######## design 1 ########
### Placement by cell class, design 1

(6 px per um)
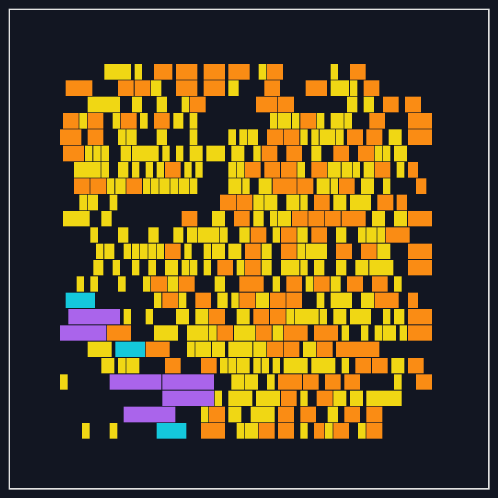

File: config.mk
export PLATFORM = sky130hd
export DESIGN_NAME = control_unit
export DESIGN_NICKNAME = d
export VERILOG_FILES = /design/src/rtl/control_unit.sv
export SDC_FILE = /design/constraint.sdc
export NUM_CORES = 1
export LEC_CHECK = 0
export ABC_AREA = 1
export CELL_PAD_IN_SITES_DETAIL_PLACEMENT = 0
export CELL_PAD_IN_SITES_GLOBAL_PLACEMENT = 1
export CORE_MARGIN = 8
export CORE_UTILIZATION = 30
export CTS_CLUSTER_SIZE = 10
export DETAILED_ROUTE_END_ITERATION = 7
export HOLD_SLACK_MARGIN = 0.12
export PLACE_DENSITY_LB_ADDON = 0.12
export SKIP_LAST_GASP = 1
export SYNTH_ARGS = -nofsm -noshare
export SYNTH_HDL_FRONTEND = slang
export SYNTH_SLANG_ARGS = --single-unit
File: constraint.sdc
create_clock -name clk -period 1.87 [get_ports clk]
set_clock_uncertainty 0.1 [all_clocks]
set_input_delay 0.374 -clock clk [delete_from_list [all_inputs] [get_ports clk]]
set_output_delay 0.374 -clock clk [all_outputs]
set_load 0.02 [all_outputs]
File: src/rtl/control_unit.sv
// Multi-cycle sequencer: fetch via AR/PC, decode IR, Moore control outputs per state.
// Build option: define CU_ILLEGAL_OP_HALT_EN to send undefined opcodes to ENDOP instead of NOP.
module control_unit #(
   parameter int IR_WIDTH = 8
) (
   input  logic                clk,
   input  logic                rst,
   input  logic                start,
   input  logic                Zout,
   input  logic [IR_WIDTH-1:0] instruction,
   output logic [2:0]          aluOp,
   output logic [3:0]          incReg,
   output logic [9:0]          wrEnReg,
   output logic [3:0]          busSel,
   output logic                DataMemWrEn,
   output logic                ZWrEn,
   output logic                done,
   output logic                ready
);

   typedef enum logic [IR_WIDTH-1:0] {
      OP_NOP, OP_ENDOP, OP_CLAC, OP_LDIAC, OP_LDAC, OP_STR, OP_STIR, OP_JUMP,
      OP_JMPNZ, OP_JMPZ, OP_MUL, OP_ADD, OP_SUB, OP_INCAC, OP_MV_RL_AC, OP_MV_RP_AC,
      OP_MV_RQ_AC, OP_MV_RC_AC, OP_MV_R_AC, OP_MV_R1_AC, OP_MV_AC_RP, OP_MV_AC_RQ, OP_MV_AC_RL
   } opcode_t;

   typedef enum logic [5:0] {
      S_IDLE, S_F1, S_F2, S_F3, S_NOP, S_ENDOP, S_CLAC, S_INCAC, S_ADD, S_SUB, S_MUL,
      S_MV_RL_AC, S_MV_RP_AC, S_MV_RQ_AC, S_MV_RC_AC, S_MV_R_AC, S_MV_R1_AC,
      S_MV_AC_RP, S_MV_AC_RQ, S_MV_AC_RL,
      S_L1, S_L2, S_L3, S_I1, S_I2, S_I3, S_I4, S_I5, S_S1, S_S2, S_S3,
      S_T1, S_T2, S_T3, S_T4, S_T5, S_J1, S_J2, S_J3, S_JMPZ, S_JMPNZ
   } state_t;

   localparam logic [2:0] ALU_IDLE = 3'd0, ALU_CLR = 3'd1, ALU_PASS = 3'd2, ALU_ADD = 3'd3,
                          ALU_SUB  = 3'd4, ALU_MUL = 3'd5, ALU_INC  = 3'd6;
   localparam logic [3:0] BUS_NONE = 4'd0, BUS_DM = 4'd1, BUS_PC = 4'd2, BUS_RL = 4'd4,
                          BUS_RC = 4'd5, BUS_RP = 4'd6, BUS_RQ = 4'd7, BUS_R = 4'd8,
                          BUS_R1 = 4'd9, BUS_AC = 4'd10;
   localparam logic [9:0] WR_AR = 10'h200, WR_R  = 10'h100, WR_PC = 10'h080, WR_IR = 10'h040,
                          WR_RL = 10'h020, WR_RC = 10'h010, WR_RP = 10'h008, WR_RQ = 10'h004,
                          WR_R1 = 10'h002, WR_AC = 10'h001;
   localparam logic [3:0] INC_PC = 4'b1000;

   state_t r_state;
   state_t w_next;
   state_t w_exec;
   logic   w_take;

   always_ff @(posedge clk) begin
      if (rst) r_state <= S_IDLE;
      else     r_state <= w_next;
   end

   // First execute state, chosen from the opcode presented during FETCH3
   always_comb begin
      w_exec = S_NOP;
      case (instruction)
         OP_NOP:      w_exec = S_NOP;
         OP_ENDOP:    w_exec = S_ENDOP;
         OP_CLAC:     w_exec = S_CLAC;
         OP_LDIAC:    w_exec = S_I1;
         OP_LDAC:     w_exec = S_L1;
         OP_STR:      w_exec = S_S1;
         OP_STIR:     w_exec = S_T1;
         OP_JUMP:     w_exec = S_J1;
         OP_JMPNZ:    w_exec = S_JMPNZ;
         OP_JMPZ:     w_exec = S_JMPZ;
         OP_MUL:      w_exec = S_MUL;
         OP_ADD:      w_exec = S_ADD;
         OP_SUB:      w_exec = S_SUB;
         OP_INCAC:    w_exec = S_INCAC;
         OP_MV_RL_AC: w_exec = S_MV_RL_AC;
         OP_MV_RP_AC: w_exec = S_MV_RP_AC;
         OP_MV_RQ_AC: w_exec = S_MV_RQ_AC;
         OP_MV_RC_AC: w_exec = S_MV_RC_AC;
         OP_MV_R_AC:  w_exec = S_MV_R_AC;
         OP_MV_R1_AC: w_exec = S_MV_R1_AC;
         OP_MV_AC_RP: w_exec = S_MV_AC_RP;
         OP_MV_AC_RQ: w_exec = S_MV_AC_RQ;
         OP_MV_AC_RL: w_exec = S_MV_AC_RL;
`ifdef CU_ILLEGAL_OP_HALT_EN
         default:     w_exec = S_ENDOP;
`else
         default:     w_exec = S_NOP;
`endif
      endcase
   end

   always_comb begin
      w_next      = r_state;
      aluOp       = ALU_IDLE;
      incReg      = '0;
      wrEnReg     = '0;
      busSel      = BUS_NONE;
      DataMemWrEn = 1'b0;
      ZWrEn       = 1'b0;
      done        = 1'b0;
      ready       = 1'b0;
      w_take      = 1'b0;
      case (r_state)
         S_IDLE:  begin ready = 1'b1; if (start) w_next = S_F1; end
         S_F1:    begin busSel = BUS_PC; wrEnReg = WR_AR; w_next = S_F2; end
         S_F2:    w_next = S_F3;
         S_F3:    begin wrEnReg = WR_IR; incReg = INC_PC; w_next = w_exec; end
         S_NOP:   w_next = S_F1;
         S_ENDOP: begin done = 1'b1; w_next = S_IDLE; end
         S_CLAC:  begin aluOp = ALU_CLR; wrEnReg = WR_AC; ZWrEn = 1'b1; w_next = S_F1; end
         S_INCAC: begin aluOp = ALU_INC; wrEnReg = WR_AC; ZWrEn = 1'b1; w_next = S_F1; end
         S_ADD, S_SUB, S_MUL: begin
            aluOp   = (r_state == S_ADD) ? ALU_ADD : (r_state == S_SUB) ? ALU_SUB : ALU_MUL;
            busSel  = BUS_R;
            wrEnReg = WR_AC;
            ZWrEn   = 1'b1;
            w_next  = S_F1;
         end
         S_MV_RL_AC: begin busSel = BUS_AC; wrEnReg = WR_RL; w_next = S_F1; end
         S_MV_RP_AC: begin busSel = BUS_AC; wrEnReg = WR_RP; w_next = S_F1; end
         S_MV_RQ_AC: begin busSel = BUS_AC; wrEnReg = WR_RQ; w_next = S_F1; end
         S_MV_RC_AC: begin busSel = BUS_AC; wrEnReg = WR_RC; w_next = S_F1; end
         S_MV_R_AC:  begin busSel = BUS_AC; wrEnReg = WR_R;  w_next = S_F1; end
         S_MV_R1_AC: begin busSel = BUS_AC; wrEnReg = WR_R1; w_next = S_F1; end
         S_MV_AC_RP, S_MV_AC_RQ, S_MV_AC_RL: begin
            busSel  = (r_state == S_MV_AC_RP) ? BUS_RP : (r_state == S_MV_AC_RQ) ? BUS_RQ : BUS_RL;
            aluOp   = ALU_PASS;
            wrEnReg = WR_AC;
            ZWrEn   = 1'b1;
            w_next  = S_F1;
         end
         S_L1: begin busSel = BUS_AC; wrEnReg = WR_AR; w_next = S_L2; end
         S_L2: w_next = S_L3;
         S_L3: begin busSel = BUS_DM; aluOp = ALU_PASS; wrEnReg = WR_AC; ZWrEn = 1'b1; w_next = S_F1; end
         S_I1: begin busSel = BUS_PC; wrEnReg = WR_AR; w_next = S_I2; end
         S_I2: begin incReg = INC_PC; w_next = S_I3; end
         S_I3: begin busSel = BUS_DM; wrEnReg = WR_AR; w_next = S_I4; end
         S_I4: w_next = S_I5;
         S_I5: begin busSel = BUS_DM; aluOp = ALU_PASS; wrEnReg = WR_AC; ZWrEn = 1'b1; w_next = S_F1; end
         S_S1: begin busSel = BUS_AC; wrEnReg = WR_R; w_next = S_S2; end
         S_S2: begin DataMemWrEn = 1'b1; w_next = S_S3; end
         S_S3: w_next = S_F1;
         S_T1: begin busSel = BUS_PC; wrEnReg = WR_AR; w_next = S_T2; end
         S_T2: begin incReg = INC_PC; w_next = S_T3; end
         S_T3: begin busSel = BUS_DM; wrEnReg = WR_AR; w_next = S_T4; end
         S_T4: begin busSel = BUS_AC; wrEnReg = WR_R; w_next = S_T5; end
         S_T5: begin DataMemWrEn = 1'b1; w_next = S_F1; end
         S_J1: begin busSel = BUS_PC; wrEnReg = WR_AR; w_next = S_J2; end
         S_J2: w_next = S_J3;
         S_J3: begin busSel = BUS_DM; wrEnReg = WR_PC; w_next = S_F1; end
         // A taken branch doubles as J1 so the jump still totals six cycles
         S_JMPZ, S_JMPNZ: begin
            w_take = (r_state == S_JMPZ) ? Zout : ~Zout;
            if (w_take) begin
               busSel  = BUS_PC;
               wrEnReg = WR_AR;
               w_next  = S_J2;
            end else begin
               incReg  = INC_PC;
               w_next  = S_F1;
            end
         end
         default: w_next = S_IDLE;
      endcase
   end

endmodule

######## design 2 ########
[src/rtl/nn_pkg.sv]
// Shared types and sizing for the MLP output path.
// Covers the output beat width, class index, reader FSM state and result record.
package nn_pkg;

    localparam int NN_OUTPUTS        = 2;
    localparam int OUTPUT_DATA_WIDTH = 32;

    typedef logic [7:0]                          nn_class_t;
    typedef logic signed [OUTPUT_DATA_WIDTH-1:0] nn_score_t;

    typedef enum logic [1:0] {
        IDLE    = 2'd0,
        COLLECT = 2'd1,
        EMIT    = 2'd2
    } nn_reader_state_e;

    typedef struct packed {
        nn_class_t cls;
        nn_score_t max;
        logic      err;
    } nn_result_t;

endpackage

[src/rtl/nn_result_reader_if.sv]
// Beat input and result output ports of the NN result reader.
// Both ports use valid/ready: a transfer happens on a rising clk edge with valid && ready.
interface nn_result_reader_if
    import nn_pkg::*;
#(
    parameter int NUM_CLASSES = NN_OUTPUTS,
    parameter int DATA_WIDTH  = OUTPUT_DATA_WIDTH,
    parameter int CLASS_W     = 8,
    parameter int CNT_W       = 16
);
    logic                            in_valid;
    logic                            in_ready;
    logic [DATA_WIDTH-1:0]           in_data;
    logic                            in_last;
    logic                            out_valid;
    logic                            out_ready;
    logic [CLASS_W-1:0]              out_class;
    logic [DATA_WIDTH-1:0]           out_max;
    logic [NUM_CLASSES*DATA_WIDTH-1:0] out_scores;
    logic                            out_err;
    logic [CNT_W-1:0]                out_count;
    nn_reader_state_e                dbg_state;

    modport master (
        output in_valid, in_data, in_last, out_ready,
        input  in_ready, out_valid, out_class, out_max, out_scores, out_err, out_count, dbg_state
    );

    modport slave (
        input  in_valid, in_data, in_last, out_ready,
        output in_ready, out_valid, out_class, out_max, out_scores, out_err, out_count, dbg_state
    );

endinterface

[src/rtl/nn_result_reader.sv]
// Collects one inference worth of signed scores, tracks the running argmax and
// holds a single classification result until downstream takes it.
module nn_result_reader
    import nn_pkg::*;
#(
    parameter int NUM_CLASSES = NN_OUTPUTS,
    parameter int DATA_WIDTH  = OUTPUT_DATA_WIDTH,
    parameter int CLASS_W     = 8,
    parameter int CNT_W       = 16
) (
    input logic              clk,
    input logic              rst,
    nn_result_reader_if.slave bus
);

    nn_reader_state_e                  state_q;
    logic [CLASS_W-1:0]                idx_q;
    logic [NUM_CLASSES*DATA_WIDTH-1:0] scores_q;
    logic signed [DATA_WIDTH-1:0]      max_q;
    logic [CLASS_W-1:0]                class_q;
    logic                              err_q;
    logic                              out_valid_q;
    logic [CNT_W-1:0]                  count_q;

    logic accept;
    logic at_last_idx;
    logic end_beat;

    assign accept      = bus.in_valid && (state_q != EMIT);
    assign at_last_idx = (idx_q == CLASS_W'(NUM_CLASSES - 1));
    assign end_beat    = bus.in_last || at_last_idx;

    always_ff @(posedge clk or posedge rst) begin
        if (rst) begin
            state_q     <= IDLE;
            idx_q       <= '0;
            scores_q    <= '0;
            max_q       <= '0;
            class_q     <= '0;
            err_q       <= 1'b0;
            out_valid_q <= 1'b0;
            count_q     <= '0;
        end else begin
            case (state_q)
                IDLE, COLLECT: begin
                    if (accept) begin
                        // First beat clears every slot so short frames report zeros.
                        for (int k = 0; k < NUM_CLASSES; k++) begin
                            if (CLASS_W'(k) == idx_q)
                                scores_q[k*DATA_WIDTH +: DATA_WIDTH] <= bus.in_data;
                            else if (idx_q == '0)
                                scores_q[k*DATA_WIDTH +: DATA_WIDTH] <= '0;
                        end
                        // Strict greater-than keeps the lower index on ties.
                        if ((idx_q == '0) || ($signed(bus.in_data) > max_q)) begin
                            max_q   <= $signed(bus.in_data);
                            class_q <= idx_q;
                        end
                        if (end_beat) begin
                            state_q     <= EMIT;
                            out_valid_q <= 1'b1;
                            idx_q       <= '0;
                            err_q       <= (bus.in_last != at_last_idx);
                        end else begin
                            state_q <= COLLECT;
                            idx_q   <= idx_q + CLASS_W'(1);
                        end
                    end
                end
                EMIT: begin
                    if (bus.out_ready) begin
                        out_valid_q <= 1'b0;
                        count_q     <= count_q + CNT_W'(1);
                        state_q     <= IDLE;
                    end
                end
                default: state_q <= IDLE;
            endcase
        end
    end

    assign bus.in_ready   = (state_q != EMIT);
    assign bus.out_valid  = out_valid_q;
    assign bus.out_class  = class_q;
    assign bus.out_max    = max_q;
    assign bus.out_scores = scores_q;
    assign bus.out_err    = err_q;
    assign bus.out_count  = count_q;
    assign bus.dbg_state  = state_q;

endmodule

[src/flat_wrapper.sv]
// flat-port wrapper written by rule: the top's interface ports become plain ports
module nn_result_reader_flat import nn_pkg::*;
#(
    parameter int NUM_CLASSES = NN_OUTPUTS,
    parameter int DATA_WIDTH  = OUTPUT_DATA_WIDTH,
    parameter int CLASS_W     = 8,
    parameter int CNT_W       = 16
)
  (clk, rst, bus_in_valid, bus_in_data, bus_in_last, bus_out_ready, bus_in_ready, bus_out_valid, bus_out_class, bus_out_max, bus_out_scores, bus_out_err, bus_out_count, bus_dbg_state);
  nn_result_reader_if #(.NUM_CLASSES(NUM_CLASSES), .DATA_WIDTH(DATA_WIDTH), .CLASS_W(CLASS_W), .CNT_W(CNT_W)) bus_i ();
  input logic clk;
  input logic rst;
  input wire logic [$bits(bus_i.in_valid)-1:0] bus_in_valid;
  input wire logic [$bits(bus_i.in_data)-1:0] bus_in_data;
  input wire logic [$bits(bus_i.in_last)-1:0] bus_in_last;
  input wire logic [$bits(bus_i.out_ready)-1:0] bus_out_ready;
  output wire logic [$bits(bus_i.in_ready)-1:0] bus_in_ready;
  output wire logic [$bits(bus_i.out_valid)-1:0] bus_out_valid;
  output wire logic [$bits(bus_i.out_class)-1:0] bus_out_class;
  output wire logic [$bits(bus_i.out_max)-1:0] bus_out_max;
  output wire logic [$bits(bus_i.out_scores)-1:0] bus_out_scores;
  output wire logic [$bits(bus_i.out_err)-1:0] bus_out_err;
  output wire logic [$bits(bus_i.out_count)-1:0] bus_out_count;
  output wire logic [$bits(bus_i.dbg_state)-1:0] bus_dbg_state;
  assign bus_i.in_valid = bus_in_valid;
  assign bus_i.in_data = bus_in_data;
  assign bus_i.in_last = bus_in_last;
  assign bus_i.out_ready = bus_out_ready;
  assign bus_in_ready = bus_i.in_ready;
  assign bus_out_valid = bus_i.out_valid;
  assign bus_out_class = bus_i.out_class;
  assign bus_out_max = bus_i.out_max;
  assign bus_out_scores = bus_i.out_scores;
  assign bus_out_err = bus_i.out_err;
  assign bus_out_count = bus_i.out_count;
  assign bus_dbg_state = bus_i.dbg_state;
  nn_result_reader #(.NUM_CLASSES(NUM_CLASSES), .DATA_WIDTH(DATA_WIDTH), .CLASS_W(CLASS_W), .CNT_W(CNT_W)) u_core (.clk(clk), .rst(rst), .bus(bus_i));
endmodule
[config.mk]
export PLATFORM = sky130hd
export DESIGN_NAME = nn_result_reader_flat
export DESIGN_NICKNAME = d
export VERILOG_FILES = /design/src/rtl/nn_pkg.sv /design/src/rtl/nn_result_reader_if.sv /design/src/rtl/nn_result_reader.sv /design/src/flat_wrapper.sv
export SDC_FILE = /design/constraint.sdc
export NUM_CORES = 1
export LEC_CHECK = 0
export ABC_CLOCK_PERIOD_IN_PS = 5340
export CAP_MARGIN = 20
export CORE_MARGIN = 2
export CORE_UTILIZATION = 51
export CTS_BUF_LIST = sky130_fd_sc_hd__clkbuf_8
export CTS_CLUSTER_DIAMETER = 30
export CTS_CLUSTER_SIZE = 28
export DETAILED_ROUTE_END_ITERATION = 8
export GPL_TIMING_DRIVEN = 0
export PLACE_DENSITY = 0.83
export SYNTH_ARGS = -nofsm -noshare
export SYNTH_HDL_FRONTEND = slang
export SYNTH_SLANG_ARGS = --single-unit
[constraint.sdc]
create_clock -name clk -period 5.34 [get_ports clk]
set_input_delay 1.068 -clock clk [delete_from_list [all_inputs] [get_ports clk]]
set_output_delay 1.068 -clock clk [all_outputs]
set_load 0.05 [all_outputs]
######## design 3 ########
File: src/rtl/writeback_arbiter.sv
// writeback_arbiter: two-source (ALU, MEM) FIFO'd round-robin writeback onto one register-bank write port.
//   clock/resetN               : rising-edge clock, asynchronous active-low reset
//   aluValid/aluReady/aluReg/aluData, memValid/memReady/memReg/memData : source request handshakes
//   regC/dataWrite/writeFlag   : bank write port, all zero when nothing is granted
//   pendingMask                : bit r set while any queued write targets r
//   idle                       : both FIFOs empty
module writeback_arbiter #(
  parameter int DEPTH      = 2,
  parameter int DATA_WIDTH = 32,
  parameter int ADDR_WIDTH = 5
) (
  input  logic                       clock,
  input  logic                       resetN,
  input  logic                       aluValid,
  output logic                       aluReady,
  input  logic [ADDR_WIDTH-1:0]      aluReg,
  input  logic [DATA_WIDTH-1:0]      aluData,
  input  logic                       memValid,
  output logic                       memReady,
  input  logic [ADDR_WIDTH-1:0]      memReg,
  input  logic [DATA_WIDTH-1:0]      memData,
  output logic [ADDR_WIDTH-1:0]      regC,
  output logic [DATA_WIDTH-1:0]      dataWrite,
  output logic                       writeFlag,
  output logic [(1<<ADDR_WIDTH)-1:0] pendingMask,
  output logic                       idle
);
  localparam int PW = $clog2(DEPTH);
  localparam int CW = PW + 1;
  localparam int NR = 1 << ADDR_WIDTH;
  // index 0 is the ALU source, index 1 the MEM source
  logic [ADDR_WIDTH-1:0] reg_q [2][DEPTH], reg_d [2][DEPTH];
  logic [DATA_WIDTH-1:0] data_q [2][DEPTH], data_d [2][DEPTH];
  logic [PW-1:0] wp_q [2], wp_d [2], rp_q [2], rp_d [2];
  logic [CW-1:0] cnt_q [2], cnt_d [2];
  logic last_q, last_d;
  logic [NR-1:0] pend [2];
  logic [ADDR_WIDTH-1:0] in_reg [2];
  logic [DATA_WIDTH-1:0] in_data [2];
  logic [1:0] push, pop, ne;
  logic conflict;
  assign in_reg[0]  = aluReg;
  assign in_reg[1]  = memReg;
  assign in_data[0] = aluData;
  assign in_data[1] = memData;
  // an entry is live when its distance from the read pointer is below the count
  always_comb begin
    for (int s = 0; s < 2; s++) begin
      pend[s] = '0;
      for (int i = 0; i < DEPTH; i++)
        if ({1'b0, PW'(i) - rp_q[s]} < cnt_q[s]) pend[s][reg_q[s][i]] = 1'b1;
    end
  end
  // ALU wins a same-cycle same-register tie, so the FIFOs never share a register
  assign aluReady = (cnt_q[0] != CW'(DEPTH)) & ~pend[1][aluReg];
  assign conflict = aluValid & aluReady & (aluReg == memReg) & (memReg != '0);
  assign memReady = (cnt_q[1] != CW'(DEPTH)) & ~pend[0][memReg] & ~conflict;
  // register 0 is handshaken but never queued
  assign push[0] = aluValid & aluReady & (aluReg != '0);
  assign push[1] = memValid & memReady & (memReg != '0);
  assign ne[0] = cnt_q[0] != '0;
  assign ne[1] = cnt_q[1] != '0;
  assign pop[0] = ne[0] & (~ne[1] | last_q);
  assign pop[1] = ne[1] & (~ne[0] | ~last_q);
  assign writeFlag   = |pop;
  assign regC        = pop[0] ? reg_q[0][rp_q[0]] : pop[1] ? reg_q[1][rp_q[1]] : '0;
  assign dataWrite   = pop[0] ? data_q[0][rp_q[0]] : pop[1] ? data_q[1][rp_q[1]] : '0;
  assign pendingMask = pend[0] | pend[1];
  assign idle        = ~|ne;
  always_comb begin
    last_d = pop[1] ? 1'b1 : pop[0] ? 1'b0 : last_q;
    for (int s = 0; s < 2; s++) begin
      for (int i = 0; i < DEPTH; i++) begin
        reg_d[s][i]  = reg_q[s][i];
        data_d[s][i] = data_q[s][i];
      end
      if (push[s]) begin
        reg_d[s][wp_q[s]]  = in_reg[s];
        data_d[s][wp_q[s]] = in_data[s];
      end
      wp_d[s]  = wp_q[s] + PW'(push[s]);
      rp_d[s]  = rp_q[s] + PW'(pop[s]);
      cnt_d[s] = cnt_q[s] + CW'(push[s]) - CW'(pop[s]);
    end
  end
  always_ff @(posedge clock or negedge resetN) begin
    if (!resetN) begin
      last_q <= 1'b1;
      for (int s = 0; s < 2; s++) begin
        wp_q[s]  <= '0;
        rp_q[s]  <= '0;
        cnt_q[s] <= '0;
        for (int i = 0; i < DEPTH; i++) begin
          reg_q[s][i]  <= '0;
          data_q[s][i] <= '0;
        end
      end
    end else begin
      last_q <= last_d;
      for (int s = 0; s < 2; s++) begin
        wp_q[s]  <= wp_d[s];
        rp_q[s]  <= rp_d[s];
        cnt_q[s] <= cnt_d[s];
        for (int i = 0; i < DEPTH; i++) begin
          reg_q[s][i]  <= reg_d[s][i];
          data_q[s][i] <= data_d[s][i];
        end
      end
    end
  end
endmodule

File: config.mk
export PLATFORM = sky130hd
export DESIGN_NAME = writeback_arbiter
export DESIGN_NICKNAME = d
export VERILOG_FILES = /design/src/rtl/writeback_arbiter.sv
export SDC_FILE = /design/constraint.sdc
export NUM_CORES = 1
export LEC_CHECK = 0
export CAP_MARGIN = 20
export CORE_MARGIN = 5
export CORE_UTILIZATION = 45
export CTS_BUF_LIST = sky130_fd_sc_hd__clkbuf_8
export CTS_CLUSTER_DIAMETER = 100
export DETAILED_ROUTE_END_ITERATION = 16
export PLACE_DENSITY_LB_ADDON = 0.1
export SETUP_SLACK_MARGIN = 0.5
export SYNTH_ARGS = -nofsm -noshare
export SYNTH_HDL_FRONTEND = slang
export SYNTH_SLANG_ARGS = --single-unit
File: constraint.sdc
create_clock -name clock -period 3.7 [get_ports clock]
set_input_delay 1.11 -clock clock [delete_from_list [all_inputs] [get_ports clock]]
set_output_delay 1.11 -clock clock [all_outputs]
set_load 0.1 [all_outputs]
### Wire density map, design 1

(4 px per um) 16 x 16 tiles, from white (low) to dark blue (high), scaled to the fullest tile. Values are wire area over tile area, all layers added.
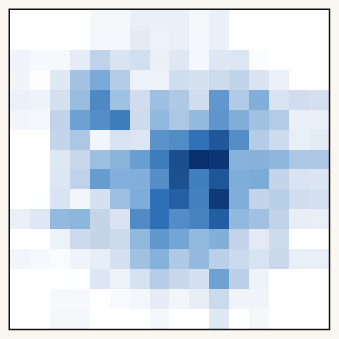
The densest ninth of the die: middle. 24% of the tiles are nearly empty. 13% of the tiles are over half the peak. The mean over all tiles is 0.13.

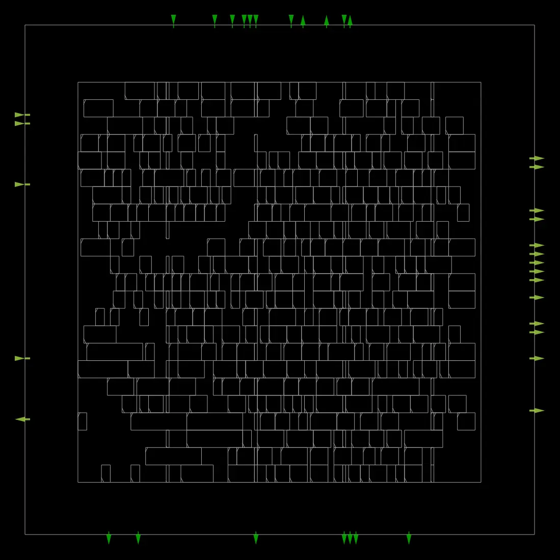
*Cell placement, design 1*
Layout Cells excl Fill: 416
Seq/total area: 5.55%
Layout Utilization: 64.1%
tap cells: 50
CORE AREA: 0.00394 sq mm

About 'Placement by cell class' of design 1:
Key: remaining buffers and delay cells = orange [cells 129]; sequential cells = purple [cells 6]; combinational and other logic = yellow [cells 228]; clock drivers = cyan [cells 3]

==> changes_impl.md, design 1 <==
## Flow update

- Status: finished with violations
- Failing checks: negative setup slack
- Most frequent cells in the layout: 94 x buf_4, 43 x nand2_1, 33 x nor2_1, 24 x nand2_2, 23 x inv_1
- CTS Hold Bufs: 0
- Largest area contributor in the netlist: nand2_1
- Final Cell Area: around 0.0025 sq mm
- Worst path max stage delay: 0.38 ns
- Final WS setup: -0.140 ns
- Total GRT Usage: about 16%
- Initial core utilization: 30.8%
- Area fraction in mux cells: 0%
- Worst hold path class: input port to flip-flop
- Initial DRC Count: 138
- TritonCTS Buffers: 3
- #FFs+latches synth: 6
- Via density: ~4.8
- Cell Area, Placed: around 0.0022 sq mm
- Reg2reg end: r_state[0]
- Syn Area/Cell: 5.09 sq um
- GR Layer Usage met3: 3.38%
- RSZ-0062 raised after global routing: true
- Routability cong.: 0.913
- Hold_ws: 0.758 ns
- Clock Buffer Count: 3
- Diodes inserted: 0
- Final setup violation count: 12
- # Max-Cap Violations: 0
- Post-CTS Resized: approximately 160
- Register area: 140 sq um
- Clk latency late pin: 0.22 ns
- Sinks on the clock net: 6
- Cell total in the yosys stat output: 239
- Most common cell in the synthesized netlist: nand2_1
- AO/OA Area Share: between 10% and 20%
- DR top layer: met4
- Worst setup EP type: output port
- Crit path arrival time: 1.54 ns
- YS warnings: 0
- Detailed placement HPWL: 4050 um
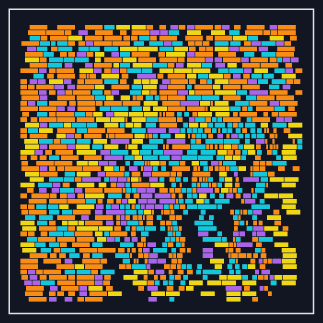
*Cells by drive strength, design 3*
(2 px per um)
Key: _0 and _1 cells = orange [cells 483, share 44%, most used dfrtp_1]; _3 and _4 cells = cyan [cells 285, share 26%, most used buf_4]; _6 and larger = yellow [cells 169, share 15%, most used buf_12]; _2 cells = purple [cells 157, share 14%, most used mux2_2]

==> changes_impl.md, design 3 <==
## Flow update

- Status: finished with violations
- Failing checks: negative setup slack
- Biggest regs: data_q x128, reg_q x20, cnt_q x4
- WL met3: 2410 um
- Commonest flop: dfrtp_1
- Cell total in the yosys stat output: between 700 and 800
- Crit path cell chain: nor2_1 > o21ai_1 > o22a_1 > mux4_2 > o2111a_1 > a311o_1 > nand3_2 > and3_4 > buf_12
- Worst Setup EP: memReady
- Final Cell Area: ~0.015 sq mm
- Hold worst-path end: data_q[106]
- XOR-XNOR Cells, Area Fraction: less than 1%
- Layout Utilization: between 70 and 80%
- Netlist Area Pre-Place: 0.00900 sq mm
- Cell Area, Placed: 0.0131 sq mm
- Register share after synthesis: 43.7%
- Kind of critical path: flip-flop to output port
- Dpl cells: ~1300
- Pre-Repair DR Iteration Count: 5
- Mapped Nets: ~900
- CTS root buffer: clkbuf_8
- Final setup violation count: 79
- TritonCTS Buffers: 17
- Hold_sp: data_q[106]
- Initial DRC Count: 606
- Startpoint type of the worst setup path: flip-flop
- Hold_ws: just over 0.5 ns
- Clock Skew: 0.0259 ns
- Total GRT Usage: roughly 29%
- Postcts setup bufs: 18
- Non-clk buf share: around 28%
- Worst setup EP type: output port
- Congestion Overflow GR: 0
- AO/OA Area Share: 13.5%
- CP top delay family: AND-OR/OR-AND gates
- Most common cell in the synthesized netlist: dfrtp_1
- CP max stage cell: dfrtp_1
- #FFs+latches synth: 157
- RR Startpoint: reg_q[6]
- Buf/Inv on CP: 1
- Critical Path Start: reg_q[6]
- Final WS setup: -0.587 ns
- Relative slew slack: 55.2%
- Boundary Pins: 151
- R2r setup slk: -0.50 ns
- Final Net Count: approximately 1200
- Largest area contributor in the netlist: dfrtp_1
- Actual slew at the worst max-slew pin: 0.670 ns
- Fin crit period: 4.29 ns
- YS warnings: 0
- Hold depth: 1
- Post-Route M1 WL: 14700 um
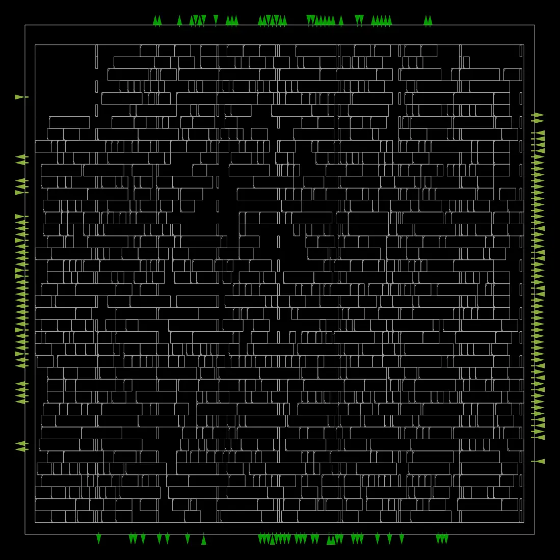
*Cell placement, design 2*
Flops: 132
tap cells: 168

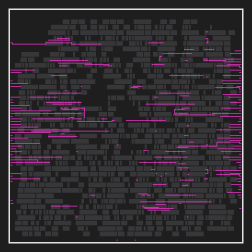
*M3 wires, design 2*
(2 px per um)
The layer carries 1340 um of wire. The wires run mostly horizontal.

==> changes_impl.md, design 2 <==
## Flow update

- Actual slew at the worst max-slew pin: 1.00 ns
- Max-area cell class: sequential cells
- Final worst-path cycle share: 70.1%
- Number of enable flip-flop cells: 0
- Cell total in the yosys stat output: between 600 and 700
- CTS tree: yes
- Inverters excl. clock: 46
- GRT met1 Usage: 35.6%
- Detail Route Antenna Nets: 0
- Vias: 5696
- Met2 WL post-DR: 8560 um
- Sinks on the clock net: 132
- WL final: 17900 um
- CP top delay family: simple AND/OR/NAND/NOR gates
- Mapped Nets: 734
- # Max-Cap Violations: 0
- Final tally of hold violations: 0
- Cell Area, Placed: 0.00826 sq mm
- Register share after synthesis: 51.6%
- WL met3: between 1000 and 1500 um
- Final Net Count: 915
- Simple share: 16.7%
- Clock Skew: 0.00920 ns
- Initial DRC Count: 432
- Pin count of the biggest net entering global routing: 83
- Setup TNS: 0 ns
- CORE AREA: 0.0121 sq mm
- Clock network area share: 5.30%
- Clk buf depth: 2
- Worst path max stage delay: 0.60 ns
- Clk latency late pin: 0.45 ns
- Largest area contributor in the netlist: dfrtp_1
- DRC Markers: 0
- Final setup violation count: 0
- Clock Buffer Count: 17
- Wire length of the first global-routing pass: 28700 um
- Detailed placement HPWL: 13100 um
- PortBufs: around 160
- #FFs+latches synth: approximately 130
- Req. time, crit path: 5.67 ns
- Critical Path Start: bus_in_data[27]
- Layout Cells excl Fill: 1022
- Vias in the first global route: about 5900
- Layout cells sized above 1: 5.50%
- Top-area cell share: 51.6%
- RR Startpoint: u_core.bus.out_max[27]
- DIE HEIGHT: 116 um
- Crit-path max FO: 10
- Congestion Overflow GR: 0
- Most common library cells after synthesis: 186 x nand2_1, 132 x dfrtp_1, 46 x inv_1, 42 x o21ai_0, 37 x ha_1
- Most frequent cells in the layout: 186 x nand2_1, 161 x clkdlybuf4s50_1, 132 x dfrtp_1, 45 x inv_1, 42 x o21ai_0
- Crit path arrival time: a little over 4 ns
- Top cell excl fill/tap: nand2_1
- Status: completed
- Hold depth: 1
- Via density: approximately 5.6

######## design 4 ########
### Placement by cell class, design 4

(12 px per um)
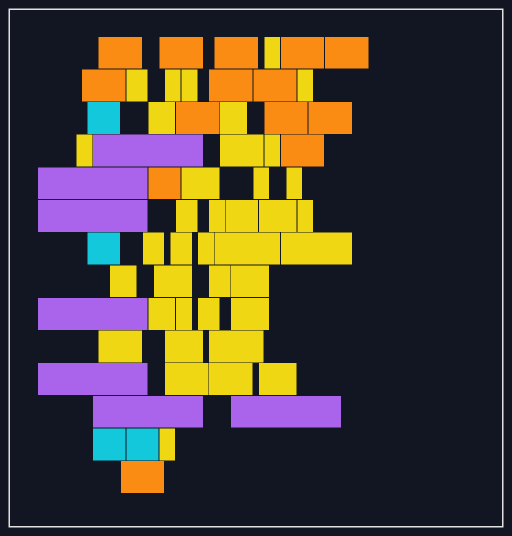

## src/rtl/tlc_pkg.sv

```systemverilog
// Shared constants for the traffic-light controller: lamp codes, phase encodes
// and default dwell times.
package tlc_pkg;

  localparam logic [2:0] LAMP_GREEN  = 3'b001;
  localparam logic [2:0] LAMP_YELLOW = 3'b010;
  localparam logic [2:0] LAMP_RED    = 3'b100;
  localparam logic [2:0] LAMP_OFF    = 3'b000;

  typedef enum logic [2:0] {
    ST_S1 = 3'd0,
    ST_S2 = 3'd1,
    ST_S3 = 3'd2,
    ST_S4 = 3'd3,
    ST_S5 = 3'd4,
    ST_S6 = 3'd5,
    ST_S7 = 3'd6
  } tlc_state_e;

  localparam int T_MAIN_DEF   = 7;
  localparam int T_TURN_DEF   = 5;
  localparam int T_SIDE_DEF   = 3;
  localparam int T_YEL_DEF    = 2;
  localparam int T_ALLRED_DEF = 2;
  localparam int CW_DEF       = 4;

endpackage

```

## src/rtl/tlc_phase_timer.sv

```systemverilog
// Per-phase dwell counter: looks up the dwell of the current phase and flags
// the last cycle of it. Honours TLC_ALL_RED_EN for the all-red phase.
module tlc_phase_timer
  import tlc_pkg::*;
#(
  parameter int T_MAIN   = T_MAIN_DEF,
  parameter int T_TURN   = T_TURN_DEF,
  parameter int T_SIDE   = T_SIDE_DEF,
  parameter int T_YEL    = T_YEL_DEF,
  parameter int T_ALLRED = T_ALLRED_DEF,
  parameter int CW       = CW_DEF
) (
  input  logic          clk,
  input  logic          rst,
  input  logic [2:0]    state_i,
  output logic [CW-1:0] count_o,
  output logic          tc_o
);

  logic [CW-1:0] count_q;
  logic [CW-1:0] count_d;
  logic [CW-1:0] last_count;
  logic          valid;
  int            dwell;

  always_comb begin
    dwell = 1;
    valid = 1'b1;
    case (state_i)
      ST_S1: dwell = T_MAIN;
      ST_S2: dwell = T_YEL;
      ST_S3: dwell = T_TURN;
      ST_S4: dwell = T_YEL;
      ST_S5: dwell = T_SIDE;
      ST_S6: dwell = T_YEL;
      ST_S7: begin
        dwell = T_ALLRED;
`ifndef TLC_ALL_RED_EN
        valid = 1'b0;
`endif
      end
      default: valid = 1'b0;
    endcase
  end

  assign last_count = CW'(dwell - 1);
  assign tc_o       = valid && (count_q == last_count);

  // An unused encode is recovering to S1, so the count restarts with it.
  always_comb begin
    count_d = count_q + 1'b1;
    if (tc_o || !valid) count_d = '0;
  end

  always_ff @(posedge clk or posedge rst) begin
    if (rst) count_q <= '0;
    else     count_q <= count_d;
  end

  assign count_o = count_q;

endmodule

```

## src/rtl/traffic_light_controller.sv

```systemverilog
// Moore FSM stepping a fixed six-phase junction cycle (seven with the all-red
// phase when TLC_ALL_RED_EN is defined); lamps decode the registered state.
module traffic_light_controller
  import tlc_pkg::*;
#(
  parameter int T_MAIN   = T_MAIN_DEF,
  parameter int T_TURN   = T_TURN_DEF,
  parameter int T_SIDE   = T_SIDE_DEF,
  parameter int T_YEL    = T_YEL_DEF,
  parameter int T_ALLRED = T_ALLRED_DEF,
  parameter int CW       = CW_DEF
) (
  input  logic       clk,
  input  logic       rst,
  output logic [2:0] M1,
  output logic [2:0] MT,
  output logic [2:0] M2,
  output logic [2:0] S
);

  tlc_state_e    current_state;
  tlc_state_e    next_state;
  logic [CW-1:0] count;
  logic          tc;

  tlc_phase_timer #(
    .T_MAIN  (T_MAIN),
    .T_TURN  (T_TURN),
    .T_SIDE  (T_SIDE),
    .T_YEL   (T_YEL),
    .T_ALLRED(T_ALLRED),
    .CW      (CW)
  ) u_timer (
    .clk    (clk),
    .rst    (rst),
    .state_i(current_state),
    .count_o(count),
    .tc_o   (tc)
  );

  always_ff @(posedge clk or posedge rst) begin
    if (rst) current_state <= ST_S1;
    else     current_state <= next_state;
  end

  always_comb begin
    next_state = current_state;
    case (current_state)
      ST_S1: if (tc) next_state = ST_S2;
      ST_S2: if (tc) next_state = ST_S3;
      ST_S3: if (tc) next_state = ST_S4;
      ST_S4: if (tc) next_state = ST_S5;
      ST_S5: if (tc) next_state = ST_S6;
`ifdef TLC_ALL_RED_EN
      ST_S6: if (tc) next_state = ST_S7;
      ST_S7: if (tc) next_state = ST_S1;
`else
      ST_S6: if (tc) next_state = ST_S1;
`endif
      default: next_state = ST_S1;
    endcase
  end

  // All-red is both the S7 pattern and the safe decode for unused encodes.
  always_comb begin
    M1 = LAMP_RED;
    MT = LAMP_RED;
    M2 = LAMP_RED;
    S  = LAMP_RED;
    case (current_state)
      ST_S1: begin M1 = LAMP_GREEN;  M2 = LAMP_GREEN;  end
      ST_S2: begin M1 = LAMP_GREEN;  M2 = LAMP_YELLOW; end
      ST_S3: begin M1 = LAMP_GREEN;  MT = LAMP_GREEN;  end
      ST_S4: begin M1 = LAMP_YELLOW; MT = LAMP_YELLOW; end
      ST_S5: S = LAMP_GREEN;
      ST_S6: S = LAMP_YELLOW;
      default: ;
    endcase
  end

endmodule

```

## config.mk

```make
export PLATFORM = sky130hd
export DESIGN_NAME = traffic_light_controller
export DESIGN_NICKNAME = d
export VERILOG_FILES = /design/src/rtl/tlc_pkg.sv /design/src/rtl/tlc_phase_timer.sv /design/src/rtl/traffic_light_controller.sv
export SDC_FILE = /design/constraint.sdc
export NUM_CORES = 1
export LEC_CHECK = 0
export ABC_CLOCK_PERIOD_IN_PS = 2550
export CORE_AREA = 2 2 39 41
export CTS_BUF_LIST = sky130_fd_sc_hd__clkbuf_4 sky130_fd_sc_hd__clkbuf_8
export DETAILED_ROUTE_END_ITERATION = 8
export DIE_AREA = 0 0 41 43
export PLACE_DENSITY_LB_ADDON = 0.3
export SYNTH_ARGS = -nofsm -noshare
export SYNTH_HDL_FRONTEND = slang
export SYNTH_SLANG_ARGS = --single-unit
```

## constraint.sdc

```tcl
create_clock -name clk -period 2.55 [get_ports clk]
set_clock_uncertainty 0.15 [all_clocks]
set_input_delay 0.51 -clock clk [delete_from_list [all_inputs] [get_ports clk]]
set_output_delay 0.51 -clock clk [all_outputs]
set_load 0.01 [all_outputs]
```

######## design 5 ########
<file path="src/rtl/mkio_manch_rx.sv">
// mkio_manch_rx -- MIL-STD-1553 style Manchester word receiver.
//
// Decodes one word from a differential bus pair (di1/di0): a 3-bit-time sync
// (6 half-bits), DATA_W Manchester data bits MSB first, then one parity bit.
// The line is sampled once per half-bit, in the middle of the half-bit period,
// counted from the first clock on which the line left the idle state.
//
// Ports:
//   clk         system clock, all logic on the rising edge
//   reset       synchronous active-high reset
//   rx_en       receiver enable; low forces the receiver back to idle
//   di1, di0    asynchronous bus legs; (1,0) = H, (0,1) = L, else idle/invalid
//   word_valid  one-cycle pulse, a completed word is on the word_* outputs
//   word_sync   1 = command/status sync, 0 = data sync
//   word_data   decoded data bits, first received bit in the MSB
//   parity_err  received parity does not match ODD_PARITY
//   manch_err   at least one pair was not (H,L) or (L,H)
//   sync_err    one-cycle pulse, the sync pattern was rejected
//   busy        high while a word is being received
module mkio_manch_rx #(
  parameter int CLKS_PER_HALFBIT = 16,
  parameter int DATA_W           = 16,
  parameter bit ODD_PARITY       = 1'b1
) (
  input  logic              clk,
  input  logic              reset,
  input  logic              rx_en,
  input  logic              di1,
  input  logic              di0,
  output logic              word_valid,
  output logic              word_sync,
  output logic [DATA_W-1:0] word_data,
  output logic              parity_err,
  output logic              manch_err,
  output logic              sync_err,
  output logic              busy
);

  localparam int NUM_HB = 8 + 2 * DATA_W;
  localparam int CNT_W  = $clog2(CLKS_PER_HALFBIT);
  localparam int IDX_W  = $clog2(NUM_HB);

  localparam logic [CNT_W-1:0] CNT_ONE        = CNT_W'(1);
  localparam logic [CNT_W-1:0] CNT_SAMPLE     = CNT_W'(CLKS_PER_HALFBIT / 2);
  localparam logic [CNT_W-1:0] CNT_LAST       = CNT_W'(CLKS_PER_HALFBIT - 1);
  localparam logic [IDX_W-1:0] IDX_SYNC_SPLIT = IDX_W'(3);
  localparam logic [IDX_W-1:0] IDX_SYNC_LAST  = IDX_W'(5);
  localparam logic [IDX_W-1:0] IDX_FIRST_DATA = IDX_W'(6);
  localparam logic [IDX_W-1:0] IDX_LAST       = IDX_W'(NUM_HB - 1);

  typedef enum logic {IDLE, RX} state_t;

  state_t            state;
  logic              d1_meta, d1_sync, d0_meta, d0_sync;
  logic [CNT_W-1:0]  cnt;
  logic [IDX_W-1:0]  hidx;
  logic              wrap;
  logic              wait_idle;
  logic              cmd_ok, dat_ok, sync_is_cmd;
  logic              first_h, first_l;
  logic [DATA_W-1:0] data_sr;
  logic              pair_err_acc;

  logic line_h, line_l, line_ok;
  logic expect_h, cmd_ok_next, dat_ok_next;
  logic pair_bit, pair_bad, par_calc;

  assign line_h  = d1_sync & ~d0_sync;
  assign line_l  = ~d1_sync & d0_sync;
  assign line_ok = line_h | line_l;

  // The sync check runs on two candidate patterns at once; each flag stays
  // set only while every sample so far matches its pattern.
  assign expect_h    = (hidx < IDX_SYNC_SPLIT);
  assign cmd_ok_next = cmd_ok & (expect_h ? line_h : line_l);
  assign dat_ok_next = dat_ok & (expect_h ? line_l : line_h);

  // Second half of a pair: (H,L) = 1, (L,H) = 0, anything else is an error
  // and decodes as 0.
  assign pair_bit = first_h & line_l;
  assign pair_bad = ~((first_h & line_l) | (first_l & line_h));
  assign par_calc = ((^{data_sr, pair_bit}) != ODD_PARITY);

  always_ff @(posedge clk) begin
    if (reset) begin
      d1_meta <= 1'b0;
      d1_sync <= 1'b0;
      d0_meta <= 1'b0;
      d0_sync <= 1'b0;
    end else begin
      d1_meta <= di1;
      d1_sync <= d1_meta;
      d0_meta <= di0;
      d0_sync <= d0_meta;
    end
  end

  always_ff @(posedge clk) begin
    if (reset) begin
      state        <= IDLE;
      cnt          <= '0;
      hidx         <= '0;
      wrap         <= 1'b0;
      wait_idle    <= 1'b0;
      cmd_ok       <= 1'b0;
      dat_ok       <= 1'b0;
      sync_is_cmd  <= 1'b0;
      first_h      <= 1'b0;
      first_l      <= 1'b0;
      data_sr      <= '0;
      pair_err_acc <= 1'b0;
      word_valid   <= 1'b0;
      word_sync    <= 1'b0;
      word_data    <= '0;
      parity_err   <= 1'b0;
      manch_err    <= 1'b0;
      sync_err     <= 1'b0;
      busy         <= 1'b0;
    end else begin
      word_valid <= 1'b0;
      sync_err   <= 1'b0;
      case (state)
        IDLE: begin
          // After a rejected sync the bus must go quiet before we re-arm,
          // otherwise we would lock onto the middle of the bad word.
          if (wait_idle) begin
            if (!line_ok) wait_idle <= 1'b0;
          end else if (rx_en && line_ok) begin
            state        <= RX;
            busy         <= 1'b1;
            cnt          <= CNT_ONE;
            hidx         <= '0;
            cmd_ok       <= 1'b1;
            dat_ok       <= 1'b1;
            pair_err_acc <= 1'b0;
          end
        end

        RX: begin
          if (!rx_en) begin
            state <= IDLE;
            busy  <= 1'b0;
            wrap  <= 1'b0;
          end else if (wrap) begin
            // This clock is count 0 of a following word if the line is
            // still driven, exactly as a fresh start from IDLE would be.
            wrap <= 1'b0;
            if (line_ok) begin
              cnt          <= CNT_ONE;
              hidx         <= '0;
              cmd_ok       <= 1'b1;
              dat_ok       <= 1'b1;
              pair_err_acc <= 1'b0;
            end else begin
              state <= IDLE;
              busy  <= 1'b0;
            end
          end else begin
            if (cnt == CNT_LAST) begin
              cnt <= '0;
              if (hidx == IDX_LAST) wrap <= 1'b1;
              else                  hidx <= hidx + 1'b1;
            end else begin
              cnt <= cnt + 1'b1;
            end

            if (cnt == CNT_SAMPLE) begin
              if (hidx < IDX_FIRST_DATA) begin
                cmd_ok <= cmd_ok_next;
                dat_ok <= dat_ok_next;
                if (hidx == IDX_SYNC_LAST) begin
                  if (!cmd_ok_next && !dat_ok_next) begin
                    state     <= IDLE;
                    busy      <= 1'b0;
                    sync_err  <= 1'b1;
                    wait_idle <= 1'b1;
                  end else begin
                    sync_is_cmd <= cmd_ok_next;
                  end
                end
              end else if (!hidx[0]) begin
                first_h <= line_h;
                first_l <= line_l;
              end else begin
                data_sr      <= {data_sr[DATA_W-2:0], pair_bit};
                pair_err_acc <= pair_err_acc | pair_bad;
                // The final pair is the parity bit; data_sr then already
                // holds exactly the DATA_W data bits.
                if (hidx == IDX_LAST) begin
                  word_valid <= 1'b1;
                  word_sync  <= sync_is_cmd;
                  word_data  <= data_sr;
                  parity_err <= par_calc;
                  manch_err  <= pair_err_acc | pair_bad;
                end
              end
            end
          end
        end

        default: begin
          state <= IDLE;
          busy  <= 1'b0;
        end
      endcase
    end
  end

endmodule
</file>
<file path="config.mk">
export PLATFORM = sky130hd
export DESIGN_NAME = mkio_manch_rx
export DESIGN_NICKNAME = d
export VERILOG_FILES = /design/src/rtl/mkio_manch_rx.sv
export SDC_FILE = /design/constraint.sdc
export NUM_CORES = 1
export LEC_CHECK = 0
export CORE_ASPECT_RATIO = 0.9
export CORE_MARGIN = 2
export CORE_UTILIZATION = 40
export CTS_CLUSTER_SIZE = 28
export DETAILED_ROUTE_END_ITERATION = 7
export PLACE_DENSITY = 0.59
export SYNTH_ARGS = -nofsm -noshare
export SYNTH_HDL_FRONTEND = slang
export SYNTH_SLANG_ARGS = --single-unit
</file>
<file path="constraint.sdc">
create_clock -name clk -period 1.92 [get_ports clk]
set_input_delay 0.48 -clock clk [delete_from_list [all_inputs] [get_ports clk]]
set_output_delay 0.48 -clock clk [all_outputs]
set_load 0.01 [all_outputs]
</file>
### Cells by drive strength, design 5

(4 px per um)
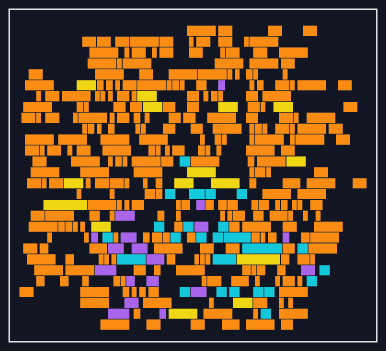
Key: _3 and _4 cells = cyan [cells 25, share 7.2%, most used buf_4]; _2 cells = purple [cells 18, share 5.2%, most used clkinv_2]; _6 and larger = yellow [cells 15, share 4.3%, most used clkbuf_8]; _0 and _1 cells = orange [cells 291, share 83%, most used dfxtp_1]

==> changes_impl.md, design 5 <==
## Flow update

- Area grow syn2layout: 25.7%
- Final tally of hold violations: 0
- Status: completed
- Layout Cells excl Fill: 439
- Startpoint type of the worst setup path: flip-flop
- DIE HEIGHT: 82.7 um
- MI comb cells: ~210
- Actual slew at the worst max-slew pin: a little over 0.4 ns
- Final worst-path cycle share: 94.5%
- CP top delay family: simple AND/OR/NAND/NOR gates
- Final-layout fill cell count: 637
- Final WS setup: approximately 0.11 ns
- PortBufs: 26
- LEAKAGE: 1.20 nW
- Dpl cells: 424
- Setup TNS: 0 ns
- Top pwr grp: sequential cells
- Hold_ws: between 0.4 and 0.5 ns
- Final Net Count: roughly 360
- Total Power: 2.63 mW
- Power drawn by the clock network: 1.23 mW
- CORE AREA: 0.00662 sq mm
- Comb area leader: simple AND/OR/NAND/NOR gates
- Layout cells sized above 1: roughly 17%
- Pin count of the biggest net entering global routing: about 43
- Vias: 2116
- DRC Markers: 0
- GR Layer Usage met3: about 5.0%
- Worst setup EP type: flip-flop
- Crit path cell chain: nor3_2 > nor3b_4 > mux2_2 > and2b_1 > o21ai_1 > a21oi_1
- Final setup violation count: 0
- Final Cell Area: roughly 0.0035 sq mm
- Clock Skew: 0.00634 ns
- Sinks on the clock net: 61
- Sequential power: 1.29 mW
- Seq/total area: 35.3%
- Wire length of the first global-routing pass: 9110 um
- Total GRT Usage: 15.5%
- CTS tree: yes
- Cell Area, Placed: 0.00324 sq mm
- Pins Over Slew Limit: 0
- Hold_sp: d1_meta
- Reg2reg end: sync_is_cmd
- Pwr dens: about 760 mW/mm^2
- Area fraction in mux cells: a little under a tenth
- Met2 GRT Util: 22.6%
- Netlist Area Pre-Place: 0.00276 sq mm
- Die Wd: 91.5 um
- Most frequent cells in the layout: 61 x dfxtp_1, 43 x nand2_1, 40 x nor2_1, 25 x clkdlybuf4s50_1, 24 x a21oi_1
- Detailed placement HPWL: 3690 um
- Largest area contributor in the netlist: dfxtp_1
- YS chip area: 0.00276 sq mm
- Combinational fraction of design power: between 4 and 5%
- Top cell excl fill/tap: dfxtp_1
- Combinational share of cell area: between 40% and 50%
- Post-Route M1 WL: roughly 2900 um
- DR top layer: met4
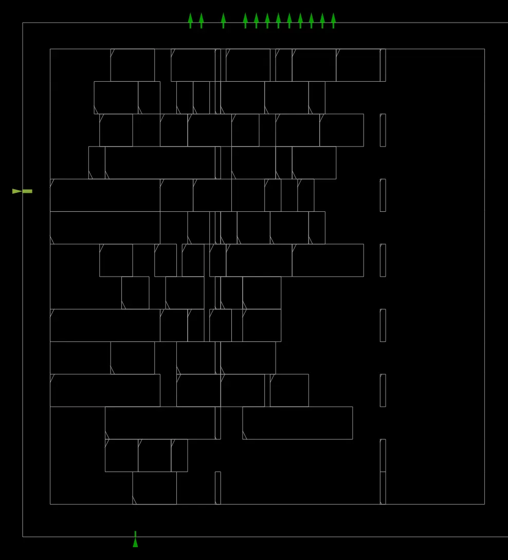
*Cell placement, design 4*
Layout Utilization: 44.8%
final-layout fill cell count: 137

Notes on 'Placement by cell class' of design 4 above:
Key: sequential cells = purple [cells 7]; remaining buffers and delay cells = orange [cells 14]; combinational and other logic = yellow [cells 38]; clock drivers and dummy loads = cyan [cells 4]

==> changes_impl.md, design 4 <==
## Flow update

- Status: completed
- Final setup violation count: 0
- GR Layer Usage met3: 1.57%
- Reg2reg end: u_timer.count_o[1]
- Flops: 7
- Layout cells sized above 1: approximately 16%
- Area fraction in mux cells: 2.11%
- Combinational fraction of design power: 1.6%
- Pwr dens: 362 mW/mm^2
- CTS root buffer: clkbuf_4
- Post-CTS Resized: 0
- Total Power: 0.224 mW
- MI comb cells: 35
- Worst path max stage delay: between 0.5 and 0.6 ns
- Crit path depth: 3
- YS warnings: 0
- Detail Route Antenna Nets: 0
- Die Size: 0.00176 sq mm
- Simple share: 18.7%
- Met2 WL post-DR: 393 um
- Clock-pin slew on the worst setup and hold paths: 0.05 ns
- Post-Route M1 WL: 431 um
- #FFs+latches synth: 7
- Distinct lib cells: 25
- CORE AREA: 0.00138 sq mm
- Kind of critical path: flip-flop to output port
- Sequential power: roughly 0.11 mW
- Pins Over Slew Limit: 0
- Non-clk buf share: between 20% and 30%
- Crit path cell chain: or2_2 > nor2_1 > clkdlybuf4s50_1
- LEAKAGE: 0.299 nW
- Die Wd: 41 um
- Top cell excl fill/tap: clkdlybuf4s50_1
- Clock network area share: 4.85%
- Inverters excl. clock: 3
- Busiest grt layer: met1
- Dpl cells: 75
- Most common library cells after synthesis: 7 x dfrtp_1, 7 x nor2_1, 4 x xor2_1
- Sinks on the clock net: 7
- Clk latency late pin: approximately 0.25 ns
- Clock power frac: around half
- Layout Cells excl Fill: 79
- Buf/Inv on CP: 1
- Routability cong.: 0.764
- Final tally of hold violations: 0
- Antenna violations before repair: 0
- Register area: 175 sq um
- Peak VDD IR: approximately 280 uV
- Switching power: 0.0411 mW
- # Max-Cap Violations: 0
- WL final: between 800 and 900 um
- Hold_ws: between 0.3 and 0.4 ns
- Congestion Overflow GR: 0
- Most frequent cells in the layout: 13 x clkdlybuf4s50_1, 7 x nor2_1, 7 x dfrtp_1, 4 x xor2_1, 4 x clkbuf_4
- Number of enable flip-flop cells: 0
- Startpoint type of the worst setup path: flip-flop
- Max reg flops: 4

######## design 6 ########
### Cell placement, design 6

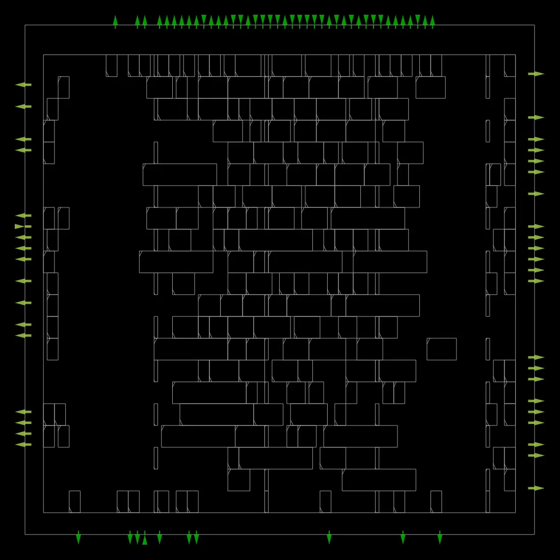

<file path="src/rtl/pipeline_ctrl.sv">
// Pipeline sequencer: merges d-cache stall, load-use and taken-branch into PC/IF/ID/EX controls.
// Optional performance counters are built when PIPE_PERF_CNT_EN is defined.
module pipeline_ctrl #(
  parameter int REG_W       = 5,
  parameter int TIMEOUT_CYC = 1024,
  parameter int CNT_W       = 32
) (
  input  logic             clk_i,
  input  logic             rst_i,
  input  logic             dcache_stall_i,
  input  logic             ID_EX_MemRead_i,
  input  logic [REG_W-1:0] ID_EX_Rt_i,
  input  logic [REG_W-1:0] IF_ID_Rs_i,
  input  logic [REG_W-1:0] IF_ID_Rt_i,
  input  logic             branch_taken_i,
  output logic             PC_Write_o,
  output logic             IF_ID_Write_o,
  output logic             IF_Flush_o,
  output logic             ID_EX_Bubble_o,
  output logic             stall_o,
  output logic             err_o,
  output logic [CNT_W-1:0] stall_cnt_o,
  output logic [CNT_W-1:0] flush_cnt_o
);

  localparam int WAIT_W = $clog2(TIMEOUT_CYC + 1);
  localparam logic [WAIT_W-1:0] WAIT_MAX = WAIT_W'(TIMEOUT_CYC);

  typedef enum logic [1:0] {
    RUN       = 2'd0,
    MEM_STALL = 2'd1,
    RELEASE   = 2'd2
  } state_t;

  state_t            state_reg;
  state_t            state_next;
  logic [WAIT_W-1:0] wait_cnt_reg;
  logic              err_reg;
  logic              load_use;

  always_ff @(posedge clk_i or posedge rst_i) begin
    if (rst_i) begin
      state_reg <= RUN;
    end else begin
      state_reg <= state_next;
    end
  end

  always_comb begin
    state_next = RUN;
    case (state_reg)
      RUN:       state_next = dcache_stall_i ? MEM_STALL : RUN;
      MEM_STALL: state_next = dcache_stall_i ? MEM_STALL : RELEASE;
      RELEASE:   state_next = dcache_stall_i ? MEM_STALL : RUN;
      default:   state_next = RUN;
    endcase
  end

  // The stall is never forcibly released; the timeout only raises a sticky flag.
  always_ff @(posedge clk_i or posedge rst_i) begin
    if (rst_i) begin
      wait_cnt_reg <= '0;
      err_reg      <= 1'b0;
    end else begin
      if (state_reg != MEM_STALL && state_next == MEM_STALL) begin
        wait_cnt_reg <= '0;
      end else if (state_reg == MEM_STALL && dcache_stall_i && wait_cnt_reg != WAIT_MAX) begin
        wait_cnt_reg <= wait_cnt_reg + WAIT_W'(1);
      end
      if (wait_cnt_reg == WAIT_MAX) begin
        err_reg <= 1'b1;
      end
    end
  end

  assign err_o = err_reg;

  assign load_use = ID_EX_MemRead_i && (ID_EX_Rt_i != '0) &&
                    ((ID_EX_Rt_i == IF_ID_Rs_i) || (ID_EX_Rt_i == IF_ID_Rt_i));

  always_comb begin
    PC_Write_o     = 1'b1;
    IF_ID_Write_o  = 1'b1;
    IF_Flush_o     = 1'b0;
    ID_EX_Bubble_o = 1'b0;
    stall_o        = 1'b0;
    if (rst_i) begin
      stall_o        = 1'b1;
      PC_Write_o     = 1'b0;
      IF_ID_Write_o  = 1'b0;
      ID_EX_Bubble_o = 1'b1;
    end else if (state_reg == MEM_STALL || dcache_stall_i) begin
      stall_o       = 1'b1;
      PC_Write_o    = 1'b0;
      IF_ID_Write_o = 1'b0;
    end else if (load_use) begin
      PC_Write_o     = 1'b0;
      IF_ID_Write_o  = 1'b0;
      ID_EX_Bubble_o = 1'b1;
    end else if (branch_taken_i) begin
      IF_Flush_o = 1'b1;
    end
  end

`ifdef PIPE_PERF_CNT_EN
  logic [CNT_W-1:0] stall_cnt_reg;
  logic [CNT_W-1:0] flush_cnt_reg;

  always_ff @(posedge clk_i or posedge rst_i) begin
    if (rst_i) begin
      stall_cnt_reg <= '0;
      flush_cnt_reg <= '0;
    end else begin
      stall_cnt_reg <= stall_cnt_reg + CNT_W'(stall_o);
      flush_cnt_reg <= flush_cnt_reg + CNT_W'(IF_Flush_o);
    end
  end

  assign stall_cnt_o = stall_cnt_reg;
  assign flush_cnt_o = flush_cnt_reg;
`else
  assign stall_cnt_o = '0;
  assign flush_cnt_o = '0;
`endif

endmodule

</file>
<file path="config.mk">
export PLATFORM = sky130hd
export DESIGN_NAME = pipeline_ctrl
export DESIGN_NICKNAME = d
export VERILOG_FILES = /design/src/rtl/pipeline_ctrl.sv
export SDC_FILE = /design/constraint.sdc
export NUM_CORES = 1
export LEC_CHECK = 0
export CAP_MARGIN = 10
export CORE_MARGIN = 2
export CORE_UTILIZATION = 40
export CTS_CLUSTER_SIZE = 40
export DETAILED_ROUTE_END_ITERATION = 16
export GPL_ROUTABILITY_DRIVEN = 0
export PLACE_DENSITY = 0.87
export SLEW_MARGIN = 30
export SYNTH_ARGS = -nofsm -noshare
export SYNTH_HDL_FRONTEND = slang
export SYNTH_SLANG_ARGS = --single-unit
</file>
<file path="constraint.sdc">
create_clock -name clk_i -period 2.3 [get_ports clk_i]
set_input_delay 0.23 -clock clk_i [delete_from_list [all_inputs] [get_ports clk_i]]
set_output_delay 0.23 -clock clk_i [all_outputs]
set_load 0.01 [all_outputs]
</file>
######## design 7 ########
<file path="src/rtl/fft_pkg.sv">
// Shared types and widths for the FFT bin-stream consumers.
// Complex bins are packed {re, im} so a cplx_t overlays the 80-bit bus directly.
package fft_pkg;

    localparam int DATA_W = 40;
    localparam int MAG_W  = 41;

    typedef struct packed {
        logic signed [DATA_W-1:0] re;
        logic signed [DATA_W-1:0] im;
    } cplx_t;

    // Two's-complement magnitude; the most negative input maps to 2^(DATA_W-1) exactly.
    function automatic logic [DATA_W-1:0] abs_val(input logic signed [DATA_W-1:0] x);
        logic [DATA_W-1:0] u;
        u = x;
        if (x[DATA_W-1]) begin
            abs_val = ~u + DATA_W'(1);
        end else begin
            abs_val = u;
        end
    endfunction

endpackage

</file>
<file path="src/rtl/cplx_mag.sv">
// Three-stage alpha-max-plus-beta-min magnitude: |re|,|im| -> max/min -> max + 3*min/8.
module cplx_mag
    import fft_pkg::*;
(
    input  logic             clock,
    input  logic             reset,
    input  cplx_t            in_data,
    input  logic             in_valid,
    output logic [MAG_W-1:0] out_mag,
    output logic             out_valid
);

    logic [DATA_W-1:0] a_q, a_d, b_q, b_d;
    logic [DATA_W-1:0] mx_q, mx_d, mn_q, mn_d;
    logic [MAG_W-1:0]  mag_q, mag_d;
    logic              v1_q, v1_d, v2_q, v2_d, v3_q, v3_d;
    logic [DATA_W+1:0] mn3_s;

    always_comb begin
        a_d  = abs_val(in_data.re);
        b_d  = abs_val(in_data.im);
        v1_d = in_valid;
        if (a_q >= b_q) begin
            mx_d = a_q;
            mn_d = b_q;
        end else begin
            mx_d = b_q;
            mn_d = a_q;
        end
        v2_d  = v1_q;
        // 3*mn needs 42 bits; after >>3 it always fits beside mx in 41 bits.
        mn3_s = {2'b00, mn_q} + {1'b0, mn_q, 1'b0};
        mag_d = {1'b0, mx_q} + MAG_W'(mn3_s >> 3);
        v3_d  = v2_q;
    end

    always_ff @(posedge clock) begin
        if (reset) begin
            a_q   <= {DATA_W{1'b0}};
            b_q   <= {DATA_W{1'b0}};
            mx_q  <= {DATA_W{1'b0}};
            mn_q  <= {DATA_W{1'b0}};
            mag_q <= {MAG_W{1'b0}};
            v1_q  <= 1'b0;
            v2_q  <= 1'b0;
            v3_q  <= 1'b0;
        end else begin
            a_q   <= a_d;
            b_q   <= b_d;
            mx_q  <= mx_d;
            mn_q  <= mn_d;
            mag_q <= mag_d;
            v1_q  <= v1_d;
            v2_q  <= v2_d;
            v3_q  <= v3_d;
        end
    end

    assign out_mag   = mag_q;
    assign out_valid = v3_q;

endmodule

</file>
<file path="src/rtl/fft_mag_peak.sv">
// Magnitude stream plus per-frame windowed peak search over the FFT bin stream.
// Bin index and frame flags ride a 3-deep delay line alongside the magnitude pipe.
module fft_mag_peak
    import fft_pkg::*;
#(
    parameter int BIN_W     = 10,
    parameter int SEARCH_LO = 1,
    parameter int SEARCH_HI = 511
) (
    input  logic             clock,
    input  logic             reset,
    input  logic [79:0]      din,
    input  logic             din_valid,
    input  logic             start,
    input  logic             stop,
    output logic [MAG_W-1:0] mag,
    output logic             mag_valid,
    output logic [BIN_W-1:0] mag_bin,
    output logic             mag_start,
    output logic             mag_stop,
    output logic [MAG_W-1:0] peak_mag,
    output logic [BIN_W-1:0] peak_bin,
    output logic             peak_valid
);

    localparam logic [0:0] ST_IDLE   = 1'b0;
    localparam logic [0:0] ST_SEARCH = 1'b1;

    localparam logic [BIN_W-1:0] WIN_LO = BIN_W'(SEARCH_LO);
    localparam logic [BIN_W-1:0] WIN_HI = BIN_W'(SEARCH_HI);

    cplx_t             din_c;
    logic [MAG_W-1:0]  mag_s;
    logic              mag_valid_s;

    logic [BIN_W-1:0]  bin_cnt_q, bin_cnt_d, bin_now_s;
    logic [2:0][BIN_W-1:0] bin_pipe_q, bin_pipe_d;
    logic [2:0]        start_pipe_q, start_pipe_d;
    logic [2:0]        stop_pipe_q, stop_pipe_d;

    logic [0:0]        state_q, state_d;
    logic [MAG_W-1:0]  best_mag_q, best_mag_d, peak_mag_q, peak_mag_d;
    logic [BIN_W-1:0]  best_bin_q, best_bin_d, peak_bin_q, peak_bin_d;
    logic              peak_valid_q, peak_valid_d;

    logic              in_win_s;
    logic [MAG_W-1:0]  cand_mag_s, upd_mag_s;
    logic [BIN_W-1:0]  cand_bin_s, upd_bin_s;

    assign din_c = din;

    cplx_mag u_cplx_mag (
        .clock     (clock),
        .reset     (reset),
        .in_data   (din_c),
        .in_valid  (din_valid),
        .out_mag   (mag_s),
        .out_valid (mag_valid_s)
    );

    // Flags are gated with din_valid at entry so they can never outrun mag_valid.
    always_comb begin
        if (start) begin
            bin_now_s = {BIN_W{1'b0}};
        end else begin
            bin_now_s = bin_cnt_q;
        end
        if (din_valid) begin
            bin_cnt_d = bin_now_s + BIN_W'(1);
        end else begin
            bin_cnt_d = bin_cnt_q;
        end
        bin_pipe_d   = {bin_pipe_q[1:0], bin_now_s};
        start_pipe_d = {start_pipe_q[1:0], din_valid & start};
        stop_pipe_d  = {stop_pipe_q[1:0], din_valid & stop};
    end

    always_comb begin
        in_win_s = (bin_pipe_q[2] >= WIN_LO) && (bin_pipe_q[2] <= WIN_HI);
        if (in_win_s) begin
            cand_mag_s = mag_s;
            cand_bin_s = bin_pipe_q[2];
        end else begin
            cand_mag_s = {MAG_W{1'b0}};
            cand_bin_s = WIN_LO;
        end
        // Strictly greater only, so ties keep the earlier bin.
        if (in_win_s && (mag_s > best_mag_q)) begin
            upd_mag_s = mag_s;
            upd_bin_s = bin_pipe_q[2];
        end else begin
            upd_mag_s = best_mag_q;
            upd_bin_s = best_bin_q;
        end
    end

    always_comb begin
        state_d      = state_q;
        best_mag_d   = best_mag_q;
        best_bin_d   = best_bin_q;
        peak_mag_d   = peak_mag_q;
        peak_bin_d   = peak_bin_q;
        peak_valid_d = 1'b0;
        if (mag_valid_s && start_pipe_q[2]) begin
            // A start in any state (re)loads the best; an open frame is dropped unreported.
            best_mag_d = cand_mag_s;
            best_bin_d = cand_bin_s;
            if (stop_pipe_q[2]) begin
                peak_mag_d   = cand_mag_s;
                peak_bin_d   = cand_bin_s;
                peak_valid_d = 1'b1;
                state_d      = ST_IDLE;
            end else begin
                state_d = ST_SEARCH;
            end
        end else if (mag_valid_s) begin
            case (state_q)
                ST_SEARCH: begin
                    best_mag_d = upd_mag_s;
                    best_bin_d = upd_bin_s;
                    if (stop_pipe_q[2]) begin
                        peak_mag_d   = upd_mag_s;
                        peak_bin_d   = upd_bin_s;
                        peak_valid_d = 1'b1;
                        state_d      = ST_IDLE;
                    end else begin
                        state_d = ST_SEARCH;
                    end
                end
                ST_IDLE: begin
                    state_d = ST_IDLE;
                end
                default: begin
                    state_d = ST_IDLE;
                end
            endcase
        end else begin
            state_d = state_q;
        end
    end

    always_ff @(posedge clock) begin
        if (reset) begin
            bin_cnt_q    <= {BIN_W{1'b0}};
            bin_pipe_q   <= {3*BIN_W{1'b0}};
            start_pipe_q <= 3'b000;
            stop_pipe_q  <= 3'b000;
            state_q      <= ST_IDLE;
            best_mag_q   <= {MAG_W{1'b0}};
            best_bin_q   <= {BIN_W{1'b0}};
            peak_mag_q   <= {MAG_W{1'b0}};
            peak_bin_q   <= {BIN_W{1'b0}};
            peak_valid_q <= 1'b0;
        end else begin
            bin_cnt_q    <= bin_cnt_d;
            bin_pipe_q   <= bin_pipe_d;
            start_pipe_q <= start_pipe_d;
            stop_pipe_q  <= stop_pipe_d;
            state_q      <= state_d;
            best_mag_q   <= best_mag_d;
            best_bin_q   <= best_bin_d;
            peak_mag_q   <= peak_mag_d;
            peak_bin_q   <= peak_bin_d;
            peak_valid_q <= peak_valid_d;
        end
    end

    assign mag        = mag_s;
    assign mag_valid  = mag_valid_s;
    assign mag_bin    = bin_pipe_q[2];
    assign mag_start  = start_pipe_q[2];
    assign mag_stop   = stop_pipe_q[2];
    assign peak_mag   = peak_mag_q;
    assign peak_bin   = peak_bin_q;
    assign peak_valid = peak_valid_q;

endmodule

</file>
<file path="config.mk">
export PLATFORM = sky130hd
export DESIGN_NAME = fft_mag_peak
export DESIGN_NICKNAME = d
export VERILOG_FILES = /design/src/rtl/fft_pkg.sv /design/src/rtl/cplx_mag.sv /design/src/rtl/fft_mag_peak.sv
export SDC_FILE = /design/constraint.sdc
export NUM_CORES = 1
export LEC_CHECK = 0
export ABC_AREA = 1
export CAP_MARGIN = 5
export CORE_UTILIZATION = 60
export CTS_CLUSTER_SIZE = 14
export DETAILED_ROUTE_END_ITERATION = 8
export PLACE_DENSITY = 0.93
export SLEW_MARGIN = 0
export SYNTH_ARGS = -nofsm -noshare
export SYNTH_HDL_FRONTEND = slang
export SYNTH_HIERARCHICAL = 1
export SYNTH_SLANG_ARGS = --single-unit
</file>
<file path="constraint.sdc">
create_clock -name clock -period 3.25 [get_ports clock]
set_input_delay 0.65 -clock clock [delete_from_list [all_inputs] [get_ports clock]]
set_output_delay 0.65 -clock clock [all_outputs]
set_load 0.01 [all_outputs]
</file>
######## design 8 ########
<file path="config.mk">
export PLATFORM = sky130hd
export DESIGN_NAME = control_sequencer
export DESIGN_NICKNAME = d
export VERILOG_FILES = /design/src/rtl/control_sequencer.sv
export SDC_FILE = /design/constraint.sdc
export NUM_CORES = 1
export LEC_CHECK = 0
export ABC_CLOCK_PERIOD_IN_PS = 4300
export CORE_AREA = 2 2 94 60
export CTS_BUF_LIST = sky130_fd_sc_hd__clkbuf_4 sky130_fd_sc_hd__clkbuf_8
export CTS_CLUSTER_DIAMETER = 60
export DETAILED_ROUTE_END_ITERATION = 8
export DIE_AREA = 0 0 96 62
export PLACE_DENSITY = 0.86
export SLEW_MARGIN = 20
export SYNTH_ARGS = -nofsm -noshare
export SYNTH_HDL_FRONTEND = slang
export SYNTH_SLANG_ARGS = --single-unit
</file>
<file path="constraint.sdc">
create_clock -name clock -period 4.3 [get_ports clock]
set_clock_uncertainty 0.15 [all_clocks]
set_input_delay 0.86 -clock clock [delete_from_list [all_inputs] [get_ports clock]]
set_output_delay 0.86 -clock clock [all_outputs]
set_load 0.02 [all_outputs]
</file>
<file path="src/rtl/control_sequencer.sv">
// Hardwired control sequencer for the CPU data path.
// Steps each instruction through fetch (T0, T1, T1W, T2) and execute (T3..T7).
// It drives every data-path strobe, the ALU function code and the memory handshake.
// Ports:
//   clock, clear        rising-edge clock; asynchronous active-high reset
//   ir                  IR contents fed back from the data path (op/ra/rb/rc/c)
//   mem_ready           memory finished the pending Read/Write this cycle
//   r_out, r_in         one-hot GPR bus-drive select / load enable
//   PCout .. Cout       single-bit data-path strobes
//   Read, Write         memory request, held until mem_ready
//   alu_op              ALU function code
//   run                 high while executing, low once halted
//   illegal_op          one-cycle pulse on an unknown opcode
//   mem_fault           sticky; memory did not answer within MEM_WAIT cycles
module control_sequencer #(
   parameter int unsigned NREG     = 16,
   parameter int unsigned OP_W     = 5,
   parameter int unsigned MEM_WAIT = 255
) (
   input  logic            clock,
   input  logic            clear,
   input  logic [31:0]     ir,
   input  logic            mem_ready,
   output logic [NREG-1:0] r_out,
   output logic [NREG-1:0] r_in,
   output logic            PCout,
   output logic            PCin,
   output logic            IncPC,
   output logic            MARin,
   output logic            MDRin,
   output logic            MDRout,
   output logic            IRin,
   output logic            Yin,
   output logic            Zlowin,
   output logic            Zhighin,
   output logic            Zlowout,
   output logic            Zhighout,
   output logic            HIin,
   output logic            HIout,
   output logic            LOin,
   output logic            LOout,
   output logic            Cout,
   output logic            Read,
   output logic            Write,
   output logic [OP_W-1:0] alu_op,
   output logic            run,
   output logic            illegal_op,
   output logic            mem_fault
);

   localparam int unsigned cntW = $clog2(MEM_WAIT + 1);

   localparam logic [4:0] opAddi = 5'b01000;
   localparam logic [4:0] opAndi = 5'b01001;
   localparam logic [4:0] opOri  = 5'b01010;
   localparam logic [4:0] opLd   = 5'b01011;
   localparam logic [4:0] opSt   = 5'b01100;
   localparam logic [4:0] opMul  = 5'b01101;
   localparam logic [4:0] opDiv  = 5'b01110;
   localparam logic [4:0] opMfhi = 5'b01111;
   localparam logic [4:0] opMflo = 5'b10000;
   localparam logic [4:0] opHalt = 5'b10010;

   // ALU codes used for address calculation, IncPC and the immediate forms
   localparam logic [4:0] aluAdd = 5'b00011;
   localparam logic [4:0] aluAnd = 5'b00101;
   localparam logic [4:0] aluOr  = 5'b00110;

   typedef enum logic [3:0] {
      sT0, sT1, sT1W, sT2, sT3, sT4, sT5, sT6, sT7, sHalted
   } stepT;

   stepT            state;
   logic [cntW-1:0] waitCnt;
   logic            runQ;
   logic            faultQ;

   logic [4:0] op;
   logic [3:0] ra, rb, rc;
   logic       unusedIr;

   assign op       = ir[31:27];
   assign ra       = ir[26:23];
   assign rb       = ir[22:19];
   assign rc       = ir[18:15];
   assign unusedIr = ^ir[14:0];

   // Instruction class decode
   logic isAluR, isAluI, isLd, isSt, isMulDiv, isMfhi, isMflo, isHalt, isIllegal;
   assign isAluR    = (op <= 5'd7);
   assign isAluI    = (op == opAddi) || (op == opAndi) || (op == opOri);
   assign isLd      = (op == opLd);
   assign isSt      = (op == opSt);
   assign isMulDiv  = (op == opMul) || (op == opDiv);
   assign isMfhi    = (op == opMfhi);
   assign isMflo    = (op == opMflo);
   assign isHalt    = (op == opHalt);
   assign isIllegal = (op > opHalt);

   // Memory wait states and timeout detection
   logic inWait, waitExpire;
   assign inWait     = (state == sT1W) || (state == sT6 && isLd) || (state == sT7 && isSt);
   assign waitExpire = inWait && !mem_ready && (waitCnt == cntW'(MEM_WAIT - 1));

   function automatic logic [NREG-1:0] regSel(input logic [3:0] idx);
      return NREG'(1) << idx;
   endfunction

   function automatic logic [4:0] immAlu(input logic [4:0] code);
      logic [4:0] res;
      case (code)
         opAddi:  res = aluAdd;
         opAndi:  res = aluAnd;
         default: res = aluOr;
      endcase
      return res;
   endfunction

   // Step sequencing, wait counter, run and fault flags
   always_ff @(posedge clock or posedge clear) begin
      if (clear) begin
         state   <= sT0;
         waitCnt <= '0;
         runQ    <= 1'b0;
         faultQ  <= 1'b0;
      end else begin
         runQ <= 1'b1;
         if (inWait && !mem_ready) waitCnt <= waitCnt + 1'b1;
         else                      waitCnt <= '0;

         if (waitExpire) begin
            faultQ  <= 1'b1;
            runQ    <= 1'b0;
            waitCnt <= '0;
            state   <= sHalted;
         end else begin
            case (state)
               sT0:  state <= sT1;
               sT1:  state <= sT1W;
               sT1W: if (mem_ready) state <= sT2;
               sT2:  state <= sT3;
               sT3: begin
                  if (isHalt) begin
                     state <= sHalted;
                     runQ  <= 1'b0;
                  end else if (isAluR || isAluI || isLd || isSt || isMulDiv) begin
                     state <= sT4;
                  end else begin
                     state <= sT0;
                  end
               end
               sT4:  state <= sT5;
               sT5:  state <= (isLd || isSt || isMulDiv) ? sT6 : sT0;
               sT6: begin
                  if (isLd) begin
                     if (mem_ready) state <= sT7;
                  end else if (isSt) begin
                     state <= sT7;
                  end else begin
                     state <= sT0;
                  end
               end
               sT7:  if (!isSt || mem_ready) state <= sT0;
               sHalted: begin
                  state <= sHalted;
                  runQ  <= 1'b0;
               end
               default: state <= sT0;
            endcase
         end
      end
   end

   assign run       = runQ;
   assign mem_fault = faultQ;

   // Strobe decode from current step and IR; everything held low while clear is asserted
   always_comb begin
      r_out = '0;  r_in = '0;
      PCout = 1'b0; PCin = 1'b0; IncPC = 1'b0; MARin = 1'b0; MDRin = 1'b0; MDRout = 1'b0;
      IRin = 1'b0; Yin = 1'b0; Zlowin = 1'b0; Zhighin = 1'b0; Zlowout = 1'b0; Zhighout = 1'b0;
      HIin = 1'b0; HIout = 1'b0; LOin = 1'b0; LOout = 1'b0; Cout = 1'b0;
      Read = 1'b0; Write = 1'b0; alu_op = '0; illegal_op = 1'b0;
      if (!clear) begin
         case (state)
            sT0: begin
               PCout = 1'b1; MARin = 1'b1; IncPC = 1'b1; Zlowin = 1'b1; alu_op = OP_W'(aluAdd);
            end
            sT1: begin
               Zlowout = 1'b1; PCin = 1'b1;
            end
            sT1W: begin
               Read = 1'b1; MDRin = mem_ready;
            end
            sT2: begin
               MDRout = 1'b1; IRin = 1'b1;
            end
            sT3: begin
               if (isAluR || isAluI) begin
                  r_out = regSel(rb); Yin = 1'b1;
               end else if (isLd || isSt) begin
                  // base register R0 means a zero base: nothing drives the bus
                  r_out = (rb == 4'd0) ? '0 : regSel(rb); Yin = 1'b1;
               end else if (isMulDiv) begin
                  r_out = regSel(ra); Yin = 1'b1;
               end else if (isMfhi) begin
                  HIout = 1'b1; r_in = regSel(ra);
               end else if (isMflo) begin
                  LOout = 1'b1; r_in = regSel(ra);
               end else if (isIllegal) begin
                  illegal_op = 1'b1;
               end
            end
            sT4: begin
               if (isAluR) begin
                  r_out = regSel(rc); alu_op = OP_W'(op); Zlowin = 1'b1;
               end else if (isAluI) begin
                  Cout = 1'b1; alu_op = OP_W'(immAlu(op)); Zlowin = 1'b1;
               end else if (isLd || isSt) begin
                  Cout = 1'b1; alu_op = OP_W'(aluAdd); Zlowin = 1'b1;
               end else if (isMulDiv) begin
                  r_out = regSel(rb); alu_op = OP_W'(op); Zlowin = 1'b1; Zhighin = 1'b1;
               end
            end
            sT5: begin
               Zlowout = 1'b1;
               if (isAluR || isAluI)   r_in  = regSel(ra);
               else if (isLd || isSt)  MARin = 1'b1;
               else if (isMulDiv)      LOin  = 1'b1;
            end
            sT6: begin
               if (isLd) begin
                  Read = 1'b1; MDRin = mem_ready;
               end else if (isSt) begin
                  r_out = regSel(ra); MDRin = 1'b1;
               end else if (isMulDiv) begin
                  Zhighout = 1'b1; HIin = 1'b1;
               end
            end
            sT7: begin
               if (isLd) begin
                  MDRout = 1'b1; r_in = regSel(ra);
               end else if (isSt) begin
                  Write = 1'b1;
               end
            end
            default: ;
         endcase
      end
   end

endmodule

</file>
### Placement by cell class, design 6

(8 px per um)
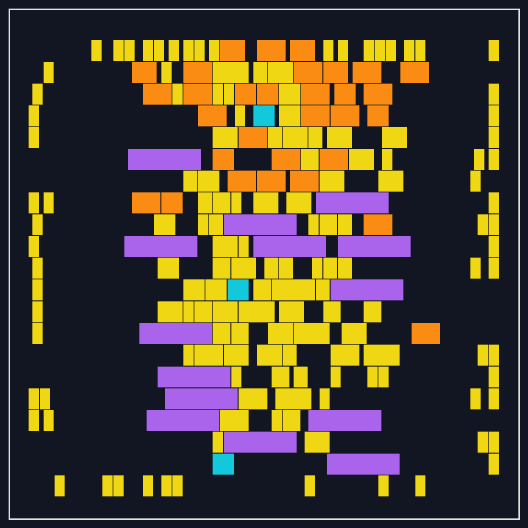
Key: combinational and other logic = yellow [cells 145]; sequential cells = purple [cells 14]; remaining buffers and delay cells = orange [cells 31]; clock drivers = cyan [cells 3]

## Picture notes: 'Cell placement' of design 6
# rows: 21
final-layout fill cell count: 336
Flops: 14
Layout Utilization: 45.2%
tap cells: 46

==> changes_impl.md, design 6 <==
## Flow update

- Post-Route M1 WL: roughly 970 um
- Worst-case reg-to-reg path depth: 6
- RR Startpoint: wait_cnt_reg[0]
- Actual slew at the worst max-slew pin: 0.504 ns
- Crit path cell chain: clkdlybuf4s50_1 > or4_1 > o21a_1 > a31o_2 > dlygate4sd2_1
- DRC Markers: 0
- Peak VDD IR: roughly 120 uV
- Log Warnings: 27
- CTS root buffer: clkbuf_4
- Die Wd: 63.6 um
- Max-area cell class: combinational gates
- Req. time, crit path: between 2 and 2.5 ns
- Die Size: 0.00404 sq mm
- WL met3: about 170 um
- Area fraction in mux cells: ~2.1%
- Comb area leader: buffers and inverters
- Final setup violation count: 0
- Max reg flops: 11
- Status: completed
- Reg2reg end: wait_cnt_reg[7]
- Pin count of the biggest net entering global routing: 15
- Register share after synthesis: between 20% and 30%
- DIE HEIGHT: roughly 64 um
- Pre-Repair DR Iteration Count: 4
- PortBufs: 25
- Ys async rst share: 100%
- Clock Skew: ~0.017 ns
- Cell Area, Placed: between 0.0015 and 0.002 sq mm
- H-tree depth: 1
- Boundary Pins: ~90
- Post-CTS Resized: 4
- Met2 WL post-DR: 1280 um
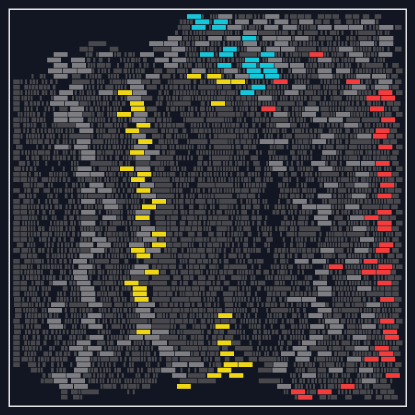
*Sequential cells grouped by signal name, design 7*
(2 px per um) Other sequential cells in the stronger gray, the rest of the logic in the fainter gray.
Key: u_cplx_mag/mx_q = yellow [flops 40]; bin_pipe_d = cyan [flops 20, where top middle]; peak_mag = red [flops 41, where a column on the right]
Another 253 sequential cells are not colored.

==> changes_impl.md, design 7 <==
## Flow update

- Internal: 9.90 mW
- Fin crit period: 3.19 ns
- Busiest grt layer: met2
- # Max-Cap Violations: 0
- Dpl cells: ~4500
- Crit path cell chain: ha_4 > a21oi_2 > o21ai_1 > a21oi_1 > nand3_2 > nand2_2 > nand2_1 > nand2_1 > nand2_2 > ha_4 > nand2_1 > nor2_2 > buf_4 > nand2_1 > nor2_4 > nand3_2 > nand2_2 > nor2_4 > a21oi_2 > nor2_1
- Clk buf depth: 3
- H-tree depth: 2
- CTS Hold Bufs: 0
- Pwr dens: 546 mW/mm^2
- Worst path max stage delay: 0.43 ns
- Sequential power: 5.21 mW
- CTS root buffer: clkbuf_16
- XOR-XNOR Cells, Area Fraction: 0.991%
- LEAKAGE: roughly 14 nW
- Adders+Majority by Area: 8.91%
- Via density: between 5 and 6
- # rows: ~71
- Final-layout fill cell count: 2826
- Clock network area share: 4.57%
- CP max stage cell: dfxtp_1
- WL final: between 60000 and 70000 um
- YS warnings: 6
- DIE HEIGHT: 198 um
- Peak VDD IR: 337 uV
- Status: completed
- Top cells by area: dfxtp_1 31%, nand2_1 15%, inv_1 11%
- PortBufs: 190
- Seq/total area: 24.9%
- Req. time, crit path: 3.69 ns
- Initial DRC Count: 2385
- Placement Setup Slack: -0.277 ns
- Most frequent cells in the layout: 868 x nand2_1, 646 x inv_1, 566 x nor2_1, 335 x dfxtp_1, 259 x nand3_1
- Crit path arrival time: 3.63 ns
- Met2 GRT Util: between 50% and 60%
- GR Layer Usage met3: between 3 and 4%
- Non-clk buf share: between 10% and 20%
- Top-area cell share: 30.8%
- MI comb cells: 2641
- Reg2reg end: u_cplx_mag/out_mag[35]
- Hold depth: 2
- Startpoint type of the worst setup path: flip-flop
- Hold_sp: u_cplx_mag/v1_q
- RR Startpoint: u_cplx_mag/mn_q[15]
- Crit path depth: 20
- Cell total in the yosys stat output: 3769
- Largest area contributor in the netlist: dfxtp_1
- Met2 WL post-DR: 32800 um
- Diodes inserted: 0
- Detail Route Antenna Nets: 0
- Critical Path Start: u_cplx_mag/mn_q[15]
- Boundary Pins: 191
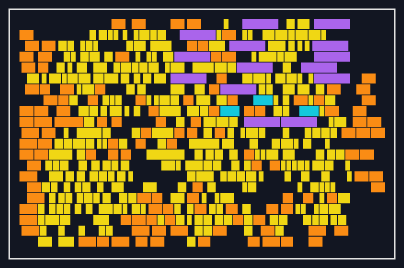
*Placement by cell class, design 8*
(4 px per um)
Key: combinational and other logic = yellow [cells 296]; remaining buffers and delay cells = orange [cells 123]; clock drivers = cyan [cells 3]; sequential cells = purple [cells 14]

==> changes_impl.md, design 8 <==
## Flow update

- Status: completed
- Crit path cell chain: clkdlybuf4s50_1 > nand3b_1 > buf_4 > nor4_4 > buf_4 > nand2_1 > a31oi_1 > clkdlybuf4s50_1
- CTS Hold Bufs: 0
- Inverters excl. clock: 4
- Detail Route Antenna Nets: 0
- Initial core utilization: about 46%
- Cell Area, Placed: 0.00338 sq mm
- Layout Utilization: 67.4%
- MI comb cells: 292
- PortBufs: 77
- Top cell excl fill/tap: clkdlybuf4s50_1
- Tap cells: 69
- Vias in the first global route: 2704
- Final worst-path cycle share: between 90% and 100%
- Clock Buffer Count: 3
- Kind of critical path: input port to output port
- Max reg flops: 8
- Clock-pin slew on the worst setup and hold paths: 0.06 ns
- Placement Setup Slack: -0.301 ns
- DRC Markers: 0
- Worst-case reg-to-reg path depth: 5
- DIE HEIGHT: 62 um
- Register share after synthesis: 14.7%
- Clk buf depth: 2
- Routability cong.: 0.962
- Final-layout fill cell count: 456
- Most flops, register: waitCnt
- Startpoint type of the worst setup path: input port
- Switching Share: 49.7%
- Relative slew slack: between 50% and 60%
- Internal: 0.468 mW
- Log Warnings: roughly 43
- Clk latency late pin: 0.24 ns
- Top-area cell share: 14.7%

## Gallery

Cells by drive strength.
Plate I
(2 px per um)
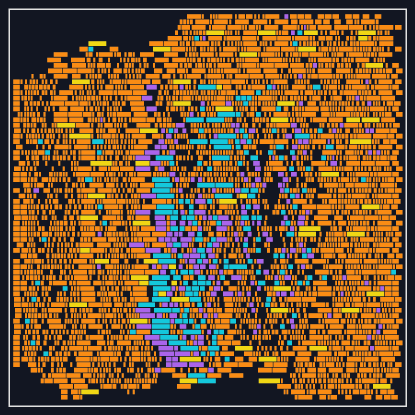
Plate II
(6 px per um)
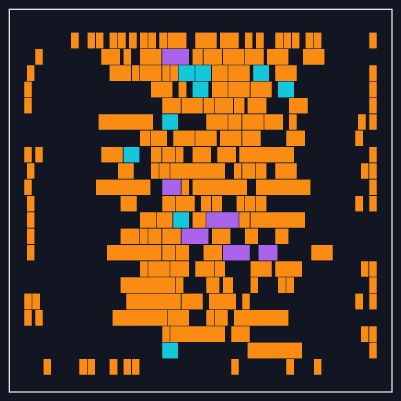
Plate III
(4 px per um)
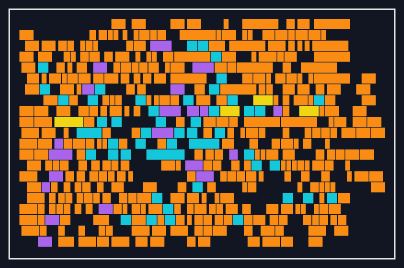
Design 8 is Plate III.
Design 7 is Plate I.
Design 6 is Plate II.
- most cells: Plate I
- largest die: Plate I

Key to Plate II:
Key: _0 and _1 cells = orange [cells 178, share 92%, most used conb_1]; _3 and _4 cells = cyan [cells 9, share 4.7%, most used buf_4]; _2 cells = purple [cells 6, share 3.1%, most used a31o_2]


######## design 9 ########
### Placement by cell class, design 9

(2 px per um)
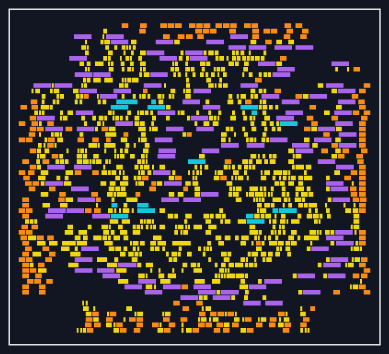
### Cell placement, design 9

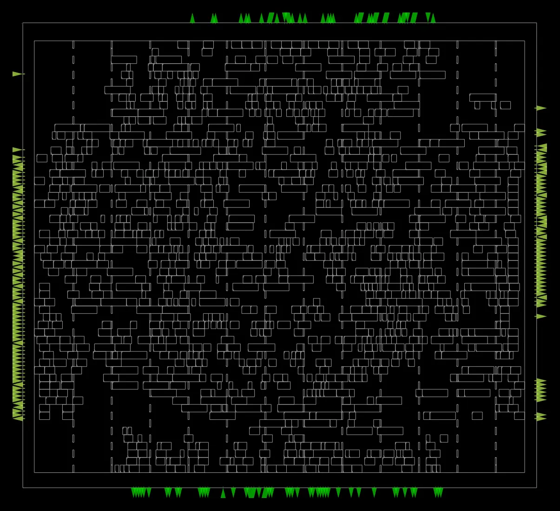
## config.mk

```make
export PLATFORM = sky130hd
export DESIGN_NAME = syscall_unit
export DESIGN_NICKNAME = d
export VERILOG_FILES = /design/src/rtl/syscall_pkg.sv /design/src/rtl/syscall_unit_heap_alloc.sv /design/src/rtl/syscall_unit.sv
export SDC_FILE = /design/constraint.sdc
export NUM_CORES = 1
export LEC_CHECK = 0
export CORE_ASPECT_RATIO = 0.9
export CORE_MARGIN = 4
export CORE_UTILIZATION = 30
export CTS_CLUSTER_SIZE = 12
export DETAILED_ROUTE_END_ITERATION = 7
export PLACE_DENSITY_LB_ADDON = 0.15
export SYNTH_ARGS = -nofsm -noshare
export SYNTH_HDL_FRONTEND = slang
export SYNTH_HIERARCHICAL = 1
export SYNTH_SLANG_ARGS = --single-unit
export TNS_END_PERCENT = 5
```

## constraint.sdc

```tcl
create_clock -name clk -period 21.4 [get_ports clk]
set_input_delay 5.35 -clock clk [delete_from_list [all_inputs] [get_ports clk]]
set_output_delay 5.35 -clock clk [all_outputs]
set_load 0.01 [all_outputs]
```

## src/rtl/syscall_pkg.sv

```systemverilog
`default_nettype none
// ============================================================================
// Module      : syscall_pkg
// Description : Shared service codes, FSM state encoding and console beat
//               types for the syscall unit.
// Revision    : 1.0 - initial release
// ============================================================================
package syscall_pkg;

    // $v0 service codes
    localparam logic [31:0] SVC_PRINT_INT  = 32'd1;
    localparam logic [31:0] SVC_PRINT_STR  = 32'd4;
    localparam logic [31:0] SVC_SBRK       = 32'd9;
    localparam logic [31:0] SVC_EXIT       = 32'd10;
    localparam logic [31:0] SVC_PRINT_CHAR = 32'd11;

    typedef enum logic [2:0] {
        ST_IDLE     = 3'd0,
        ST_EMIT     = 3'd1,
        ST_STR_RD   = 3'd2,
        ST_STR_WAIT = 3'd3,
        ST_STR_EMIT = 3'd4,
        ST_DONE     = 3'd5,
        ST_HALT     = 3'd6
    } state_e;

    typedef enum logic [1:0] {
        CON_INT  = 2'd0,
        CON_CHAR = 2'd1
    } con_type_e;

    // Services that hold the pipeline for more than the issuing cycle
    function automatic logic is_multi_cycle(input logic [31:0] code);
        return (code == SVC_PRINT_INT) || (code == SVC_PRINT_STR) ||
               (code == SVC_PRINT_CHAR) || (code == SVC_EXIT);
    endfunction

endpackage
`default_nettype wire

```

## src/rtl/syscall_unit_heap_alloc.sv

```systemverilog
`default_nettype none
// ============================================================================
// Module      : heap_alloc
// Description : sbrk support - rounds the request up to the alignment,
//               checks it against the heap limit and holds the current break
//               plus the sticky allocation-failure flag.
// Revision    : 1.0 - initial release
// ============================================================================
module heap_alloc #(
    parameter logic [31:0] HEAP_BASE  = 32'h0000_0080,
    parameter logic [31:0] HEAP_LIMIT = 32'h0000_1000,
    parameter int          ALIGN_LOG2 = 2
) (
    input  logic        clk_i,
    input  logic        reset_i,
    input  logic        req_i,
    input  logic [31:0] size_i,
    output logic        fit_o,
    output logic [31:0] heap_ptr_o,
    output logic        heap_err_o
);

    localparam logic [32:0] ALIGN_MASK = (33'd1 << ALIGN_LOG2) - 33'd1;

    logic [31:0] heap_ptr_q;
    logic        heap_err_q;
    logic [32:0] size_w;
    logic [33:0] end_w;

    // Round up in 33 bits so a request near 2**32 cannot wrap to a small size
    assign size_w = ({1'b0, size_i} + ALIGN_MASK) & ~ALIGN_MASK;
    // Extra headroom bit keeps any carry visible to the limit comparison
    assign end_w  = {2'b00, heap_ptr_q} + {1'b0, size_w};
    assign fit_o  = (end_w <= {2'b00, HEAP_LIMIT});

    assign heap_ptr_o = heap_ptr_q;
    assign heap_err_o = heap_err_q;

    // Commit a successful sbrk or latch the failure flag
    always_ff @(posedge clk_i or posedge reset_i) begin
        if (reset_i) begin
            heap_ptr_q <= HEAP_BASE;
            heap_err_q <= 1'b0;
        end else if (req_i) begin
            if (fit_o) begin
                heap_ptr_q <= end_w[31:0];
            end else begin
                heap_err_q <= 1'b1;
            end
        end
    end

endmodule
`default_nettype wire

```

## src/rtl/syscall_unit.sv

```systemverilog
`default_nettype none
// ============================================================================
// Module      : syscall_unit
// Description : Executes print_int / print_char / print_string / sbrk / exit
//               syscalls, stalling the core while console or memory traffic
//               is in flight.
// Revision    : 1.0 - initial release
// ============================================================================
module syscall_unit
    import syscall_pkg::*;
#(
    parameter logic [31:0] HEAP_BASE  = 32'h0000_0080,
    parameter logic [31:0] HEAP_LIMIT = 32'h0000_1000,
    parameter int          ALIGN_LOG2 = 2,
    parameter int          MAX_STR    = 256
) (
    input  logic        clk,
    input  logic        reset,
    input  logic        syscall,
    input  logic [31:0] v0_data,
    input  logic [31:0] a0_data,
    output logic        stall,
    output logic        rf_we,
    output logic [31:0] rf_wdata,
    output logic        mem_re,
    output logic [31:0] mem_addr,
    input  logic [7:0]  mem_rdata,
    output logic        con_valid,
    input  logic        con_ready,
    output logic [1:0]  con_type,
    output logic [31:0] con_data,
    output logic [31:0] heap_ptr,
    output logic        heap_err,
    output logic        halted
);

    localparam int                CNT_W   = $clog2(MAX_STR + 1);
    localparam logic [CNT_W-1:0]  MAX_CNT = CNT_W'(MAX_STR);

    state_e            state_q;
    logic [31:0]       ptr_q;
    logic [CNT_W-1:0]  cnt_q;
    logic              con_valid_q;
    con_type_e         con_type_q;
    logic [31:0]       con_data_q;
    logic              mem_re_q;
    logic              halted_q;

    logic [31:0]       ptr_d;
    logic [CNT_W-1:0]  cnt_d;
    logic              idle_call_w;
    logic              sbrk_req_w;
    logic              fit_w;

    assign ptr_d       = ptr_q + 32'd1;
    assign cnt_d       = cnt_q + 1'b1;
    assign idle_call_w = (state_q == ST_IDLE) && syscall;
    assign sbrk_req_w  = idle_call_w && (v0_data == SVC_SBRK);

    heap_alloc #(
        .HEAP_BASE  (HEAP_BASE),
        .HEAP_LIMIT (HEAP_LIMIT),
        .ALIGN_LOG2 (ALIGN_LOG2)
    ) u_heap_alloc (
        .clk_i      (clk),
        .reset_i    (reset),
        .req_i      (sbrk_req_w),
        .size_i     (a0_data),
        .fit_o      (fit_w),
        .heap_ptr_o (heap_ptr),
        .heap_err_o (heap_err)
    );

    // sbrk answers in the issuing cycle; the core writes $v0 with the instruction
    assign rf_we    = sbrk_req_w && !reset;
    assign rf_wdata = rf_we ? (fit_w ? heap_ptr : 32'hFFFF_FFFF) : 32'd0;

    // Stall covers the entry cycle of multi-cycle services and every busy cycle
    assign stall = !reset &&
                   ((state_q == ST_HALT) ||
                    (syscall && (state_q != ST_IDLE) && (state_q != ST_DONE)) ||
                    (idle_call_w && is_multi_cycle(v0_data)));

    assign mem_re    = mem_re_q;
    assign mem_addr  = ptr_q;
    assign con_valid = con_valid_q;
    assign con_type  = con_type_q;
    assign con_data  = con_data_q;
    assign halted    = halted_q;

    // Service sequencer with registered console and memory strobes
    always_ff @(posedge clk or posedge reset) begin
        if (reset) begin
            state_q     <= ST_IDLE;
            ptr_q       <= 32'd0;
            cnt_q       <= '0;
            con_valid_q <= 1'b0;
            con_type_q  <= CON_INT;
            con_data_q  <= 32'd0;
            mem_re_q    <= 1'b0;
            halted_q    <= 1'b0;
        end else begin
            case (state_q)
                ST_IDLE: begin
                    if (syscall) begin
                        case (v0_data)
                            SVC_PRINT_INT: begin
                                con_data_q  <= a0_data;
                                con_type_q  <= CON_INT;
                                con_valid_q <= 1'b1;
                                state_q     <= ST_EMIT;
                            end
                            SVC_PRINT_CHAR: begin
                                con_data_q  <= {24'd0, a0_data[7:0]};
                                con_type_q  <= CON_CHAR;
                                con_valid_q <= 1'b1;
                                state_q     <= ST_EMIT;
                            end
                            SVC_PRINT_STR: begin
                                ptr_q    <= a0_data;
                                cnt_q    <= '0;
                                mem_re_q <= 1'b1;
                                state_q  <= ST_STR_RD;
                            end
                            SVC_EXIT: begin
                                halted_q <= 1'b1;
                                state_q  <= ST_HALT;
                            end
                            default: ;
                        endcase
                    end
                end
                ST_EMIT: begin
                    if (con_ready) begin
                        con_valid_q <= 1'b0;
                        state_q     <= ST_DONE;
                    end
                end
                ST_STR_RD: begin
                    mem_re_q <= 1'b0;
                    state_q  <= ST_STR_WAIT;
                end
                ST_STR_WAIT: begin
                    if (mem_rdata == 8'd0) begin
                        state_q <= ST_DONE;
                    end else begin
                        con_data_q  <= {24'd0, mem_rdata};
                        con_type_q  <= CON_CHAR;
                        con_valid_q <= 1'b1;
                        state_q     <= ST_STR_EMIT;
                    end
                end
                ST_STR_EMIT: begin
                    if (con_ready) begin
                        con_valid_q <= 1'b0;
                        ptr_q       <= ptr_d;
                        cnt_q       <= cnt_d;
                        if (cnt_d == MAX_CNT) begin
                            state_q <= ST_DONE;
                        end else begin
                            mem_re_q <= 1'b1;
                            state_q  <= ST_STR_RD;
                        end
                    end
                end
                ST_DONE: state_q <= ST_IDLE;
                ST_HALT: state_q <= ST_HALT;
                default: state_q <= ST_IDLE;
            endcase
        end
    end

endmodule
`default_nettype wire

```

==> changes_impl.md <==
## Flow update

- #FFs+latches synth: around 110
- Initial DRC Count: 716
- Via density: ~5.5
- Reg2reg end: u_heap_alloc/heap_ptr_o[6]
- Final setup violation count: 0
- Pwr dens: 40.7 mW/mm^2
- Vias: between 8000 and 9000
- RR Startpoint: u_heap_alloc/heap_ptr_o[2]
- CTS Hold Bufs: 0
- Setup TNS: 0 ns
- Internal: 0.328 mW
- Non-clk buf share: 19.5%
- Peak VDD IR: 35.9 uV
- Hold depth: 1
- Sinks on the clock net: 111
- Congestion Overflow GR: 0
- Antenna violations before repair: 1
- Placement Setup Slack: 4.15 ns
- AO/OA Area Share: 27.8%
- Area fraction in mux cells: 2.35%
- DIE HEIGHT: 167 um
- Relative slew slack: 26.5%
- Most frequent cells in the layout: 208 x clkdlybuf4s50_1, 110 x dfrtp_1, 86 x nand2_1, 53 x inv_1, 52 x a21oi_1
- Most common library cells after synthesis: 110 x dfrtp_1, 86 x nand2_1, 55 x inv_1, 52 x a21oi_1, 38 x o21ai_0
- Switching power: 0.124 mW
- Detailed placement HPWL: 23400 um
- Clk latency late pin: approximately 0.37 ns
- CORE AREA: 0.0273 sq mm
- Crit path cell chain: clkdlybuf4s50_1 > o211ai_1 > nor3_1 > and2_1 > nand3_1 > nor4_1 > nand2_1 > xnor2_1 > ha_1 > a21o_1 > a31oi_1 > nand2_1 > xor2_1 > a221oi_1 > nand4_1 > or4_4 > nor4_4 > nand2_1 > clkinv_1 > buf_4 > a21oi_1 > clkdlybuf4s50_1
- Postcts setup bufs: 0
- Worst path max stage delay: 0.68 ns
- Final worst-path cycle share: 80.9%
- Routed WL per cell: around 20 um
- Top-area cell share: 32.7%
- Dpl cells: roughly 1500
- Status: completed
- Die Size: 0.0308 sq mm
- Hold_ws: 0.468 ns
- Req. time, crit path: ~16 ns
- GR Layer Usage met3: 4.25%
- Critical Path Start: a0_data[3]
- Combinational gate power: 0.0574 mW
- Worst hold path class: flip-flop to flip-flop
- Actual slew at the worst max-slew pin: 1.10 ns
- Number of enable flip-flop cells: 0
- Total Power: between 0.4 and 0.5 mW
- Crit path arrival time: 11.96 ns
- Clock-pin slew on the worst setup and hold paths: 0.08 ns
- Syn Area/Cell: 8.68 sq um
- DRC Markers: 0
- Routability cong.: 0.936
- Most common cell in the synthesized netlist: dfrtp_1
- Boundary Pins: 212
- Worst Setup EP: rf_wdata[1]
- Clk buf depth: 2
- H-tree depth: 3
- Final Net Count: 1253
- Layout cells sized above 1: 9.15%
- Busiest grt layer: met2
- Cell total in the yosys stat output: 970
- Distinct lib cells: between 80 and 90
- CTS tree: yes
- Combinational share of cell area: 46.7%
Notes on 'Placement by cell class' of design 9 above:
Key: sequential cells = purple [cells 111]; clock drivers and dummy loads = cyan [cells 16]; remaining buffers and delay cells = orange [cells 219]; combinational and other logic = yellow [cells 802]

Notes on 'Cell placement' of design 9 above:
Layout Cells excl Fill: 1503
Flops: 111
final-layout fill cell count: 2789
tap cells: 354



## Gallery

Cell placement.
picture 1
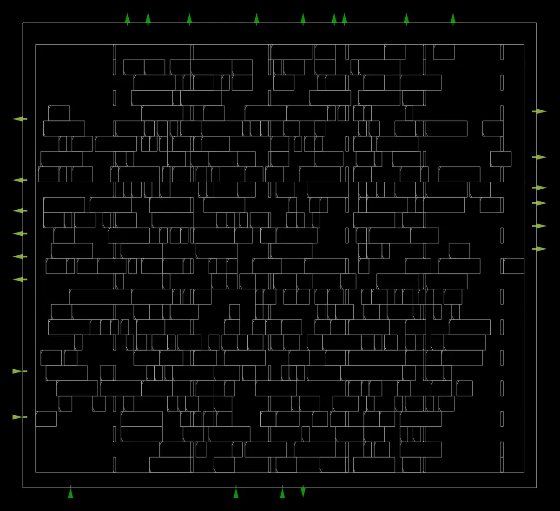
picture 2
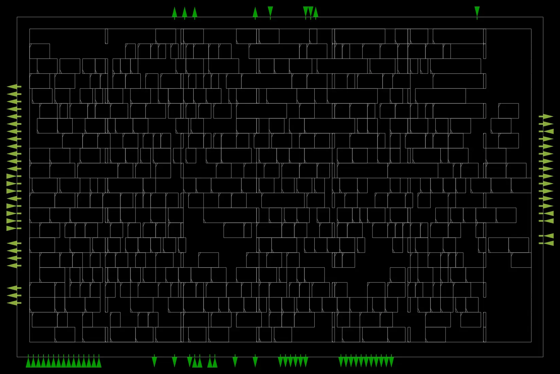
picture 3
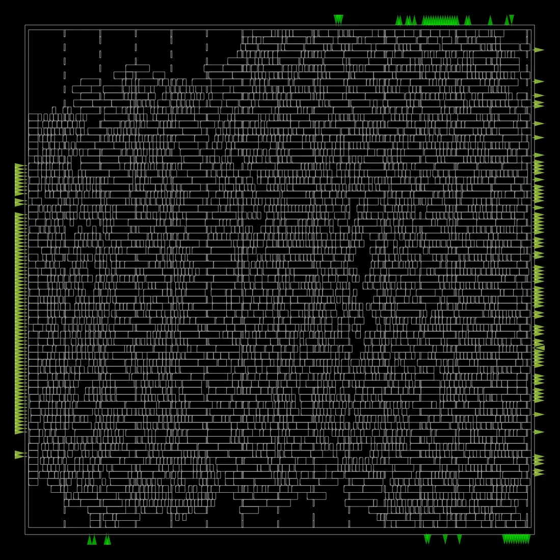
picture 4
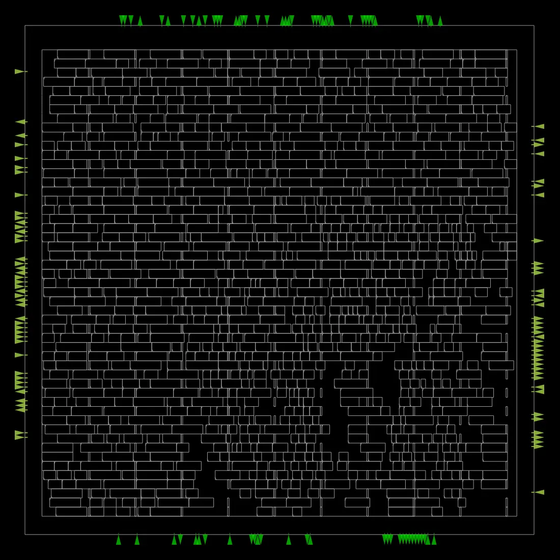
| picture | from |
|---|---|
| picture 4 | design 3 |
| picture 1 | design 5 |
| picture 3 | design 7 |
| picture 2 | design 8 |
The one with the lowest utilization is picture 1.
The one with the most cells is picture 3.


==> gallery <==
Sequential cells grouped by signal name.
panel A
(3 px per um) Other sequential cells in the stronger gray, the rest of the logic in the fainter gray.
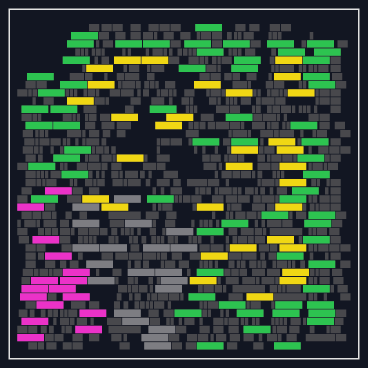
panel B
(2 px per um) Other sequential cells in the stronger gray, the rest of the logic in the fainter gray.
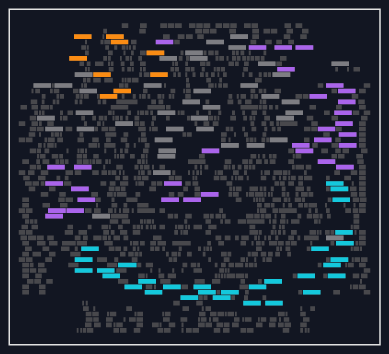
panel C
(8 px per um) Other cells in gray.
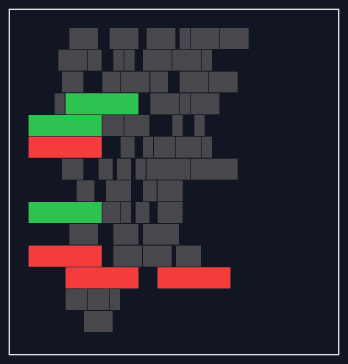
panel D
(6 px per um) Other sequential cells in the stronger gray, the rest of the logic in the fainter gray.
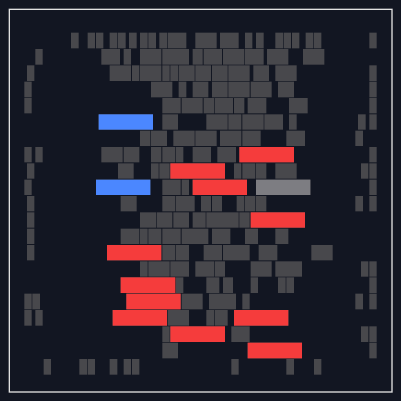
panel E
(4 px per um) Other sequential cells in the stronger gray, the rest of the logic in the fainter gray.
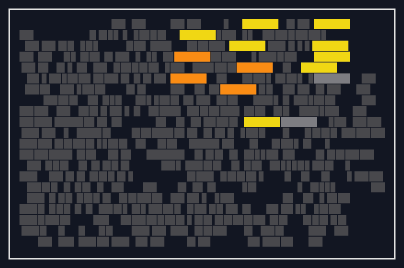
panel F
(2 px per um) Other sequential cells in the stronger gray, the rest of the logic in the fainter gray.
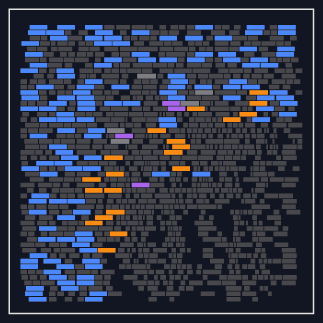
- largest die: panel B
- fewest cells: panel C
- panel C = design 4
- panel E = design 8
- panel A = design 2
- panel D = design 6
- panel B = design 9
- panel F = design 3

Power is estimated from default activity; no workload was simulated.
